# hazard_controller

hazard_controller/flops_by_reg.png
Drawn at 3 px/um. Other sequential cells in the stronger grey, the rest of the logic in the fainter grey.
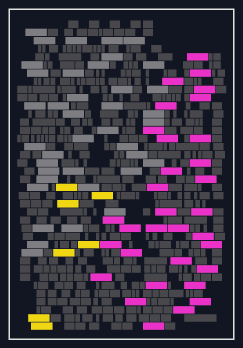

## src/rtl/hazard_pkg.sv

```systemverilog
// rtl/hazard_pkg.sv - shared types and constants for the pipeline hazard controller
package hazard_pkg;

    localparam int ENTRY_RD_W = 5;
    localparam logic [ENTRY_RD_W-1:0] REG_ZERO = '0;

    typedef struct packed {
        logic                  valid;
        logic [ENTRY_RD_W-1:0] rd;
        logic                  wb_en;
        logic                  from_mem;
    } stage_entry_t;

    typedef enum logic [1:0] {
        FWD_REG = 2'd0,
        FWD_MEM = 2'd1,
        FWD_WB  = 2'd2
    } fwd_sel_t;

    localparam stage_entry_t ENTRY_NONE = '0;

endpackage

```

## src/rtl/hazard_match.sv

```systemverilog
// rtl/hazard_match.sv - RAW match of one in-flight writer against one ID source register
module hazard_match
    import hazard_pkg::*;
(
    input  stage_entry_t          entry,
    input  logic [ENTRY_RD_W-1:0] rs,
    input  logic                  use_rs,
    output logic                  match
);

    // The load flag does not affect the match itself; callers qualify with it.
    logic unused_from_mem;
    assign unused_from_mem = entry.from_mem;

    assign match = use_rs && entry.valid && entry.wb_en
                && (entry.rd != REG_ZERO) && (entry.rd == rs);

endmodule

```

## src/rtl/hazard_controller.sv

```systemverilog
// rtl/hazard_controller.sv - stall/bubble/flush/freeze and forwarding control; HAZARD_FORWARDING_EN enables operand forwarding
module hazard_controller
    import hazard_pkg::*;
#(
    parameter int REG_ADDR_W = 5,
    parameter int CNT_W      = 32
) (
    input  logic                  clk,
    input  logic                  rst,
    input  logic                  id_valid,
    input  logic [REG_ADDR_W-1:0] id_rs1_addr,
    input  logic [REG_ADDR_W-1:0] id_rs2_addr,
    input  logic                  id_use_rs1,
    input  logic                  id_use_rs2,
    input  logic [REG_ADDR_W-1:0] id_rd_addr,
    input  logic                  id_writeback_en,
    input  logic                  id_writeback_from_mem,
    input  logic                  ex_redirect,
    input  logic                  mem_busy,
    output logic                  stall_if,
    output logic                  stall_id,
    output logic                  bubble_ex,
    output logic                  flush_id,
    output logic                  freeze,
    output logic [1:0]            fwd_rs1_sel,
    output logic [1:0]            fwd_rs2_sel,
    output logic [CNT_W-1:0]      stall_cycles,
    output logic [CNT_W-1:0]      flush_count
);

    stage_entry_t          ex_q, mem_q, wb_q, id_entry;
    logic [ENTRY_RD_W-1:0] rs1, rs2;
    logic                  use1, use2;
    logic                  ex_m1, ex_m2, mem_m1, mem_m2;
    logic                  hazard;
    logic                  unused_bits;

    assign rs1  = ENTRY_RD_W'(id_rs1_addr);
    assign rs2  = ENTRY_RD_W'(id_rs2_addr);
    assign use1 = id_valid && id_use_rs1;
    assign use2 = id_valid && id_use_rs2;

    assign id_entry = '{valid:    id_valid,
                        rd:       ENTRY_RD_W'(id_rd_addr),
                        wb_en:    id_writeback_en,
                        from_mem: id_writeback_from_mem};

    // The register file is write-through, so the WB entry never needs a comparator.
    hazard_match u_ex_rs1  (.entry(ex_q),  .rs(rs1), .use_rs(use1), .match(ex_m1));
    hazard_match u_ex_rs2  (.entry(ex_q),  .rs(rs2), .use_rs(use2), .match(ex_m2));
    hazard_match u_mem_rs1 (.entry(mem_q), .rs(rs1), .use_rs(use1), .match(mem_m1));
    hazard_match u_mem_rs2 (.entry(mem_q), .rs(rs2), .use_rs(use2), .match(mem_m2));

    assign freeze = mem_busy;

    always_comb begin
        stall_if  = 1'b0;
        stall_id  = 1'b0;
        bubble_ex = 1'b0;
        flush_id  = 1'b0;
        if (!mem_busy) begin
            if (ex_redirect) begin
                flush_id  = 1'b1;
                bubble_ex = 1'b1;
            end else if (hazard) begin
                stall_if  = 1'b1;
                stall_id  = 1'b1;
                bubble_ex = 1'b1;
            end
        end
    end

    always_ff @(posedge clk) begin
        if (rst) begin
            ex_q         <= ENTRY_NONE;
            mem_q        <= ENTRY_NONE;
            wb_q         <= ENTRY_NONE;
            stall_cycles <= '0;
            flush_count  <= '0;
        end else if (!freeze) begin
            wb_q         <= mem_q;
            mem_q        <= ex_q;
            ex_q         <= bubble_ex ? ENTRY_NONE : id_entry;
            stall_cycles <= stall_cycles + CNT_W'(stall_id);
            flush_count  <= flush_count + CNT_W'(flush_id);
        end
    end

`ifdef HAZARD_FORWARDING_EN
    fwd_sel_t fwd1_d, fwd2_d, fwd1_q, fwd2_q;

    // Only a load still in EX cannot be forwarded in time.
    assign hazard = (ex_m1 || ex_m2) && ex_q.from_mem;

    // The EX producer will sit in MEM when this instruction reaches EX; youngest wins.
    always_comb begin
        fwd1_d = FWD_REG;
        fwd2_d = FWD_REG;
        if (!bubble_ex) begin
            if (ex_m1)       fwd1_d = FWD_MEM;
            else if (mem_m1) fwd1_d = FWD_WB;
            if (ex_m2)       fwd2_d = FWD_MEM;
            else if (mem_m2) fwd2_d = FWD_WB;
        end
    end

    always_ff @(posedge clk) begin
        if (rst) begin
            fwd1_q <= FWD_REG;
            fwd2_q <= FWD_REG;
        end else if (!freeze) begin
            fwd1_q <= fwd1_d;
            fwd2_q <= fwd2_d;
        end
    end

    assign fwd_rs1_sel = fwd1_q;
    assign fwd_rs2_sel = fwd2_q;
    assign unused_bits = ^{wb_q, mem_q.from_mem};
`else
    // Without forwarding the consumer waits until its producer reaches WB.
    assign hazard      = ex_m1 || ex_m2 || mem_m1 || mem_m2;
    assign fwd_rs1_sel = FWD_REG;
    assign fwd_rs2_sel = FWD_REG;
    assign unused_bits = ^{wb_q, mem_q.from_mem, ex_q.from_mem};
`endif

endmodule

```

## config.mk

```make
export PLATFORM = sky130hd
export DESIGN_NAME = hazard_controller
export DESIGN_NICKNAME = d
export VERILOG_FILES = /design/src/rtl/hazard_pkg.sv /design/src/rtl/hazard_match.sv /design/src/rtl/hazard_controller.sv
export SDC_FILE = /design/constraint.sdc
export NUM_CORES = 1
export LEC_CHECK = 0
export ABC_AREA = 0
export CAP_MARGIN = 20
export CORE_ASPECT_RATIO = 1.5
export CORE_MARGIN = 2
export CORE_UTILIZATION = 53
export DETAILED_ROUTE_END_ITERATION = 6
export GPL_TIMING_DRIVEN = 0
export PLACE_DENSITY = 0.86
export SLEW_MARGIN = 25
export SYNTH_ARGS = -nofsm -noshare
export SYNTH_HDL_FRONTEND = slang
export SYNTH_SLANG_ARGS = --single-unit
```

## constraint.sdc

```tcl
create_clock -name clk -period 7.2 [get_ports clk]
set_input_delay 1.44 -clock clk [delete_from_list [all_inputs] [get_ports clk]]
set_output_delay 1.44 -clock clk [all_outputs]
set_load 0.005 [all_outputs]
```

# inst_fetch_unit

===== src/rtl/inst_fetch_unit_pkg.sv =====
// Shared constants and fetch-state encoding for the instruction fetch unit.
// Imported by the top and by the fetch buffer.
package inst_fetch_unit_pkg;

    localparam int          DW         = 32;
    localparam int          AW         = 5;
    localparam logic        RESET_ON   = 1'b1;
    localparam logic        RESET_EDGE = 1'b1;
    localparam logic [31:0] ZERO       = 32'h0000_0000;
    localparam logic [31:0] NOP        = 32'h0000_0013;

    typedef enum logic {
        ST_RUN  = 1'b0,
        ST_HALT = 1'b1
    } fetch_state_t;

endpackage


===== src/rtl/inst_fetch_unit_fetch_buffer.sv =====
// Small synchronous FIFO holding fetched {pc, inst} pairs for decode.
// The head reads as zero whenever the buffer is empty.
module fetch_buffer #(
    parameter int DW        = inst_fetch_unit_pkg::DW,
    parameter int BUF_DEPTH = 2,
    parameter int CW        = $clog2(BUF_DEPTH) + 1
) (
    input  logic          clk_i,
    input  logic          rst_i,
    input  logic          push,
    input  logic [DW-1:0] push_pc,
    input  logic [DW-1:0] push_inst,
    input  logic          pop,
    input  logic          flush,
    output logic [CW-1:0] count,
    output logic [DW-1:0] head_pc,
    output logic [DW-1:0] head_inst
);
    import inst_fetch_unit_pkg::*;

    localparam int PW = $clog2(BUF_DEPTH);

    logic [DW-1:0] mem_pc   [BUF_DEPTH];
    logic [DW-1:0] mem_inst [BUF_DEPTH];
    logic [PW-1:0] rd_ptr;
    logic [PW-1:0] wr_ptr;
    logic [CW-1:0] count_q;

    always_ff @(posedge clk_i or posedge rst_i) begin
        if (rst_i) begin
            rd_ptr  <= '0;
            wr_ptr  <= '0;
            count_q <= '0;
        end else if (flush) begin
            rd_ptr  <= '0;
            wr_ptr  <= '0;
            count_q <= '0;
        end else begin
            if (push) wr_ptr <= wr_ptr + PW'(1);
            if (pop)  rd_ptr <= rd_ptr + PW'(1);
            count_q <= count_q + CW'(push) - CW'(pop);
        end
    end

    // Storage is not reset; the head mux hides stale contents while empty.
    always_ff @(posedge clk_i) begin
        if (push && !flush) begin
            mem_pc[wr_ptr]   <= push_pc;
            mem_inst[wr_ptr] <= push_inst;
        end
    end

    assign count     = count_q;
    assign head_pc   = (count_q != '0) ? mem_pc[rd_ptr]   : DW'(ZERO);
    assign head_inst = (count_q != '0) ? mem_inst[rd_ptr] : DW'(ZERO);

endmodule


===== src/rtl/inst_fetch_unit.sv =====
// Instruction fetch initiator: one word read per cycle into a small buffer,
// valid/stall handoff to decode, flush-and-restart on redirect.
module inst_fetch_unit #(
    parameter int          DW        = inst_fetch_unit_pkg::DW,
    parameter int          AW        = inst_fetch_unit_pkg::AW,
    parameter logic [DW-1:0] RESET_PC = '0,
    parameter int          BUF_DEPTH = 2
) (
    input  logic          clk_i,
    input  logic          rst_i,
    output logic [AW-1:0] mem_addr_o,
    output logic          mem_rd_en_o,
    input  logic [DW-1:0] mem_data_i,
    input  logic          stall_i,
    input  logic          redirect_i,
    input  logic [DW-1:0] redirect_pc_i,
    output logic          inst_valid_o,
    output logic [DW-1:0] inst_o,
    output logic [DW-1:0] inst_pc_o,
    output logic          fetch_err_o
);
    import inst_fetch_unit_pkg::*;

    localparam int CW = $clog2(BUF_DEPTH) + 1;

    fetch_state_t  state_q, state_d;
    logic [DW-1:0] fpc_q;
    logic          inflight_q;
    logic          err_q;
    logic [CW-1:0] count;
    logic [CW-1:0] occupancy;
    logic          pop;
    logic          issue;
    logic          misaligned;

    assign inst_valid_o = (count != '0);
    assign pop          = inst_valid_o && !stall_i;
    assign misaligned   = redirect_i && (redirect_pc_i[1:0] != 2'b00);
    // The pop frees a slot this cycle, so it is credited before the compare.
    assign occupancy    = count + CW'(inflight_q) - CW'(pop);

    always_comb begin
        state_d = state_q;
        issue   = 1'b0;
        if (redirect_i) begin
            state_d = misaligned ? ST_HALT : ST_RUN;
        end else if (state_q == ST_RUN && !rst_i) begin
            issue = (occupancy < CW'(BUF_DEPTH));
        end
    end

    always_ff @(posedge clk_i or posedge rst_i) begin
        if (rst_i) begin
            state_q    <= ST_RUN;
            fpc_q      <= RESET_PC;
            inflight_q <= 1'b0;
            err_q      <= 1'b0;
        end else begin
            state_q    <= state_d;
            inflight_q <= issue;
            err_q      <= misaligned;
            if (redirect_i && !misaligned) fpc_q <= redirect_pc_i;
            else if (issue)                fpc_q <= fpc_q + DW'(4);
        end
    end

    fetch_buffer #(
        .DW        (DW),
        .BUF_DEPTH (BUF_DEPTH),
        .CW        (CW)
    ) u_fetch_buffer (
        .clk_i     (clk_i),
        .rst_i     (rst_i),
        .push      (issue),
        .push_pc   (fpc_q),
        .push_inst (mem_data_i),
        .pop       (pop),
        .flush     (redirect_i),
        .count     (count),
        .head_pc   (inst_pc_o),
        .head_inst (inst_o)
    );

    assign mem_addr_o  = fpc_q[AW+1:2];
    assign mem_rd_en_o = issue;
    assign fetch_err_o = err_q;

endmodule


===== config.mk =====
export PLATFORM = sky130hd
export DESIGN_NAME = inst_fetch_unit
export DESIGN_NICKNAME = d
export VERILOG_FILES = /design/src/rtl/inst_fetch_unit_pkg.sv /design/src/rtl/inst_fetch_unit_fetch_buffer.sv /design/src/rtl/inst_fetch_unit.sv
export SDC_FILE = /design/constraint.sdc
export NUM_CORES = 1
export LEC_CHECK = 0
export CORE_ASPECT_RATIO = 1.5
export CORE_MARGIN = 4
export CORE_UTILIZATION = 40
export DETAILED_ROUTE_END_ITERATION = 8
export PLACE_DENSITY_LB_ADDON = 0.08
export SLEW_MARGIN = 20
export SYNTH_ARGS = -nofsm -noshare
export SYNTH_HDL_FRONTEND = slang
export SYNTH_SLANG_ARGS = --single-unit

===== constraint.sdc =====
create_clock -name clk_i -period 14.15 [get_ports clk_i]
set_input_delay 4.245 -clock clk_i [delete_from_list [all_inputs] [get_ports clk_i]]
set_output_delay 4.245 -clock clk_i [all_outputs]
set_load 0.02 [all_outputs]

# board_io_ctrl

### config.mk
export PLATFORM = sky130hd
export DESIGN_NAME = board_io_ctrl
export DESIGN_NICKNAME = d
export VERILOG_FILES = /design/src/rtl/board_io_ctrl.sv
export SDC_FILE = /design/constraint.sdc
export NUM_CORES = 1
export LEC_CHECK = 0
export ABC_CLOCK_PERIOD_IN_PS = 3250
export CAP_MARGIN = 5
export CORE_ASPECT_RATIO = 1.5
export CORE_MARGIN = 10
export CORE_UTILIZATION = 42
export CTS_CLUSTER_SIZE = 16
export DETAILED_ROUTE_END_ITERATION = 10
export MAX_ROUTING_LAYER = met4
export SLEW_MARGIN = 15
export SYNTH_ARGS = -nofsm -noshare
export SYNTH_HDL_FRONTEND = slang
export SYNTH_SLANG_ARGS = --single-unit
### constraint.sdc
create_clock -name clk -period 3.25 [get_ports clk]
set_clock_uncertainty 0.05 [all_clocks]
set_input_delay 0.65 -clock clk [delete_from_list [all_inputs] [get_ports clk]]
set_output_delay 0.65 -clock clk [all_outputs]
set_load 0.02 [all_outputs]
### src/rtl/board_io_ctrl.sv
// board_io_ctrl: CPU-bus board I/O slave.
//   - 2-FF synchronisers on the raw push buttons and switches
//   - per-key debouncer with sticky press-event capture (write-1-to-clear)
//   - hex digit value and blanking registers with registered 7-segment decode
//   - green/red LED registers and a per-key interrupt enable
//
// Bus protocol: io_rd / io_wr are single-cycle strobes with no back-pressure
// (the slave is always ready). A write lands on the clock edge where io_wr
// is high. io_dout is loaded on the edge where io_rd is high and is valid
// from the following cycle. It then holds its value until the next selected
// read. If io_rd and io_wr are both high, the read returns pre-write data.
module board_io_ctrl #(
  parameter int          NUM_KEYS        = 4,
  parameter int          NUM_SW          = 10,
  parameter int          NUM_HEX         = 4,
  parameter int          NUM_LEDG        = 8,
  parameter int          NUM_LEDR        = 10,
  parameter int          DEBOUNCE_CYCLES = 240000,
  parameter logic [15:0] ADDR_BASE       = 16'h0000
) (
  input  logic                   clk,
  input  logic                   reset,
  input  logic [NUM_KEYS-1:0]    key,
  input  logic [NUM_SW-1:0]      sw,
  input  logic                   io_rd,
  input  logic                   io_wr,
  input  logic [15:0]            io_addr,
  input  logic [15:0]            io_din,
  output logic [15:0]            io_dout,
  output logic [7*NUM_HEX-1:0]   hex,
  output logic [NUM_LEDG-1:0]    ledg,
  output logic [NUM_LEDR-1:0]    ledr,
  output logic                   irq
);

  localparam int             CW       = $clog2(DEBOUNCE_CYCLES + 1);
  localparam logic [CW-1:0]  CNT_LAST = CW'(DEBOUNCE_CYCLES - 1);

  localparam logic [2:0] REG_KEY_STATE = 3'd0;
  localparam logic [2:0] REG_KEY_EDGE  = 3'd1;
  localparam logic [2:0] REG_SW        = 3'd2;
  localparam logic [2:0] REG_HEX_VAL   = 3'd3;
  localparam logic [2:0] REG_BLANK     = 3'd4;
  localparam logic [2:0] REG_LEDG      = 3'd5;
  localparam logic [2:0] REG_LEDR      = 3'd6;
  localparam logic [2:0] REG_IRQ_EN    = 3'd7;

  // Active-low 7-segment pattern, bit order g..a.
  function automatic logic [6:0] seg7(input logic [3:0] v);
    logic [6:0] s;
    case (v)
      4'h0: s = 7'h40;
      4'h1: s = 7'h79;
      4'h2: s = 7'h24;
      4'h3: s = 7'h30;
      4'h4: s = 7'h19;
      4'h5: s = 7'h12;
      4'h6: s = 7'h02;
      4'h7: s = 7'h78;
      4'h8: s = 7'h00;
      4'h9: s = 7'h10;
      4'hA: s = 7'h08;
      4'hB: s = 7'h03;
      4'hC: s = 7'h46;
      4'hD: s = 7'h21;
      4'hE: s = 7'h06;
      default: s = 7'h0E;
    endcase
    return s;
  endfunction

  // ---------------------------------------------------------------------------
  // Synchronisers
  // ---------------------------------------------------------------------------
  logic [NUM_KEYS-1:0] key_s1, key_s2;
  logic [NUM_SW-1:0]   sw_s1, sw_s2;
  logic [NUM_KEYS-1:0] key_sync;  // 1 = pressed

  // Two-flop synchronisers; raw keys idle high, so they reset to "released".
  always_ff @(posedge clk) begin
    if (reset) begin
      key_s1 <= '1;
      key_s2 <= '1;
      sw_s1  <= '0;
      sw_s2  <= '0;
    end else begin
      key_s1 <= key;
      key_s2 <= key_s1;
      sw_s1  <= sw;
      sw_s2  <= sw_s1;
    end
  end

  assign key_sync = ~key_s2;

  // ---------------------------------------------------------------------------
  // Debounce
  // ---------------------------------------------------------------------------
  logic [CW-1:0]       db_cnt [NUM_KEYS];
  logic [NUM_KEYS-1:0] key_db;     // debounced, 1 = pressed
  logic [NUM_KEYS-1:0] db_flip;    // debounced bit toggles this edge
  logic [NUM_KEYS-1:0] key_press;  // debounced released->pressed this edge

  // A key flips when the synced level has disagreed with the debounced level
  // for DEBOUNCE_CYCLES consecutive edges (the counter would reach the limit).
  always_comb begin
    db_flip = '0;
    for (int i = 0; i < NUM_KEYS; i++) begin
      db_flip[i] = (key_sync[i] != key_db[i]) && (db_cnt[i] == CNT_LAST);
    end
  end

  assign key_press = db_flip & ~key_db;

  // Per-key stability counters and debounced state.
  always_ff @(posedge clk) begin
    if (reset) begin
      key_db <= '0;
      for (int i = 0; i < NUM_KEYS; i++) begin
        db_cnt[i] <= '0;
      end
    end else begin
      key_db <= key_db ^ db_flip;
      for (int i = 0; i < NUM_KEYS; i++) begin
        if ((key_sync[i] == key_db[i]) || db_flip[i]) begin
          db_cnt[i] <= '0;
        end else begin
          db_cnt[i] <= db_cnt[i] + CW'(1);
        end
      end
    end
  end

  // ---------------------------------------------------------------------------
  // Bus decode
  // ---------------------------------------------------------------------------
  logic       sel;
  logic [2:0] idx;
  logic       wr_en;
  logic       rd_en;

  assign sel   = (io_addr[15:3] == ADDR_BASE[15:3]);
  assign idx   = io_addr[2:0];
  assign wr_en = io_wr & sel;
  assign rd_en = io_rd & sel;

  // Only the low bits of the write data reach the registers.
  logic unused_din;
  assign unused_din = ^io_din;

  // ---------------------------------------------------------------------------
  // Sticky press events
  // ---------------------------------------------------------------------------
  logic [NUM_KEYS-1:0] key_edge;
  logic [NUM_KEYS-1:0] edge_clr;

  assign edge_clr = (wr_en && (idx == REG_KEY_EDGE)) ? io_din[NUM_KEYS-1:0] : '0;

  // Clear-by-write first, then OR in new presses, so a same-edge press wins.
  always_ff @(posedge clk) begin
    if (reset) begin
      key_edge <= '0;
    end else begin
      key_edge <= (key_edge & ~edge_clr) | key_press;
    end
  end

  // ---------------------------------------------------------------------------
  // Read/write registers
  // ---------------------------------------------------------------------------
  logic [4*NUM_HEX-1:0] hex_val;
  logic [NUM_HEX-1:0]   blank;
  logic [NUM_KEYS-1:0]  irq_en;

  // CPU-writable registers; writes to read-only or unselected slots drop.
  always_ff @(posedge clk) begin
    if (reset) begin
      hex_val <= '0;
      blank   <= '1;
      ledg    <= '0;
      ledr    <= '0;
      irq_en  <= '0;
    end else if (wr_en) begin
      case (idx)
        REG_HEX_VAL: hex_val <= io_din[4*NUM_HEX-1:0];
        REG_BLANK:   blank   <= io_din[NUM_HEX-1:0];
        REG_LEDG:    ledg    <= io_din[NUM_LEDG-1:0];
        REG_LEDR:    ledr    <= io_din[NUM_LEDR-1:0];
        REG_IRQ_EN:  irq_en  <= io_din[NUM_KEYS-1:0];
        default: ;
      endcase
    end
  end

  // ---------------------------------------------------------------------------
  // Read path
  // ---------------------------------------------------------------------------
  logic [15:0] rd_data;

  // Zero-extended read mux over the 8-register window.
  always_comb begin
    rd_data = '0;
    case (idx)
      REG_KEY_STATE: rd_data[NUM_KEYS-1:0]  = key_db;
      REG_KEY_EDGE:  rd_data[NUM_KEYS-1:0]  = key_edge;
      REG_SW:        rd_data[NUM_SW-1:0]    = sw_s2;
      REG_HEX_VAL:   rd_data[4*NUM_HEX-1:0] = hex_val;
      REG_BLANK:     rd_data[NUM_HEX-1:0]   = blank;
      REG_LEDG:      rd_data[NUM_LEDG-1:0]  = ledg;
      REG_LEDR:      rd_data[NUM_LEDR-1:0]  = ledr;
      default:       rd_data[NUM_KEYS-1:0]  = irq_en;
    endcase
  end

  // Read data register; holds across unselected cycles.
  always_ff @(posedge clk) begin
    if (reset) begin
      io_dout <= '0;
    end else if (rd_en) begin
      io_dout <= rd_data;
    end
  end

  // ---------------------------------------------------------------------------
  // Display and interrupt outputs
  // ---------------------------------------------------------------------------

  // Registered segment drive; digit 0 sits in the most significant slice.
  always_ff @(posedge clk) begin
    if (reset) begin
      hex <= '1;
    end else begin
      for (int i = 0; i < NUM_HEX; i++) begin
        hex[7*(NUM_HEX-i)-1 -: 7] <= blank[i] ? 7'h7F : seg7(hex_val[4*i +: 4]);
      end
    end
  end

  // Level interrupt: any enabled pending press event.
  always_ff @(posedge clk) begin
    if (reset) begin
      irq <= 1'b0;
    end else begin
      irq <= |(key_edge & irq_en);
    end
  end

endmodule

inst_fetch_unit/metal_density.png
Drawn at 2 px/um. The die is cut into 23 by 34 equal tiles; dark purple is low, yellow is high, scaled to the fullest tile. Values are wire area over tile area, all layers added.
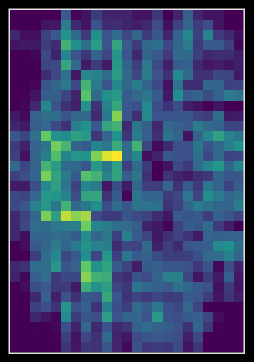
The densest ninth of the die: west. The fullest tile reaches 0.48. The mean over all tiles is 0.12. 9.1% of the tiles are over half the peak. 10% of the tiles are nearly empty.
via count: 4,607
Routed WL: 15,900 um
Total GRT Usage: 16.27%

==> flow_summary.json, inst_fetch_unit <==
{
  "outcome": "finished clean",
  "timing.critical_path.required_ps": 9900,
  "power_switching_share_pct": 34.12,
  "warning_count": 26,
  "ctsHoldBuffers": 0,
  "n_clock_buffer": 17,
  "clkSlewWorstSetupHoldPaths_ps": 60,
  "share_of_the_synthesized_area_in_the_top_cell_type_pct": 54.11,
  "grt-busiest-layer": "met2",
  "first_global_vias": 4827,
  "timing.reg2reg.setup_slack_ps": 10160,
  "die_height_um": 171.2,
  "syn_inst": 533,
  "yosys-top-cells-count": "128 x edfxtp_1, 98 x nor2_1, 65 x mux2i_1",
  "reg.largest.list": "u_fetch_buffer.mem_inst (64), u_fetch_buffer.mem_pc (64), fpc_q (32)",
  "largest_area_cell": "edfxtp_1",
  "clock_skew_ps": 10.36,
  "worst_skew_pair.late_latency_ps": 410,
  "gp_congestion": 0.7650,
  "worst_ep_arrival_time_ps": 6810,
  "final_design_area_no_fill_mm2": 0.009253,
  "hold_ws_ps": 466.3
}
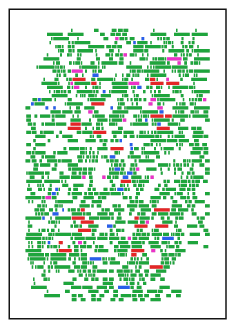
board_io_ctrl/sizes.png
Drawn at 1.5 px/um.
Key: green = _0 and _1 cells [cells 1,055, share 93%, most used dfxtp_1]; magenta = _3 and _4 cells [cells 24, share 2.1%, most used buf_4]; blue = _2 cells [cells 31, share 2.7%, most used or2_2]; red = _6 and larger [cells 27, share 2.4%, most used clkbuf_16]

board_io_ctrl/detail.png
Region (47, 119) to (97, 169) um. Cells in grey, sequential cells in the stronger grey; small squares are vias.
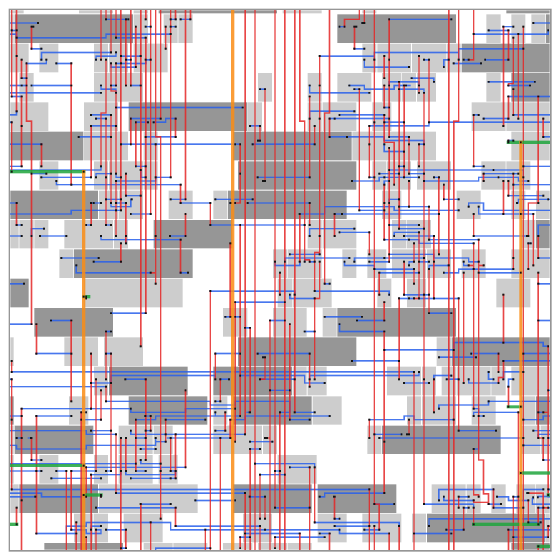
Key: blue = metal 1; orange = metal 4; green = metal 3; red = metal 2
Sequential cells in the window: 25. Most frequent: nor2_1 (20), conb_1 (16), edfxtp_1 (15). Netlist names of flops here include db_cnt (15), io_dout (6). 145 logic cells have their middle in the window.

==> flow_summary.json, board_io_ctrl <==
{
  "outcome": "finished clean",
  "synth_seq_share_pct": 48.08,
  "worstHoldPathType": "flop to flop",
  "final-hold-violation-count": 0,
  "use_met1_pct": 18.79,
  "drt-met1-wl_um": 9763,
  "met2_usage_pct": 28.77,
  "final_design_area_no_fill_mm2": 0.01184,
  "route.detailed.vias_per_inst": 5.113,
  "ys_sh_simple_pct": 22.15,
  "period_minus_slack_ps": 2492,
  "inverters": 39,
  "route.met2.wl_um": 12240,
  "critical_path.reg2reg.endpoint": "db_cnt[1][7]",
  "post-place-ws_ps": 326.1,
  "max_freq_ghz": 0.4012,
  "wire_length_of_the_first_global_routing_pass_um": 37360,
  "placementRows": 67,
  "power_mw": 4.994,
  "final-seq-area_mm2": 0.004624,
  "critPathKind": "flop to flop",
  "worst_slew_margin_relative_to_its_limit_pct": 51.95,
  "timing.reg2reg.setup_slack_ps": 760,
  "worst_hold_path.endpoint": "key_s2[2]",
  "detailedRoute.firstPassIterationCount": 5
}
hazard_controller/metal_density.png
Drawn at 3 px/um. The die is cut into 15 by 22 equal tiles; dark purple is low, yellow is high, scaled to the fullest tile. Values are wire area over tile area, all layers added.
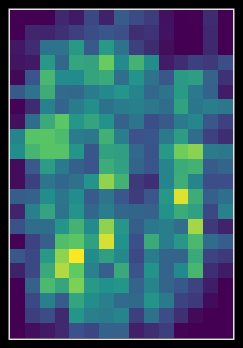
8.2% of the tiles are nearly empty. The mean over all tiles is 0.17. 26% of the tiles are over half the peak. The fullest tile reaches 0.50. The emptiest ninth of the die: north-east.
routed wirelength normalized by instance count: 14.46 um
Total GRT Usage: 23.36%
Routed WL: 8979 um

hazard_controller/sizes.png
Drawn at 2 px/um.
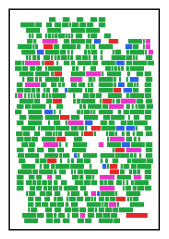
Key: blue = _2 cells [cells 16, share 3.1%, most used nor4_2]; green = _0 and _1 cells [cells 465, share 89%, most used clkdlybuf4s50_1]; red = _6 and larger [cells 17, share 3.3%, most used clkbuf_8]; magenta = _3 and _4 cells [cells 23, share 4.4%, most used buf_4]
Non-CTS buffers: 113
minimum setup slack in the final design: 2005 ps
Area growth, synth to finish: 32.00%

Notes on hazard_controller/flops_by_reg.png above:
Key: magenta = flush_count [placed flops 32]; yellow = mem_q [placed flops 7]
Another 39 sequential cells are not coloured.
sequential power: 0.437 mW
Reg area: 0.001562 mm2
Util after Layout: 71.78%

==> flow_summary.json, hazard_controller <==
{
  "placement.cell_area_mm2": 0.004967,
  "period_minus_slack_ps": 5195,
  "dr_total_vias": 3309,
  "placementRows": 38,
  "end_kind": "output pin",
  "cts_htree_levels": 3,
  "route.antenna.remaining_nets": 0,
  "sh_seq_area_pct": 30.10,
  "critical_path_buf_inv_count": 3,
  "first_global_vias": 3225,
  "comb_share_pct": 42.55,
  "worstSetupStartpointType": "input pin",
  "numCtsBuffers": 9,
  "outcome": "finished clean",
  "critical-path-top-delay-family": "buffers and inverters",
  "dieArea_mm2": 0.008134,
  "clock_skew_ps": 10.28,
  "non_clock_buffer_area_fraction_after_layout_pct": 20.04
}

# pc_sequencer

pc_sequencer/placement.png
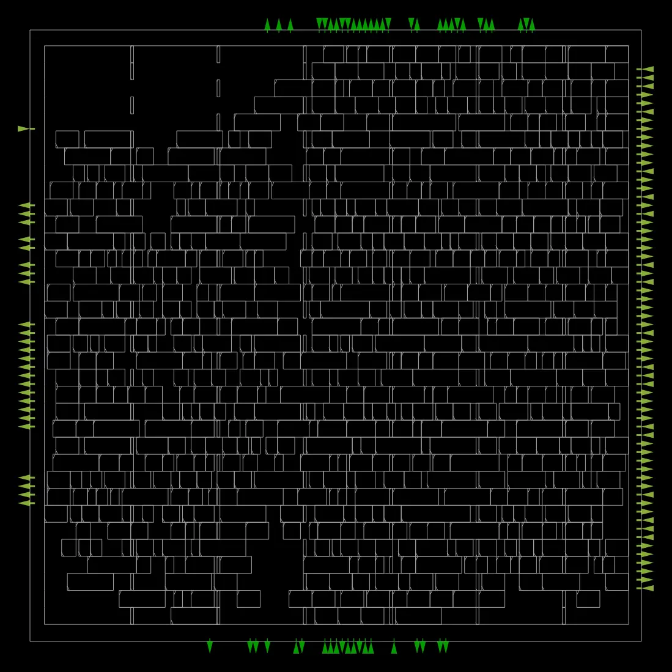

**config.mk**
```make
export PLATFORM = sky130hd
export DESIGN_NAME = pc_sequencer
export DESIGN_NICKNAME = d
export VERILOG_FILES = /design/src/rtl/pc_sequencer.sv
export SDC_FILE = /design/constraint.sdc
export NUM_CORES = 1
export LEC_CHECK = 0
export CAP_MARGIN = 10
export CORE_MARGIN = 2
export CORE_UTILIZATION = 46
export DETAILED_ROUTE_END_ITERATION = 10
export PLACE_DENSITY = 0.89
export SYNTH_ARGS = -nofsm -noshare
export SYNTH_HDL_FRONTEND = slang
export SYNTH_SLANG_ARGS = --single-unit
```
**constraint.sdc**
```tcl
create_clock -name i_clock -period 2.3 [get_ports i_clock]
set_input_delay 0.46 -clock i_clock [delete_from_list [all_inputs] [get_ports i_clock]]
set_output_delay 0.46 -clock i_clock [all_outputs]
set_load 0.01 [all_outputs]
```
**src/rtl/pc_sequencer.sv**
```systemverilog
// Fetch-handshaked, redirectable program-counter sequencer.
// Supports trap entry, halt/resume and rejection of misaligned redirect targets.
module pc_sequencer #(
   parameter int unsigned         XLEN         = 32,
   parameter logic [XLEN-1:0]     RESET_VECTOR = 32'h0000_0000,
   parameter logic [XLEN-1:0]     TRAP_VECTOR  = 32'h0000_0100,
   parameter int unsigned         INSTR_BYTES  = 4,
   parameter int unsigned         CNT_WIDTH    = 32
) (
   input  logic                 i_clock,
   input  logic                 i_resetn,
   input  logic                 i_ready,
   input  logic                 i_redirect,
   input  logic [XLEN-1:0]      i_target,
   input  logic                 i_trap,
   input  logic                 i_halt,
   input  logic                 i_resume,
   output logic [XLEN-1:0]      o_PC,
   output logic                 o_valid,
   output logic [XLEN-1:0]      o_PC_next_seq,
   output logic                 o_misaligned,
   output logic [CNT_WIDTH-1:0] o_fetch_count
);

   generate
      if (INSTR_BYTES != 2 && INSTR_BYTES != 4) begin : g_bad_instr_bytes
         $error("pc_sequencer: INSTR_BYTES must be 2 or 4");
      end
   endgenerate

   localparam int unsigned ALIGN_BITS = (INSTR_BYTES == 2) ? 1 : 2;
   localparam logic [XLEN-1:0] STEP = XLEN'(INSTR_BYTES);

   typedef enum logic [1:0] {
      BOOT = 2'd0,
      RUN  = 2'd1,
      HALT = 2'd2
   } state_t;

   state_t                state_q, state_d;
   logic [XLEN-1:0]       pc_q, pc_d;
   logic                  mis_q, mis_d;
   logic [CNT_WIDTH-1:0]  cnt_q, cnt_d;
   logic                  fire;
   logic                  target_aligned;

   assign o_PC          = pc_q;
   assign o_valid       = (state_q == RUN);
   assign o_PC_next_seq = pc_q + STEP;
   assign o_misaligned  = mis_q;
   assign o_fetch_count = cnt_q;

   assign fire           = o_valid && i_ready;
   assign target_aligned = (i_target[ALIGN_BITS-1:0] == '0);

   always_ff @(posedge i_clock) begin
      if (!i_resetn) begin
         state_q <= BOOT;
         pc_q    <= RESET_VECTOR;
         mis_q   <= 1'b0;
         cnt_q   <= '0;
      end else begin
         state_q <= state_d;
         pc_q    <= pc_d;
         mis_q   <= mis_d;
         cnt_q   <= cnt_d;
      end
   end

   always_comb begin
      state_d = state_q;
      pc_d    = pc_q;
      mis_d   = 1'b0;
      cnt_d   = cnt_q;

      // A fire is counted even when a trap or redirect squashes the advance.
      if (fire && (cnt_q != '1)) begin
         cnt_d = cnt_q + 1'b1;
      end

      unique case (state_q)
         BOOT: begin
            state_d = RUN;
         end
         RUN: begin
            if (i_trap) begin
               pc_d = TRAP_VECTOR;
            end else if (i_redirect && target_aligned) begin
               pc_d = i_target;
            end else if (i_redirect) begin
               pc_d  = TRAP_VECTOR;
               mis_d = 1'b1;
            end else if (i_halt) begin
               state_d = HALT;
            end else if (fire) begin
               pc_d = pc_q + STEP;
            end
         end
         HALT: begin
            if (i_trap) begin
               pc_d    = TRAP_VECTOR;
               state_d = RUN;
            end else if (i_resume) begin
               state_d = RUN;
            end
         end
         default: begin
            state_d = BOOT;
         end
      endcase
   end

endmodule
```
# mem_burst_reader_flat

--- src/rtl/mem_burst_reader_if.sv ---
// mem_burst_reader_if: memory read bus plus output stream handshake.
interface mem_burst_reader_if #(
  parameter int ADDR_W = 16,
  parameter int DATA_W = 8
);
  logic [ADDR_W-1:0] address;
  logic              read_signal;
  logic              write_signal;
  logic [DATA_W-1:0] data;
  logic              doneRead;
  logic [DATA_W-1:0] dataout;
  logic [DATA_W-1:0] out_data;
  logic              out_valid;
  logic              out_ready;
  modport master (
    output address, read_signal, write_signal, data, out_data, out_valid,
    input  doneRead, dataout, out_ready
  );
  modport slave (
    input  address, read_signal, write_signal, data, out_data, out_valid,
    output doneRead, dataout, out_ready
  );
endinterface

--- src/rtl/mem_burst_reader.sv ---
// mem_burst_reader: reads length consecutive words from memory and streams them out.
module mem_burst_reader #(
  parameter int ADDR_W  = 16,
  parameter int DATA_W  = 8,
  parameter int TIMEOUT = 15
) (
  input  logic                 clk,
  input  logic                 RST,
  input  logic                 start,
  input  logic                 abort,
  input  logic [ADDR_W-1:0]    base_addr,
  input  logic [15:0]          length,
  output logic                 busy,
  output logic                 done,
  output logic                 error,
  mem_burst_reader_if.master   bus
);
  localparam int CNT_W = $clog2(TIMEOUT + 1);
  typedef enum logic [1:0] {IDLE, ISSUE, WAIT, HOLD} state_t;
  state_t            state_q, state_d;
  logic [ADDR_W-1:0] cur_addr_q, cur_addr_d, address_q, address_d;
  logic [15:0]       remaining_q, remaining_d;
  logic [CNT_W-1:0]  wait_cnt_q, wait_cnt_d;
  logic [DATA_W-1:0] out_data_q, out_data_d;
  logic              out_valid_q, out_valid_d, read_q, read_d;
  logic              busy_q, busy_d, done_q, done_d, error_q, error_d;
  always_comb begin
    state_d     = state_q;
    cur_addr_d  = cur_addr_q;
    remaining_d = remaining_q;
    wait_cnt_d  = wait_cnt_q;
    out_data_d  = out_data_q;
    done_d      = 1'b0;
    error_d     = 1'b0;
    if (state_q == IDLE) begin
      if (start && length == 16'd0) done_d = 1'b1;
      else if (start) begin
        state_d     = ISSUE;
        cur_addr_d  = base_addr;
        remaining_d = length;
      end
    end else if (abort) state_d = IDLE;
    else if (state_q == ISSUE) begin
      state_d    = WAIT;
      wait_cnt_d = '0;
    end else if (state_q == WAIT) begin
      if (bus.doneRead) begin
        state_d    = HOLD;
        out_data_d = bus.dataout;
      end else if (wait_cnt_q == CNT_W'(TIMEOUT - 1)) begin
        state_d = IDLE;
        error_d = 1'b1;
      end else wait_cnt_d = wait_cnt_q + 1'b1;
    end else if (bus.out_ready) begin
      if (remaining_q == 16'd1) begin
        state_d = IDLE;
        done_d  = 1'b1;
      end else begin
        state_d     = ISSUE;
        remaining_d = remaining_q - 16'd1;
        cur_addr_d  = cur_addr_q + 1'b1;
      end
    end
    busy_d      = state_d != IDLE;
    read_d      = state_d == ISSUE;
    out_valid_d = state_d == HOLD;
    address_d   = busy_d ? cur_addr_d : '0;
  end
  always_ff @(posedge clk or negedge RST) begin
    if (!RST) begin
      state_q     <= IDLE;
      cur_addr_q  <= '0;
      remaining_q <= '0;
      wait_cnt_q  <= '0;
      out_data_q  <= '0;
      out_valid_q <= 1'b0;
      read_q      <= 1'b0;
      address_q   <= '0;
      busy_q      <= 1'b0;
      done_q      <= 1'b0;
      error_q     <= 1'b0;
    end else begin
      state_q     <= state_d;
      cur_addr_q  <= cur_addr_d;
      remaining_q <= remaining_d;
      wait_cnt_q  <= wait_cnt_d;
      out_data_q  <= out_data_d;
      out_valid_q <= out_valid_d;
      read_q      <= read_d;
      address_q   <= address_d;
      busy_q      <= busy_d;
      done_q      <= done_d;
      error_q     <= error_d;
    end
  end
  assign bus.address      = address_q;
  assign bus.read_signal  = read_q;
  assign bus.write_signal = 1'b0;
  assign bus.data         = '0;
  assign bus.out_data     = out_data_q;
  assign bus.out_valid    = out_valid_q;
  assign busy             = busy_q;
  assign done             = done_q;
  assign error            = error_q;
endmodule

--- src/flat_wrapper.sv ---
// flat-port wrapper written by rule: the top's interface ports become plain ports
module mem_burst_reader_flat 
#(
  parameter int ADDR_W  = 16,
  parameter int DATA_W  = 8,
  parameter int TIMEOUT = 15
)
  (clk, RST, start, abort, base_addr, length, busy, done, error, bus_address, bus_read_signal, bus_write_signal, bus_data, bus_out_data, bus_out_valid, bus_doneRead, bus_dataout, bus_out_ready);
  mem_burst_reader_if #(.ADDR_W(ADDR_W), .DATA_W(DATA_W)) bus_i ();
  input  logic clk;
  input  logic RST;
  input  logic start;
  input  logic abort;
  input  logic [ADDR_W-1:0] base_addr;
  input  logic [15:0] length;
  output logic busy;
  output logic done;
  output logic error;
  output wire logic [$bits(bus_i.address)-1:0] bus_address;
  output wire logic [$bits(bus_i.read_signal)-1:0] bus_read_signal;
  output wire logic [$bits(bus_i.write_signal)-1:0] bus_write_signal;
  output wire logic [$bits(bus_i.data)-1:0] bus_data;
  output wire logic [$bits(bus_i.out_data)-1:0] bus_out_data;
  output wire logic [$bits(bus_i.out_valid)-1:0] bus_out_valid;
  input wire logic [$bits(bus_i.doneRead)-1:0] bus_doneRead;
  input wire logic [$bits(bus_i.dataout)-1:0] bus_dataout;
  input wire logic [$bits(bus_i.out_ready)-1:0] bus_out_ready;
  assign bus_address = bus_i.address;
  assign bus_read_signal = bus_i.read_signal;
  assign bus_write_signal = bus_i.write_signal;
  assign bus_data = bus_i.data;
  assign bus_out_data = bus_i.out_data;
  assign bus_out_valid = bus_i.out_valid;
  assign bus_i.doneRead = bus_doneRead;
  assign bus_i.dataout = bus_dataout;
  assign bus_i.out_ready = bus_out_ready;
  mem_burst_reader #(.ADDR_W(ADDR_W), .DATA_W(DATA_W), .TIMEOUT(TIMEOUT)) u_core (.clk(clk), .RST(RST), .start(start), .abort(abort), .base_addr(base_addr), .length(length), .busy(busy), .done(done), .error(error), .bus(bus_i));
endmodule
--- config.mk ---
export PLATFORM = sky130hd
export DESIGN_NAME = mem_burst_reader_flat
export DESIGN_NICKNAME = d
export VERILOG_FILES = /design/src/rtl/mem_burst_reader_if.sv /design/src/rtl/mem_burst_reader.sv /design/src/flat_wrapper.sv
export SDC_FILE = /design/constraint.sdc
export NUM_CORES = 1
export LEC_CHECK = 0
export ABC_AREA = 0
export CAP_MARGIN = 20
export CORE_ASPECT_RATIO = 1.4
export CORE_UTILIZATION = 45
export CTS_CLUSTER_SIZE = 20
export DETAILED_ROUTE_END_ITERATION = 16
export PLACE_DENSITY = 0.72
export SLEW_MARGIN = 20
export SYNTH_ARGS = -nofsm -noshare
export SYNTH_HDL_FRONTEND = slang
export SYNTH_SLANG_ARGS = --single-unit
--- constraint.sdc ---
create_clock -name clk -period 2.85 [get_ports clk]
set_input_delay 0.7125 -clock clk [delete_from_list [all_inputs] [get_ports clk]]
set_output_delay 0.7125 -clock clk [all_outputs]
set_load 0.02 [all_outputs]
# apb_reg_arbiter

==> src/rtl/apb_reg_arbiter.sv <==
// apb_reg_arbiter: two-requester round-robin front end and APB-style master
// for the 8-bit register slave (cntrl, reg1..reg4, word index = paddr[4:2]).
// Optional decode-error short-cut: define APB_ARB_DECODE_ERR_EN.
module apb_reg_arbiter #(
  parameter int ADDR_W  = 5,
  parameter int DATA_W  = 8,
  parameter int MAX_IDX = 4
)(
  input  logic                  clk,
  input  logic                  rst,
  input  logic [1:0]            req_valid,
  output logic [1:0]            req_ready,
  input  logic [1:0]            req_write,
  input  logic [2*ADDR_W-1:0]   req_addr,
  input  logic [2*DATA_W-1:0]   req_wdata,
  output logic                  rsp_valid,
  output logic                  rsp_id,
  output logic [DATA_W-1:0]     rsp_rdata,
  output logic                  rsp_err,
  output logic                  psel,
  output logic                  penable,
  output logic                  pwrite,
  output logic [ADDR_W-1:0]     paddr,
  output logic [DATA_W-1:0]     pwdata,
  input  logic [DATA_W-1:0]     prdata
);

  typedef enum logic [1:0] {IDLE, SETUP, ACCESS, RESP} state_t;

`ifdef APB_ARB_DECODE_ERR_EN
  localparam logic DEC_EN = 1'b1;
`else
  localparam logic DEC_EN = 1'b0;
`endif
  localparam logic [2:0] MAX_I = 3'(MAX_IDX);

  state_t              r_state, w_next;
  logic                r_last;     // requester granted most recently
  logic                r_id, r_write, r_err;
  logic [ADDR_W-1:0]   r_addr;
  logic [DATA_W-1:0]   r_wdata, r_rdata;

  logic                w_gnt_id, w_xfer, w_skip;
  logic [1:0]          w_ready;
  logic [ADDR_W-1:0]   w_addr;
  logic [DATA_W-1:0]   w_wdata;
  logic                w_psel, w_pen, w_pwr;

  // Round-robin pick; ready only in IDLE and never while reset is asserted
  always_comb begin
    w_gnt_id = (req_valid == 2'b11) ? ~r_last : req_valid[1];
    w_ready  = 2'b00;
    if (rst && r_state == IDLE)
      w_ready = req_valid & (w_gnt_id ? 2'b10 : 2'b01);
    w_xfer   = |w_ready;
    w_addr   = w_gnt_id ? req_addr[2*ADDR_W-1:ADDR_W] : req_addr[ADDR_W-1:0];
    w_wdata  = w_gnt_id ? req_wdata[2*DATA_W-1:DATA_W] : req_wdata[DATA_W-1:0];
    // Unmapped index bypasses the bus only when the decode check is built in
    w_skip   = DEC_EN & (w_addr[4:2] > MAX_I);
  end

  // State register
  always_ff @(posedge clk or negedge rst) begin
    if (!rst) r_state <= IDLE;
    else      r_state <= w_next;
  end

  // Next state and bus strobes; pwrite stays low outside SETUP/ACCESS since
  // the slave writes on any cycle with pwrite high
  always_comb begin
    w_next = r_state;
    w_psel = 1'b0;
    w_pen  = 1'b0;
    w_pwr  = 1'b0;
    case (r_state)
      IDLE:    if (w_xfer) w_next = w_skip ? RESP : SETUP;
      SETUP:   begin w_next = ACCESS; w_psel = 1'b1; w_pwr = r_write; end
      ACCESS:  begin w_next = RESP; w_psel = 1'b1; w_pen = 1'b1; w_pwr = r_write; end
      RESP:    w_next = IDLE;
      default: w_next = IDLE;
    endcase
  end

  // Command latch on transfer and read-data capture at the end of ACCESS
  always_ff @(posedge clk or negedge rst) begin
    if (!rst) begin
      r_last  <= 1'b1;  // makes requester 0 win the first tie
      r_id    <= 1'b0;
      r_write <= 1'b0;
      r_err   <= 1'b0;
      r_addr  <= '0;
      r_wdata <= '0;
      r_rdata <= '0;
    end else if (w_xfer) begin
      r_last  <= w_gnt_id;
      r_id    <= w_gnt_id;
      r_write <= req_write[w_gnt_id];
      r_addr  <= w_addr;
      r_wdata <= w_wdata;
      r_err   <= w_skip;
      if (w_skip) r_rdata <= '0;
    end else if (r_state == ACCESS) begin
      r_rdata <= r_write ? '0 : prdata;
    end
  end

  assign req_ready = w_ready;
  assign rsp_valid = (r_state == RESP);
  assign rsp_id    = r_id;
  assign rsp_rdata = r_rdata;
  assign rsp_err   = r_err;
  assign psel      = w_psel;
  assign penable   = w_pen;
  assign pwrite    = w_pwr;
  assign paddr     = r_addr;
  assign pwdata    = r_wdata;

endmodule
==> config.mk <==
export PLATFORM = sky130hd
export DESIGN_NAME = apb_reg_arbiter
export DESIGN_NICKNAME = d
export VERILOG_FILES = /design/src/rtl/apb_reg_arbiter.sv
export SDC_FILE = /design/constraint.sdc
export NUM_CORES = 1
export LEC_CHECK = 0
export CORE_MARGIN = 4
export CORE_UTILIZATION = 35
export DETAILED_ROUTE_END_ITERATION = 8
export PLACE_DENSITY = 0.73
export REMOVE_ABC_BUFFERS = 1
export SYNTH_ARGS = -nofsm -noshare
export SYNTH_HDL_FRONTEND = slang
export SYNTH_SLANG_ARGS = --single-unit
==> constraint.sdc <==
create_clock -name clk -period 2.27 [get_ports clk]
set_clock_uncertainty 0.1 [all_clocks]
set_input_delay 0.3405 -clock clk [delete_from_list [all_inputs] [get_ports clk]]
set_output_delay 0.3405 -clock clk [all_outputs]
set_load 0.01 [all_outputs]
pc_sequencer/power_grid.png
Drawn at 4 px/um. Pins as bars on the die edge.
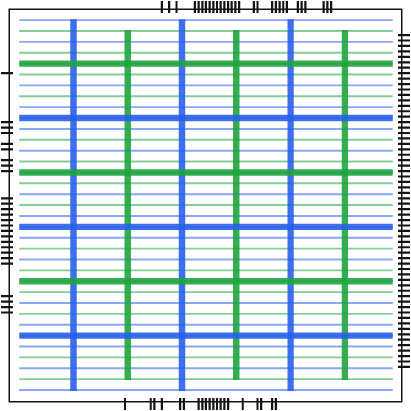
Key: green = VDD; blue = VSS
137 signal pins sit on the boundary. The core has 34 rows.
Std-Cell Core Area: 0.008636 mm2
IR Drop Worst-Case VDD: 0.5388 mV
die outline height: 97.73 um
Die Wd: 97.73 um

Notes on pc_sequencer/placement.png above:
count of placed standard cells in the final layout, fillers left out: 836
Util after Layout: 75.72%

==> flow_summary.json, pc_sequencer <==
{
  "root_buffer": "clkbuf_8",
  "insertedDiodeCount": 0,
  "post_drt_wl_per_cell_um": 20.08,
  "violations": "setup timing",
  "enable_flop_cells": 0,
  "setup_viol": 13,
  "first_global_vias": 4943,
  "dieArea_mm2": 0.009551,
  "power_leader": "registers",
  "outcome": "finished, violations left",
  "drive_gt1_share_pct": 27.61,
  "multi_input_logic_area_mm2": 0.002729,
  "io_buffers": 136,
  "drt_wl_total_um": 16790,
  "worstSetupStartpointType": "flop",
  "dr_drc_count": 0,
  "postSynthAreaPerCell_um2": 8.003,
  "met2_usage_pct": 54.27,
  "mux_cell_area_share_after_synthesis_pct": 1.486,
  "detailedRoute.firstPassIterationCount": 8,
  "final.setup.worst_slack_ps": -230.7,
  "postCtsSetupBuffers": 12,
  "layout.non_clock_buffers": 238,
  "power.density_mw_per_mm2": 525.3,
  "grt.met3_usage_pct": 5.583,
  "post-place-ws_ps": -261.5,
  "worst_ep_arrival_time_ps": 2070
}
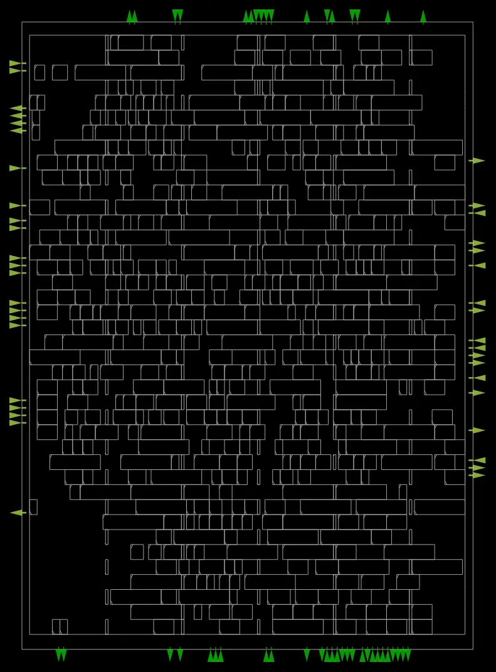
mem_burst_reader_flat/placement.png
filler cell count in the final layout: 732
final sequential cell count: 67
Util after Layout: 61.41%
flop share of the area: 31.72%

mem_burst_reader_flat/metal_density.png
Drawn at 3 px/um. The die is cut into 16 by 23 equal tiles; dark purple is low, yellow is high, scaled to the fullest tile. Values are wire area over tile area, all layers added.
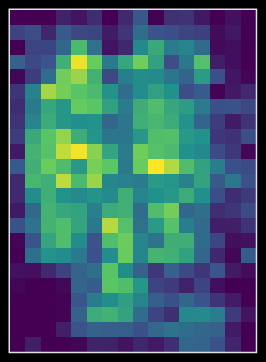
11% of the tiles are nearly empty. The fullest tile reaches 0.50. 31% of the tiles are over half the peak. The emptiest ninth of the die: south-west. The mean over all tiles is 0.18.

==> flow_summary.json, mem_burst_reader_flat <==
{
  "worst-path-max-fanout": 11,
  "maxUsedRoutingLayer": "met4",
  "initial_drc_count": 221,
  "mux_cell_area_share_after_synthesis_pct": 3.014,
  "cts_htree_levels": 3,
  "io_buffers": 74,
  "worst_slew_margin_relative_to_its_limit_pct": 42.59,
  "cp-endpoint": "u_core.bus.address[15]",
  "post-place-ws_ps": -150.4,
  "placementRows": 40,
  "timing.critical_path.from": "length[10]",
  "cpMostUsedCell": "buf_4",
  "outcome": "finished clean",
  "rsz_0062_raised_after_global_routing": "false",
  "mi_comb_cells": 321,
  "warning_count": 30,
  "wire_length_of_the_first_global_routing_pass_um": 16570,
  "worst_ep_arrival_time_ps": 2940,
  "share_of_the_synthesized_area_in_the_top_cell_type_pct": 41.64,
  "max-cap-violations": 0,
  "hold_start": "u_core.bus.out_data[5]",
  "rr_startpoint": "u_core.state_q[0]",
  "drt_wl_total_um": 10230,
  "layout.non_clock_buffers": 99,
  "critical_path_buf_inv_count": 3,
  "synth.distinct_cells": 70,
  "nets": 563
}
apb_reg_arbiter/flops_by_reg.png
Drawn at 6 px/um. Other sequential cells in the stronger grey, the rest of the logic in the fainter grey.
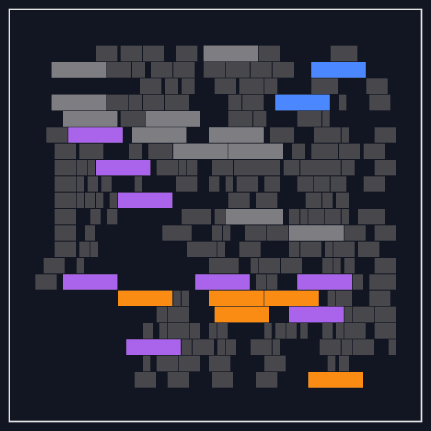
Key: orange = paddr [placed flops 5]; blue = r_state [placed flops 2]; purple = pwdata [placed flops 8]
Another 11 sequential cells are not coloured.

==> flow_summary.json, apb_reg_arbiter <==
{
  "numCtsBuffers": 3,
  "timing.critical_path.from": "r_state[1]",
  "syn_inst": 127,
  "post_cts_resized": 0,
  "power_switching_share_pct": 34.59,
  "hold_ws_ps": 353.4,
  "final-seq-area_um2": 651.9,
  "pin_count_of_the_biggest_net_entering_global_routing": 20,
  "power_leader": "combinational logic",
  "drive_gt1_share_pct": 13.43,
  "outcome": "finished clean",
  "synthesis.yosys.warnings": 0,
  "enable_flop_cells": 0,
  "mux_cell_area_share_after_synthesis_pct": 8.708,
  "met2_usage_pct": 26.82,
  "detailedRoute.firstPassIterationCount": 4,
  "critical_path_buf_inv_count": 2,
  "ys_cells": 127,
  "post-place-ws_ps": 13.07
}

# gearbox_param

gearbox_param/detail.png
Region (92, 154) to (142, 204) um. Cells in grey, sequential cells in the stronger grey; small squares are vias.
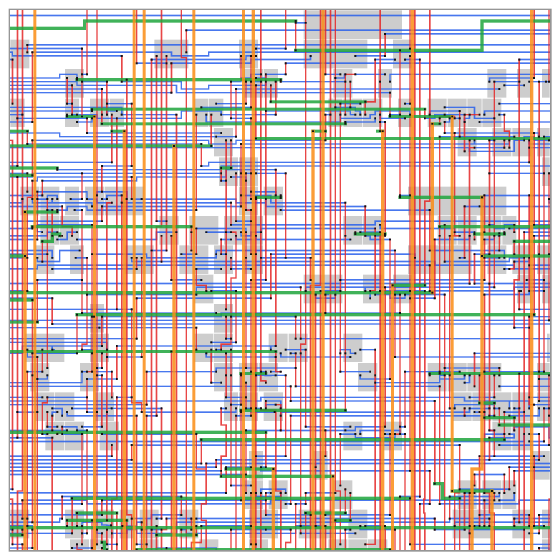

## src/rtl/gearbox_param.sv

```systemverilog
// gearbox_param: bit-level width converter from IN_W-bit writes to OUT_W-bit reads over a circular buffer.
module gearbox_param #(
  parameter int IN_W  = 16,
  parameter int OUT_W = 20,
  parameter int BUF_W = 128
) (
  input  logic                     clk,
  input  logic                     res_n,
  input  logic                     shift_in,
  input  logic [IN_W-1:0]          data_in,
  output logic                     full,
  input  logic                     shift_out,
  output logic                     valid_out,
  output logic [OUT_W-1:0]         data_out,
  input  logic                     flush,
  output logic                     flush_done,
  output logic [$clog2(BUF_W):0]   level,
  output logic                     overflow_err,
  output logic                     underflow_err,
  input  logic                     clear_err
);
  localparam int AW = $clog2(BUF_W);
  localparam int LW = AW + 1;
  localparam logic [LW-1:0] IN_L  = LW'(IN_W);
  localparam logic [LW-1:0] OUT_L = LW'(OUT_W);
  localparam logic [LW-1:0] CAP_L = LW'(BUF_W - IN_W);
  logic [BUF_W-1:0] mem;
  logic [AW-1:0]    wr_ptr, rd_ptr;
  logic [LW-1:0]    level_q, cons, level_nx;
  logic             flush_pend, wr_en, rd_en;
  assign level = level_q;
  always_comb begin
    full      = (level_q > CAP_L) || flush_pend;
    valid_out = (level_q >= OUT_L) || (flush_pend && level_q != '0);
    cons      = (level_q >= OUT_L) ? OUT_L : level_q;
    wr_en     = shift_in && !full;
    rd_en     = shift_out && valid_out;
    level_nx  = level_q + (wr_en ? IN_L : '0) - (rd_en ? cons : '0);
    data_out  = '0;
    for (int i = 0; i < OUT_W; i++)
      data_out[i] = (LW'(i) < level_q) ? mem[rd_ptr + AW'(i)] : 1'b0;
  end
  always_ff @(posedge clk)
    if (wr_en)
      for (int i = 0; i < IN_W; i++)
        mem[wr_ptr + AW'(i)] <= data_in[i];
  // A flush whose drain completes on the very edge it arrives is finished at once rather than left pending on an empty buffer.
  always_ff @(posedge clk or negedge res_n)
    if (!res_n) begin
      wr_ptr        <= '0;
      rd_ptr        <= '0;
      level_q       <= '0;
      flush_pend    <= 1'b0;
      flush_done    <= 1'b0;
      overflow_err  <= 1'b0;
      underflow_err <= 1'b0;
    end else begin
      if (wr_en) wr_ptr <= wr_ptr + AW'(IN_W);
      if (rd_en) rd_ptr <= rd_ptr + cons[AW-1:0];
      level_q       <= level_nx;
      flush_pend    <= flush_pend ? !(rd_en && level_nx == '0) : (flush && level_q != '0 && level_nx != '0);
      flush_done    <= (flush_pend && rd_en && level_nx == '0) || (flush && !flush_pend && (level_q == '0 || level_nx == '0));
      overflow_err  <= (shift_in && full) || (overflow_err && !clear_err);
      underflow_err <= (shift_out && !valid_out) || (underflow_err && !clear_err);
    end
endmodule

```

## config.mk

```make
export PLATFORM = sky130hd
export DESIGN_NAME = gearbox_param
export DESIGN_NICKNAME = d
export VERILOG_FILES = /design/src/rtl/gearbox_param.sv
export SDC_FILE = /design/constraint.sdc
export NUM_CORES = 1
export LEC_CHECK = 0
export ABC_AREA = 1
export CAP_MARGIN = 15
export CORE_ASPECT_RATIO = 1.1
export CORE_MARGIN = 2
export CORE_UTILIZATION = 24
export DETAILED_ROUTE_END_ITERATION = 10
export GPL_TIMING_DRIVEN = 0
export PLACE_DENSITY = 0.36
export SYNTH_ARGS = -nofsm -noshare
export SYNTH_HDL_FRONTEND = slang
export SYNTH_SLANG_ARGS = --single-unit
```

## constraint.sdc

```tcl
create_clock -name clk -period 4.37 [get_ports clk]
set_clock_uncertainty 0.05 [all_clocks]
set_input_delay 1.0925 -clock clk [delete_from_list [all_inputs] [get_ports clk]]
set_output_delay 1.0925 -clock clk [all_outputs]
set_load 0.01 [all_outputs]
```

# lb_diverge_monitor

$ cat src/rtl/lb_mon_pkg.sv
// Shared definitions for the two-copy load-buffer divergence monitor:
// run-state encoding, default widths and the saturating increment helper.
package lb_mon_pkg;

  localparam int DEF_WARMUP_CYCLES = 2;
  localparam int DEF_WINDOW_CYCLES = 12;
  localparam int DEF_CNT_W         = 8;
  localparam int DEF_ADDR_W        = 32;
  localparam int DEF_DATA_W        = 32;

  // Widest counter the saturating helper can handle.
  localparam int SAT_MAX_W = 32;

  typedef enum logic [1:0] {
    ST_IDLE    = 2'd0,
    ST_WARMUP  = 2'd1,
    ST_COMPARE = 2'd2,
    ST_DONE    = 2'd3
  } lb_state_e;

  // Increment val, holding at the all-ones value of a width-bit counter.
  function automatic logic [SAT_MAX_W-1:0] sat_inc(input logic [SAT_MAX_W-1:0] val,
                                                   input int                   width);
    logic [SAT_MAX_W-1:0] max_v;
    if (width >= SAT_MAX_W) begin
      max_v = '1;
    end else begin
      max_v = (SAT_MAX_W'(1) << width) - SAT_MAX_W'(1);
    end
    return (val >= max_v) ? max_v : (val + SAT_MAX_W'(1));
  endfunction

endpackage

$ cat src/rtl/lb_diverge_cmp.sv
// Combinational per-cycle event detector for one pair of load-buffer entries.
// An event is a valid mismatch, or both valid with differing addresses.
// Optional macro LB_MON_DATA_CMP_EN: also flag both valid with differing data.
module lb_diverge_cmp #(
  parameter int ADDR_W = 32,
  parameter int DATA_W = 32
) (
  input  logic              valid1_i,
  input  logic              valid2_i,
  input  logic [ADDR_W-1:0] addr1_i,
  input  logic [ADDR_W-1:0] addr2_i,
  input  logic [DATA_W-1:0] data1_i,
  input  logic [DATA_W-1:0] data2_i,
  output logic              event_o
);

  logic both_valid;
  logic valid_mismatch;
  logic addr_mismatch;

  assign both_valid     = valid1_i & valid2_i;
  assign valid_mismatch = valid1_i ^ valid2_i;
  assign addr_mismatch  = both_valid & (addr1_i != addr2_i);

`ifdef LB_MON_DATA_CMP_EN
  logic data_mismatch;
  assign data_mismatch = both_valid & (data1_i != data2_i);
  assign event_o       = valid_mismatch | addr_mismatch | data_mismatch;
`else
  // Data buses are intentionally ignored in this build.
  logic unused_data;
  assign unused_data = ^{data1_i, data2_i};
  assign event_o     = valid_mismatch | addr_mismatch;
`endif

endmodule

$ cat src/rtl/lb_diverge_monitor.sv
// Two-copy load-buffer divergence monitor. After an accepted start it skips
// WARMUP_CYCLES, then compares WINDOW_CYCLES cycles of the two load-buffer
// streams and keeps registered, sticky results (first event cycle/addresses,
// saturating event count) until the next accepted start or reset.
// Optional macro LB_MON_DATA_CMP_EN (in lb_diverge_cmp) adds data compare.
module lb_diverge_monitor
  import lb_mon_pkg::*;
#(
  parameter int WARMUP_CYCLES = DEF_WARMUP_CYCLES,
  parameter int WINDOW_CYCLES = DEF_WINDOW_CYCLES,
  parameter int CNT_W         = DEF_CNT_W,
  parameter int ADDR_W        = DEF_ADDR_W,
  parameter int DATA_W        = DEF_DATA_W
) (
  input  logic              clk,
  input  logic              reset,
  input  logic              start,
  input  logic              lb_valid1,
  input  logic              lb_valid2,
  input  logic [ADDR_W-1:0] lb_addr1,
  input  logic [ADDR_W-1:0] lb_addr2,
  input  logic [DATA_W-1:0] lb_data1,
  input  logic [DATA_W-1:0] lb_data2,
  output logic              busy,
  output logic              done,
  output logic              diverge_now,
  output logic              diverge_sticky,
  output logic [CNT_W-1:0]  diverge_count,
  output logic [CNT_W-1:0]  first_cycle,
  output logic [ADDR_W-1:0] first_addr1,
  output logic [ADDR_W-1:0] first_addr2
);

  // Phase counter only has to reach the longer of the two phases minus one.
  localparam int PH_MAX = (WARMUP_CYCLES > WINDOW_CYCLES) ? WARMUP_CYCLES : WINDOW_CYCLES;
  localparam int PH_W   = (PH_MAX > 1) ? $clog2(PH_MAX) : 1;

  lb_state_e         state_q, state_d;
  logic [PH_W-1:0]   phase_q, phase_d;
  logic              now_q, now_d;
  logic              sticky_q, sticky_d;
  logic [CNT_W-1:0]  count_q, count_d;
  logic [CNT_W-1:0]  first_cycle_q, first_cycle_d;
  logic [ADDR_W-1:0] first_addr1_q, first_addr1_d;
  logic [ADDR_W-1:0] first_addr2_q, first_addr2_d;

  logic start_ok;
  logic cmp_event;
  logic hit;

  lb_diverge_cmp #(
    .ADDR_W (ADDR_W),
    .DATA_W (DATA_W)
  ) u_cmp (
    .valid1_i (lb_valid1),
    .valid2_i (lb_valid2),
    .addr1_i  (lb_addr1),
    .addr2_i  (lb_addr2),
    .data1_i  (lb_data1),
    .data2_i  (lb_data2),
    .event_o  (cmp_event)
  );

  // Only a compare-window cycle can produce an event.
  assign hit = (state_q == ST_COMPARE) && cmp_event;

  // Run sequencing: next state, phase counter and start acceptance.
  always_comb begin
    // NOTE: every signal gets a default first so no path leaves it unassigned,
    // which would otherwise infer a latch.
    state_d  = state_q;
    phase_d  = phase_q;
    start_ok = 1'b0;
    unique case (state_q)
      ST_IDLE, ST_DONE: begin
        if (start) begin
          start_ok = 1'b1;
          phase_d  = '0;
          state_d  = (WARMUP_CYCLES > 0) ? ST_WARMUP : ST_COMPARE;
        end
      end
      ST_WARMUP: begin
        if (phase_q == PH_W'(WARMUP_CYCLES - 1)) begin
          state_d = ST_COMPARE;
          phase_d = '0;
        end else begin
          phase_d = phase_q + PH_W'(1);
        end
      end
      ST_COMPARE: begin
        if (phase_q == PH_W'(WINDOW_CYCLES - 1)) begin
          state_d = ST_DONE;
          phase_d = '0;
        end else begin
          phase_d = phase_q + PH_W'(1);
        end
      end
      default: begin
        state_d = ST_IDLE;
        phase_d = '0;
      end
    endcase
  end

  // Result bookkeeping: clear on accepted start, count and capture on events.
  always_comb begin
    now_d         = hit;
    sticky_d      = sticky_q;
    count_d       = count_q;
    first_cycle_d = first_cycle_q;
    first_addr1_d = first_addr1_q;
    first_addr2_d = first_addr2_q;
    if (start_ok) begin
      sticky_d      = 1'b0;
      count_d       = '0;
      first_cycle_d = '0;
      first_addr1_d = '0;
      first_addr2_d = '0;
    end else if (hit) begin
      count_d = CNT_W'(sat_inc(SAT_MAX_W'(count_q), CNT_W));
      if (!sticky_q) begin
        sticky_d      = 1'b1;
        first_cycle_d = CNT_W'(phase_q);
        first_addr1_d = lb_addr1;
        first_addr2_d = lb_addr2;
      end
    end
  end

  // State and result registers with asynchronous reset to the idle state.
  always_ff @(posedge clk or posedge reset) begin
    if (reset) begin
      state_q       <= ST_IDLE;
      phase_q       <= '0;
      now_q         <= 1'b0;
      sticky_q      <= 1'b0;
      count_q       <= '0;
      first_cycle_q <= '0;
      first_addr1_q <= '0;
      first_addr2_q <= '0;
    end else begin
      // NOTE: non-blocking assignments so every register samples the values
      // from before this edge, independent of statement order.
      state_q       <= state_d;
      phase_q       <= phase_d;
      now_q         <= now_d;
      sticky_q      <= sticky_d;
      count_q       <= count_d;
      first_cycle_q <= first_cycle_d;
      first_addr1_q <= first_addr1_d;
      first_addr2_q <= first_addr2_d;
    end
  end

  assign busy           = (state_q == ST_WARMUP) || (state_q == ST_COMPARE);
  assign done           = (state_q == ST_DONE);
  assign diverge_now    = now_q;
  assign diverge_sticky = sticky_q;
  assign diverge_count  = count_q;
  assign first_cycle    = first_cycle_q;
  assign first_addr1    = first_addr1_q;
  assign first_addr2    = first_addr2_q;

endmodule

$ cat config.mk
export PLATFORM = sky130hd
export DESIGN_NAME = lb_diverge_monitor
export DESIGN_NICKNAME = d
export VERILOG_FILES = /design/src/rtl/lb_mon_pkg.sv /design/src/rtl/lb_diverge_cmp.sv /design/src/rtl/lb_diverge_monitor.sv
export SDC_FILE = /design/constraint.sdc
export NUM_CORES = 1
export LEC_CHECK = 0
export CELL_PAD_IN_SITES_DETAIL_PLACEMENT = 1
export CELL_PAD_IN_SITES_GLOBAL_PLACEMENT = 1
export CORE_ASPECT_RATIO = 0.8
export CORE_MARGIN = 2
export CORE_UTILIZATION = 32
export DETAILED_ROUTE_END_ITERATION = 8
export PLACE_DENSITY = 0.95
export RECOVER_POWER = 50
export SYNTH_ARGS = -nofsm -noshare
export SYNTH_HDL_FRONTEND = slang
export SYNTH_SLANG_ARGS = --single-unit
$ cat constraint.sdc
create_clock -name clk -period 5.6 [get_ports clk]
set_input_delay 0.84 -clock clk [delete_from_list [all_inputs] [get_ports clk]]
set_output_delay 0.84 -clock clk [all_outputs]
set_load 0.1 [all_outputs]
gearbox_param/power_grid.png
Drawn at 2 px/um. Pins as bars on the die edge.
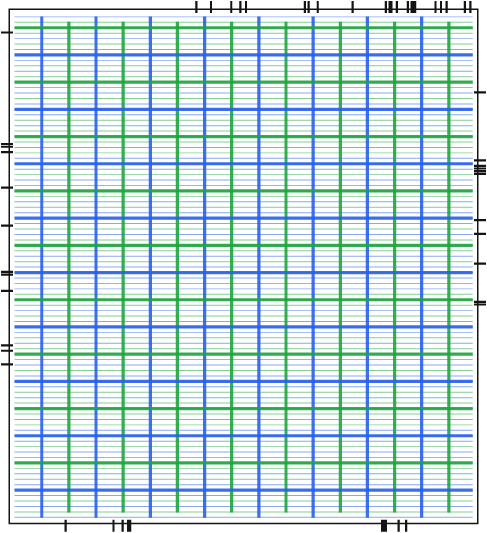
Key: blue = VSS; green = VDD
93 met1 rails follow the rows. The core has 92 rows. 16 straps on met4.

## Picture notes: gearbox_param/detail.png
Key: green = metal 3; blue = metal 1; orange = metal 4; red = metal 2
Most frequent: nand3_1 (91), nand2_1 (16), inv_1 (5). Sequential cells in the window: 0. 131 logic cells have their middle in the window.

==> flow_summary.json, gearbox_param <==
{
  "drt-met1-wl_um": 40220,
  "detailedRoute.firstPassIterationCount": 7,
  "route.detailed.vias_per_inst": 5.742,
  "n_clock_buffer": 17,
  "critPathKind": "flop to output pin",
  "design.portCount": 55,
  "top_register": "mem",
  "utilization_pct": 33.69,
  "timing.reg2reg.setup_slack_ps": 480,
  "clock_sinks": 150,
  "critical-path-top-delay-family": "buffers and inverters",
  "clkSlewWorstSetupHoldPaths_ps": 70,
  "nets": 2251,
  "wire_length_of_the_first_global_routing_pass_um": 131300,
  "outcome": "finished clean",
  "cpMostUsedCell": "nand3_1",
  "mux_cell_area_share_after_synthesis_pct": 0.08102,
  "crit_path_cell_trace": "buf_6 > clkinvlp_4 > buf_12 > ha_4 > buf_12 > buf_16 > buf_12 > nand3_1 > nand3_1 > nand3_1 > nand2_2 > nand2_1 > nand3_1 > nand3_1 > nand2_1 > nor2_1 > buf_2",
  "area_leaders": "nand3_1 34%, edfxtp_1 28%, nand2_1 12%, dfrtp_1 4.0%, ha_1 3.2%",
  "syn_area_mm2": 0.01390,
  "setup_viol": 0,
  "critical_path_buf_inv_count": 7,
  "synthesized_area_fraction_occupied_by_ao_oa_aoi_and_oai_cells_pct": 3.808,
  "largest_area_cell": "nand3_1",
  "max_stage_delay_ps": 420,
  "floorplan.core_util_pct": 24.24
}
lb_diverge_monitor/power_grid.png
Drawn at 3 px/um. Pins as bars on the die edge.
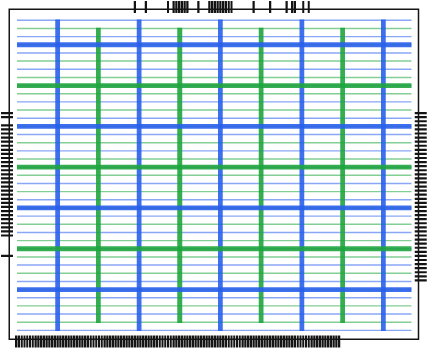
Key: blue = VSS; green = VDD
217 signal pins sit on the boundary. 39 met1 rails follow the rows. 9 straps on met4. 7 straps on met5.

lb_diverge_monitor/placement.png
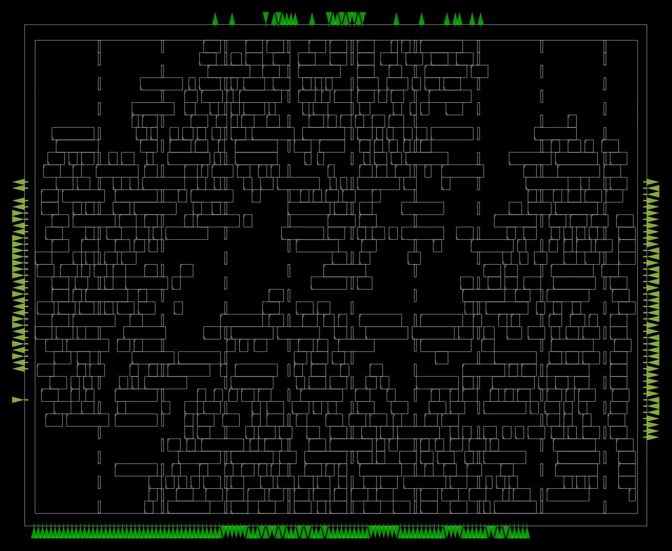
Row Count: 38
count of placed standard cells in the final layout, fillers left out: 770
filler cell count in the final layout: 1,536

==> flow_summary.json, lb_diverge_monitor <==
{
  "outcome": "finished, violations left",
  "violations": "capacitance limit, slew limit",
  "dpl.hpwl_um": 11380,
  "critical-path-top-delay-family": "buffers and inverters",
  "final-hold-violation-count": 0,
  "max-cap-violations": 1,
  "gp_congestion": 0.8988,
  "placement.cell_area_mm2": 0.006005,
  "mux_cell_area_share_after_synthesis_pct": 0.4496,
  "inverters": 10,
  "tritoncts_clock_tree": "done",
  "detailedRoute.firstPassIterationCount": 4,
  "worst_hold_path.endpoint": "first_addr2[8]",
  "dr_total_vias": 4327,
  "grt_antenna_before_repair": 0,
  "synth.cellmix.adderShare_pct": 2.248,
  "utilization_pct": 46.26,
  "final-max-slew-violation-count": 38,
  "hold_start": "first_addr2[8]"
}

==> layout pictures side by side <==
Signal metal coverage by tile.
panel A
Drawn at 1.5 px/um. The die is cut into 23 by 26 equal tiles; dark purple is low, yellow is high, scaled to the fullest tile. Values are wire area over tile area, all layers added.
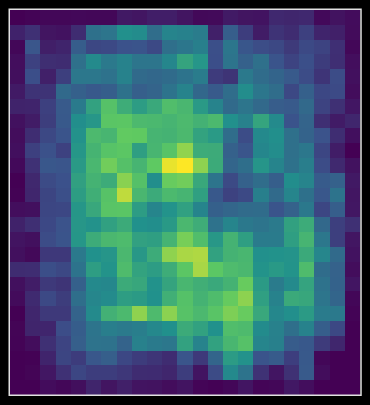
panel B
Drawn at 3 px/um. The die is cut into 27 by 22 equal tiles; dark purple is low, yellow is high, scaled to the fullest tile. Values are wire area over tile area, all layers added.
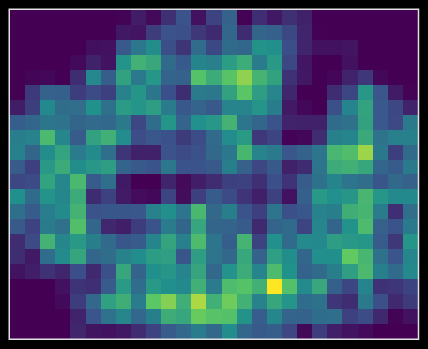
panel A: gearbox_param
panel B: lb_diverge_monitor
The one with the largest die is panel A.



## Gallery

Cell outlines without signal wires.
(a)
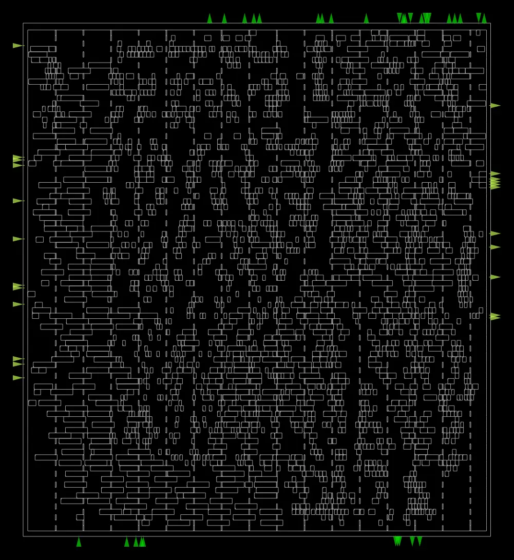
(b)
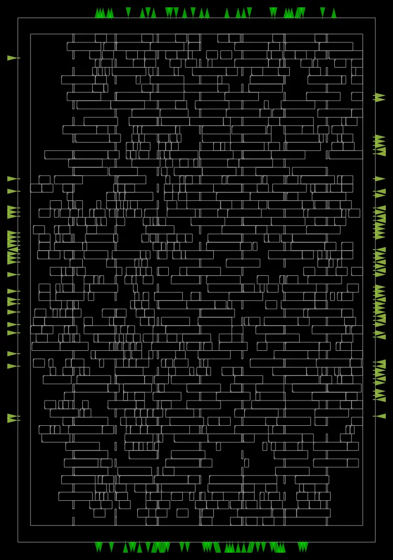
(c)
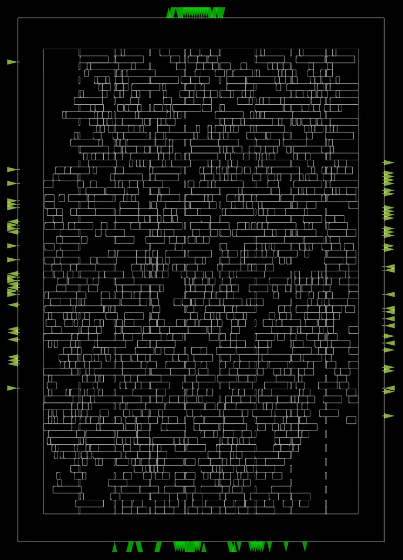
(d)
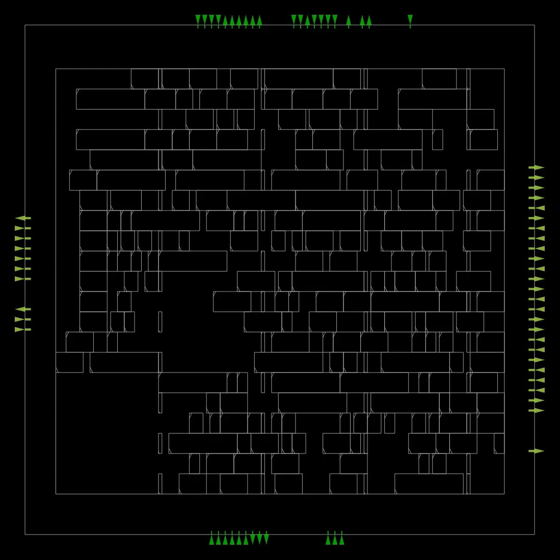
(e)
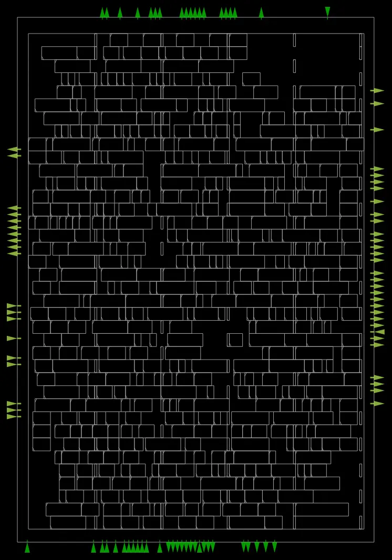
gearbox_param: (a)
inst_fetch_unit: (b)
hazard_controller: (e)
apb_reg_arbiter: (d)
board_io_ctrl: (c)


==> gallery <==
Close-up of the layout.
shot_01.png
Region (33, 95) to (83, 145) um. Cells in grey, sequential cells in the stronger grey; small squares are vias.
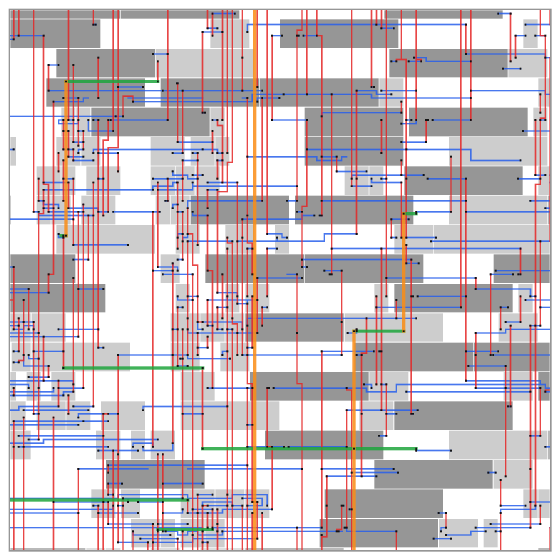
shot_02.png
Region (43, 52) to (93, 102) um. Cells in grey, sequential cells in the stronger grey; small squares are vias.
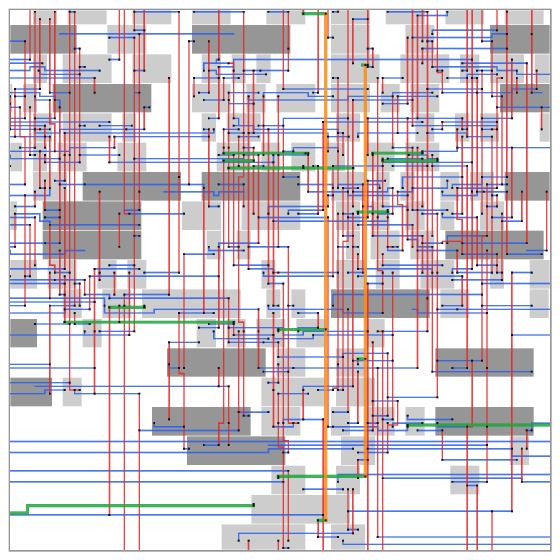
shot_03.png
Region (24, 43) to (74, 93) um. Cells in grey, sequential cells in the stronger grey; small squares are vias.
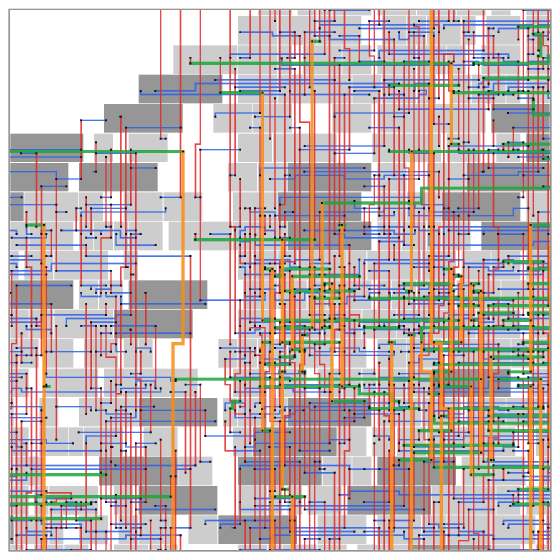
shot_04.png
Region (16, 55) to (66, 105) um. Cells in grey, sequential cells in the stronger grey; small squares are vias.
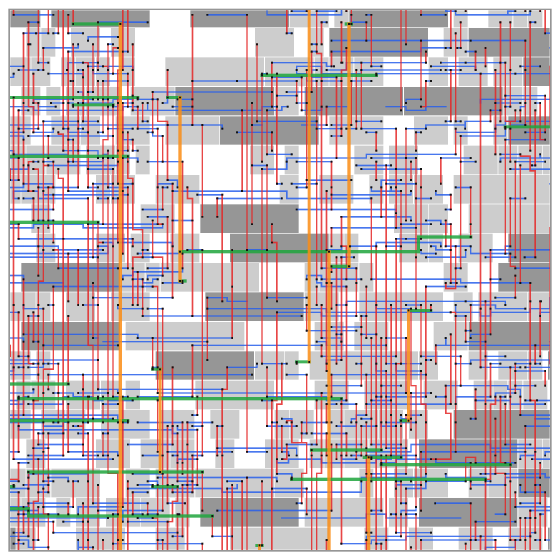
| picture | from |
|---|---|
| shot_04.png | mem_burst_reader_flat |
| shot_01.png | inst_fetch_unit |
| shot_02.png | lb_diverge_monitor |
| shot_03.png | pc_sequencer |

No activity file was given, so power comes from the tool's default toggle rates.
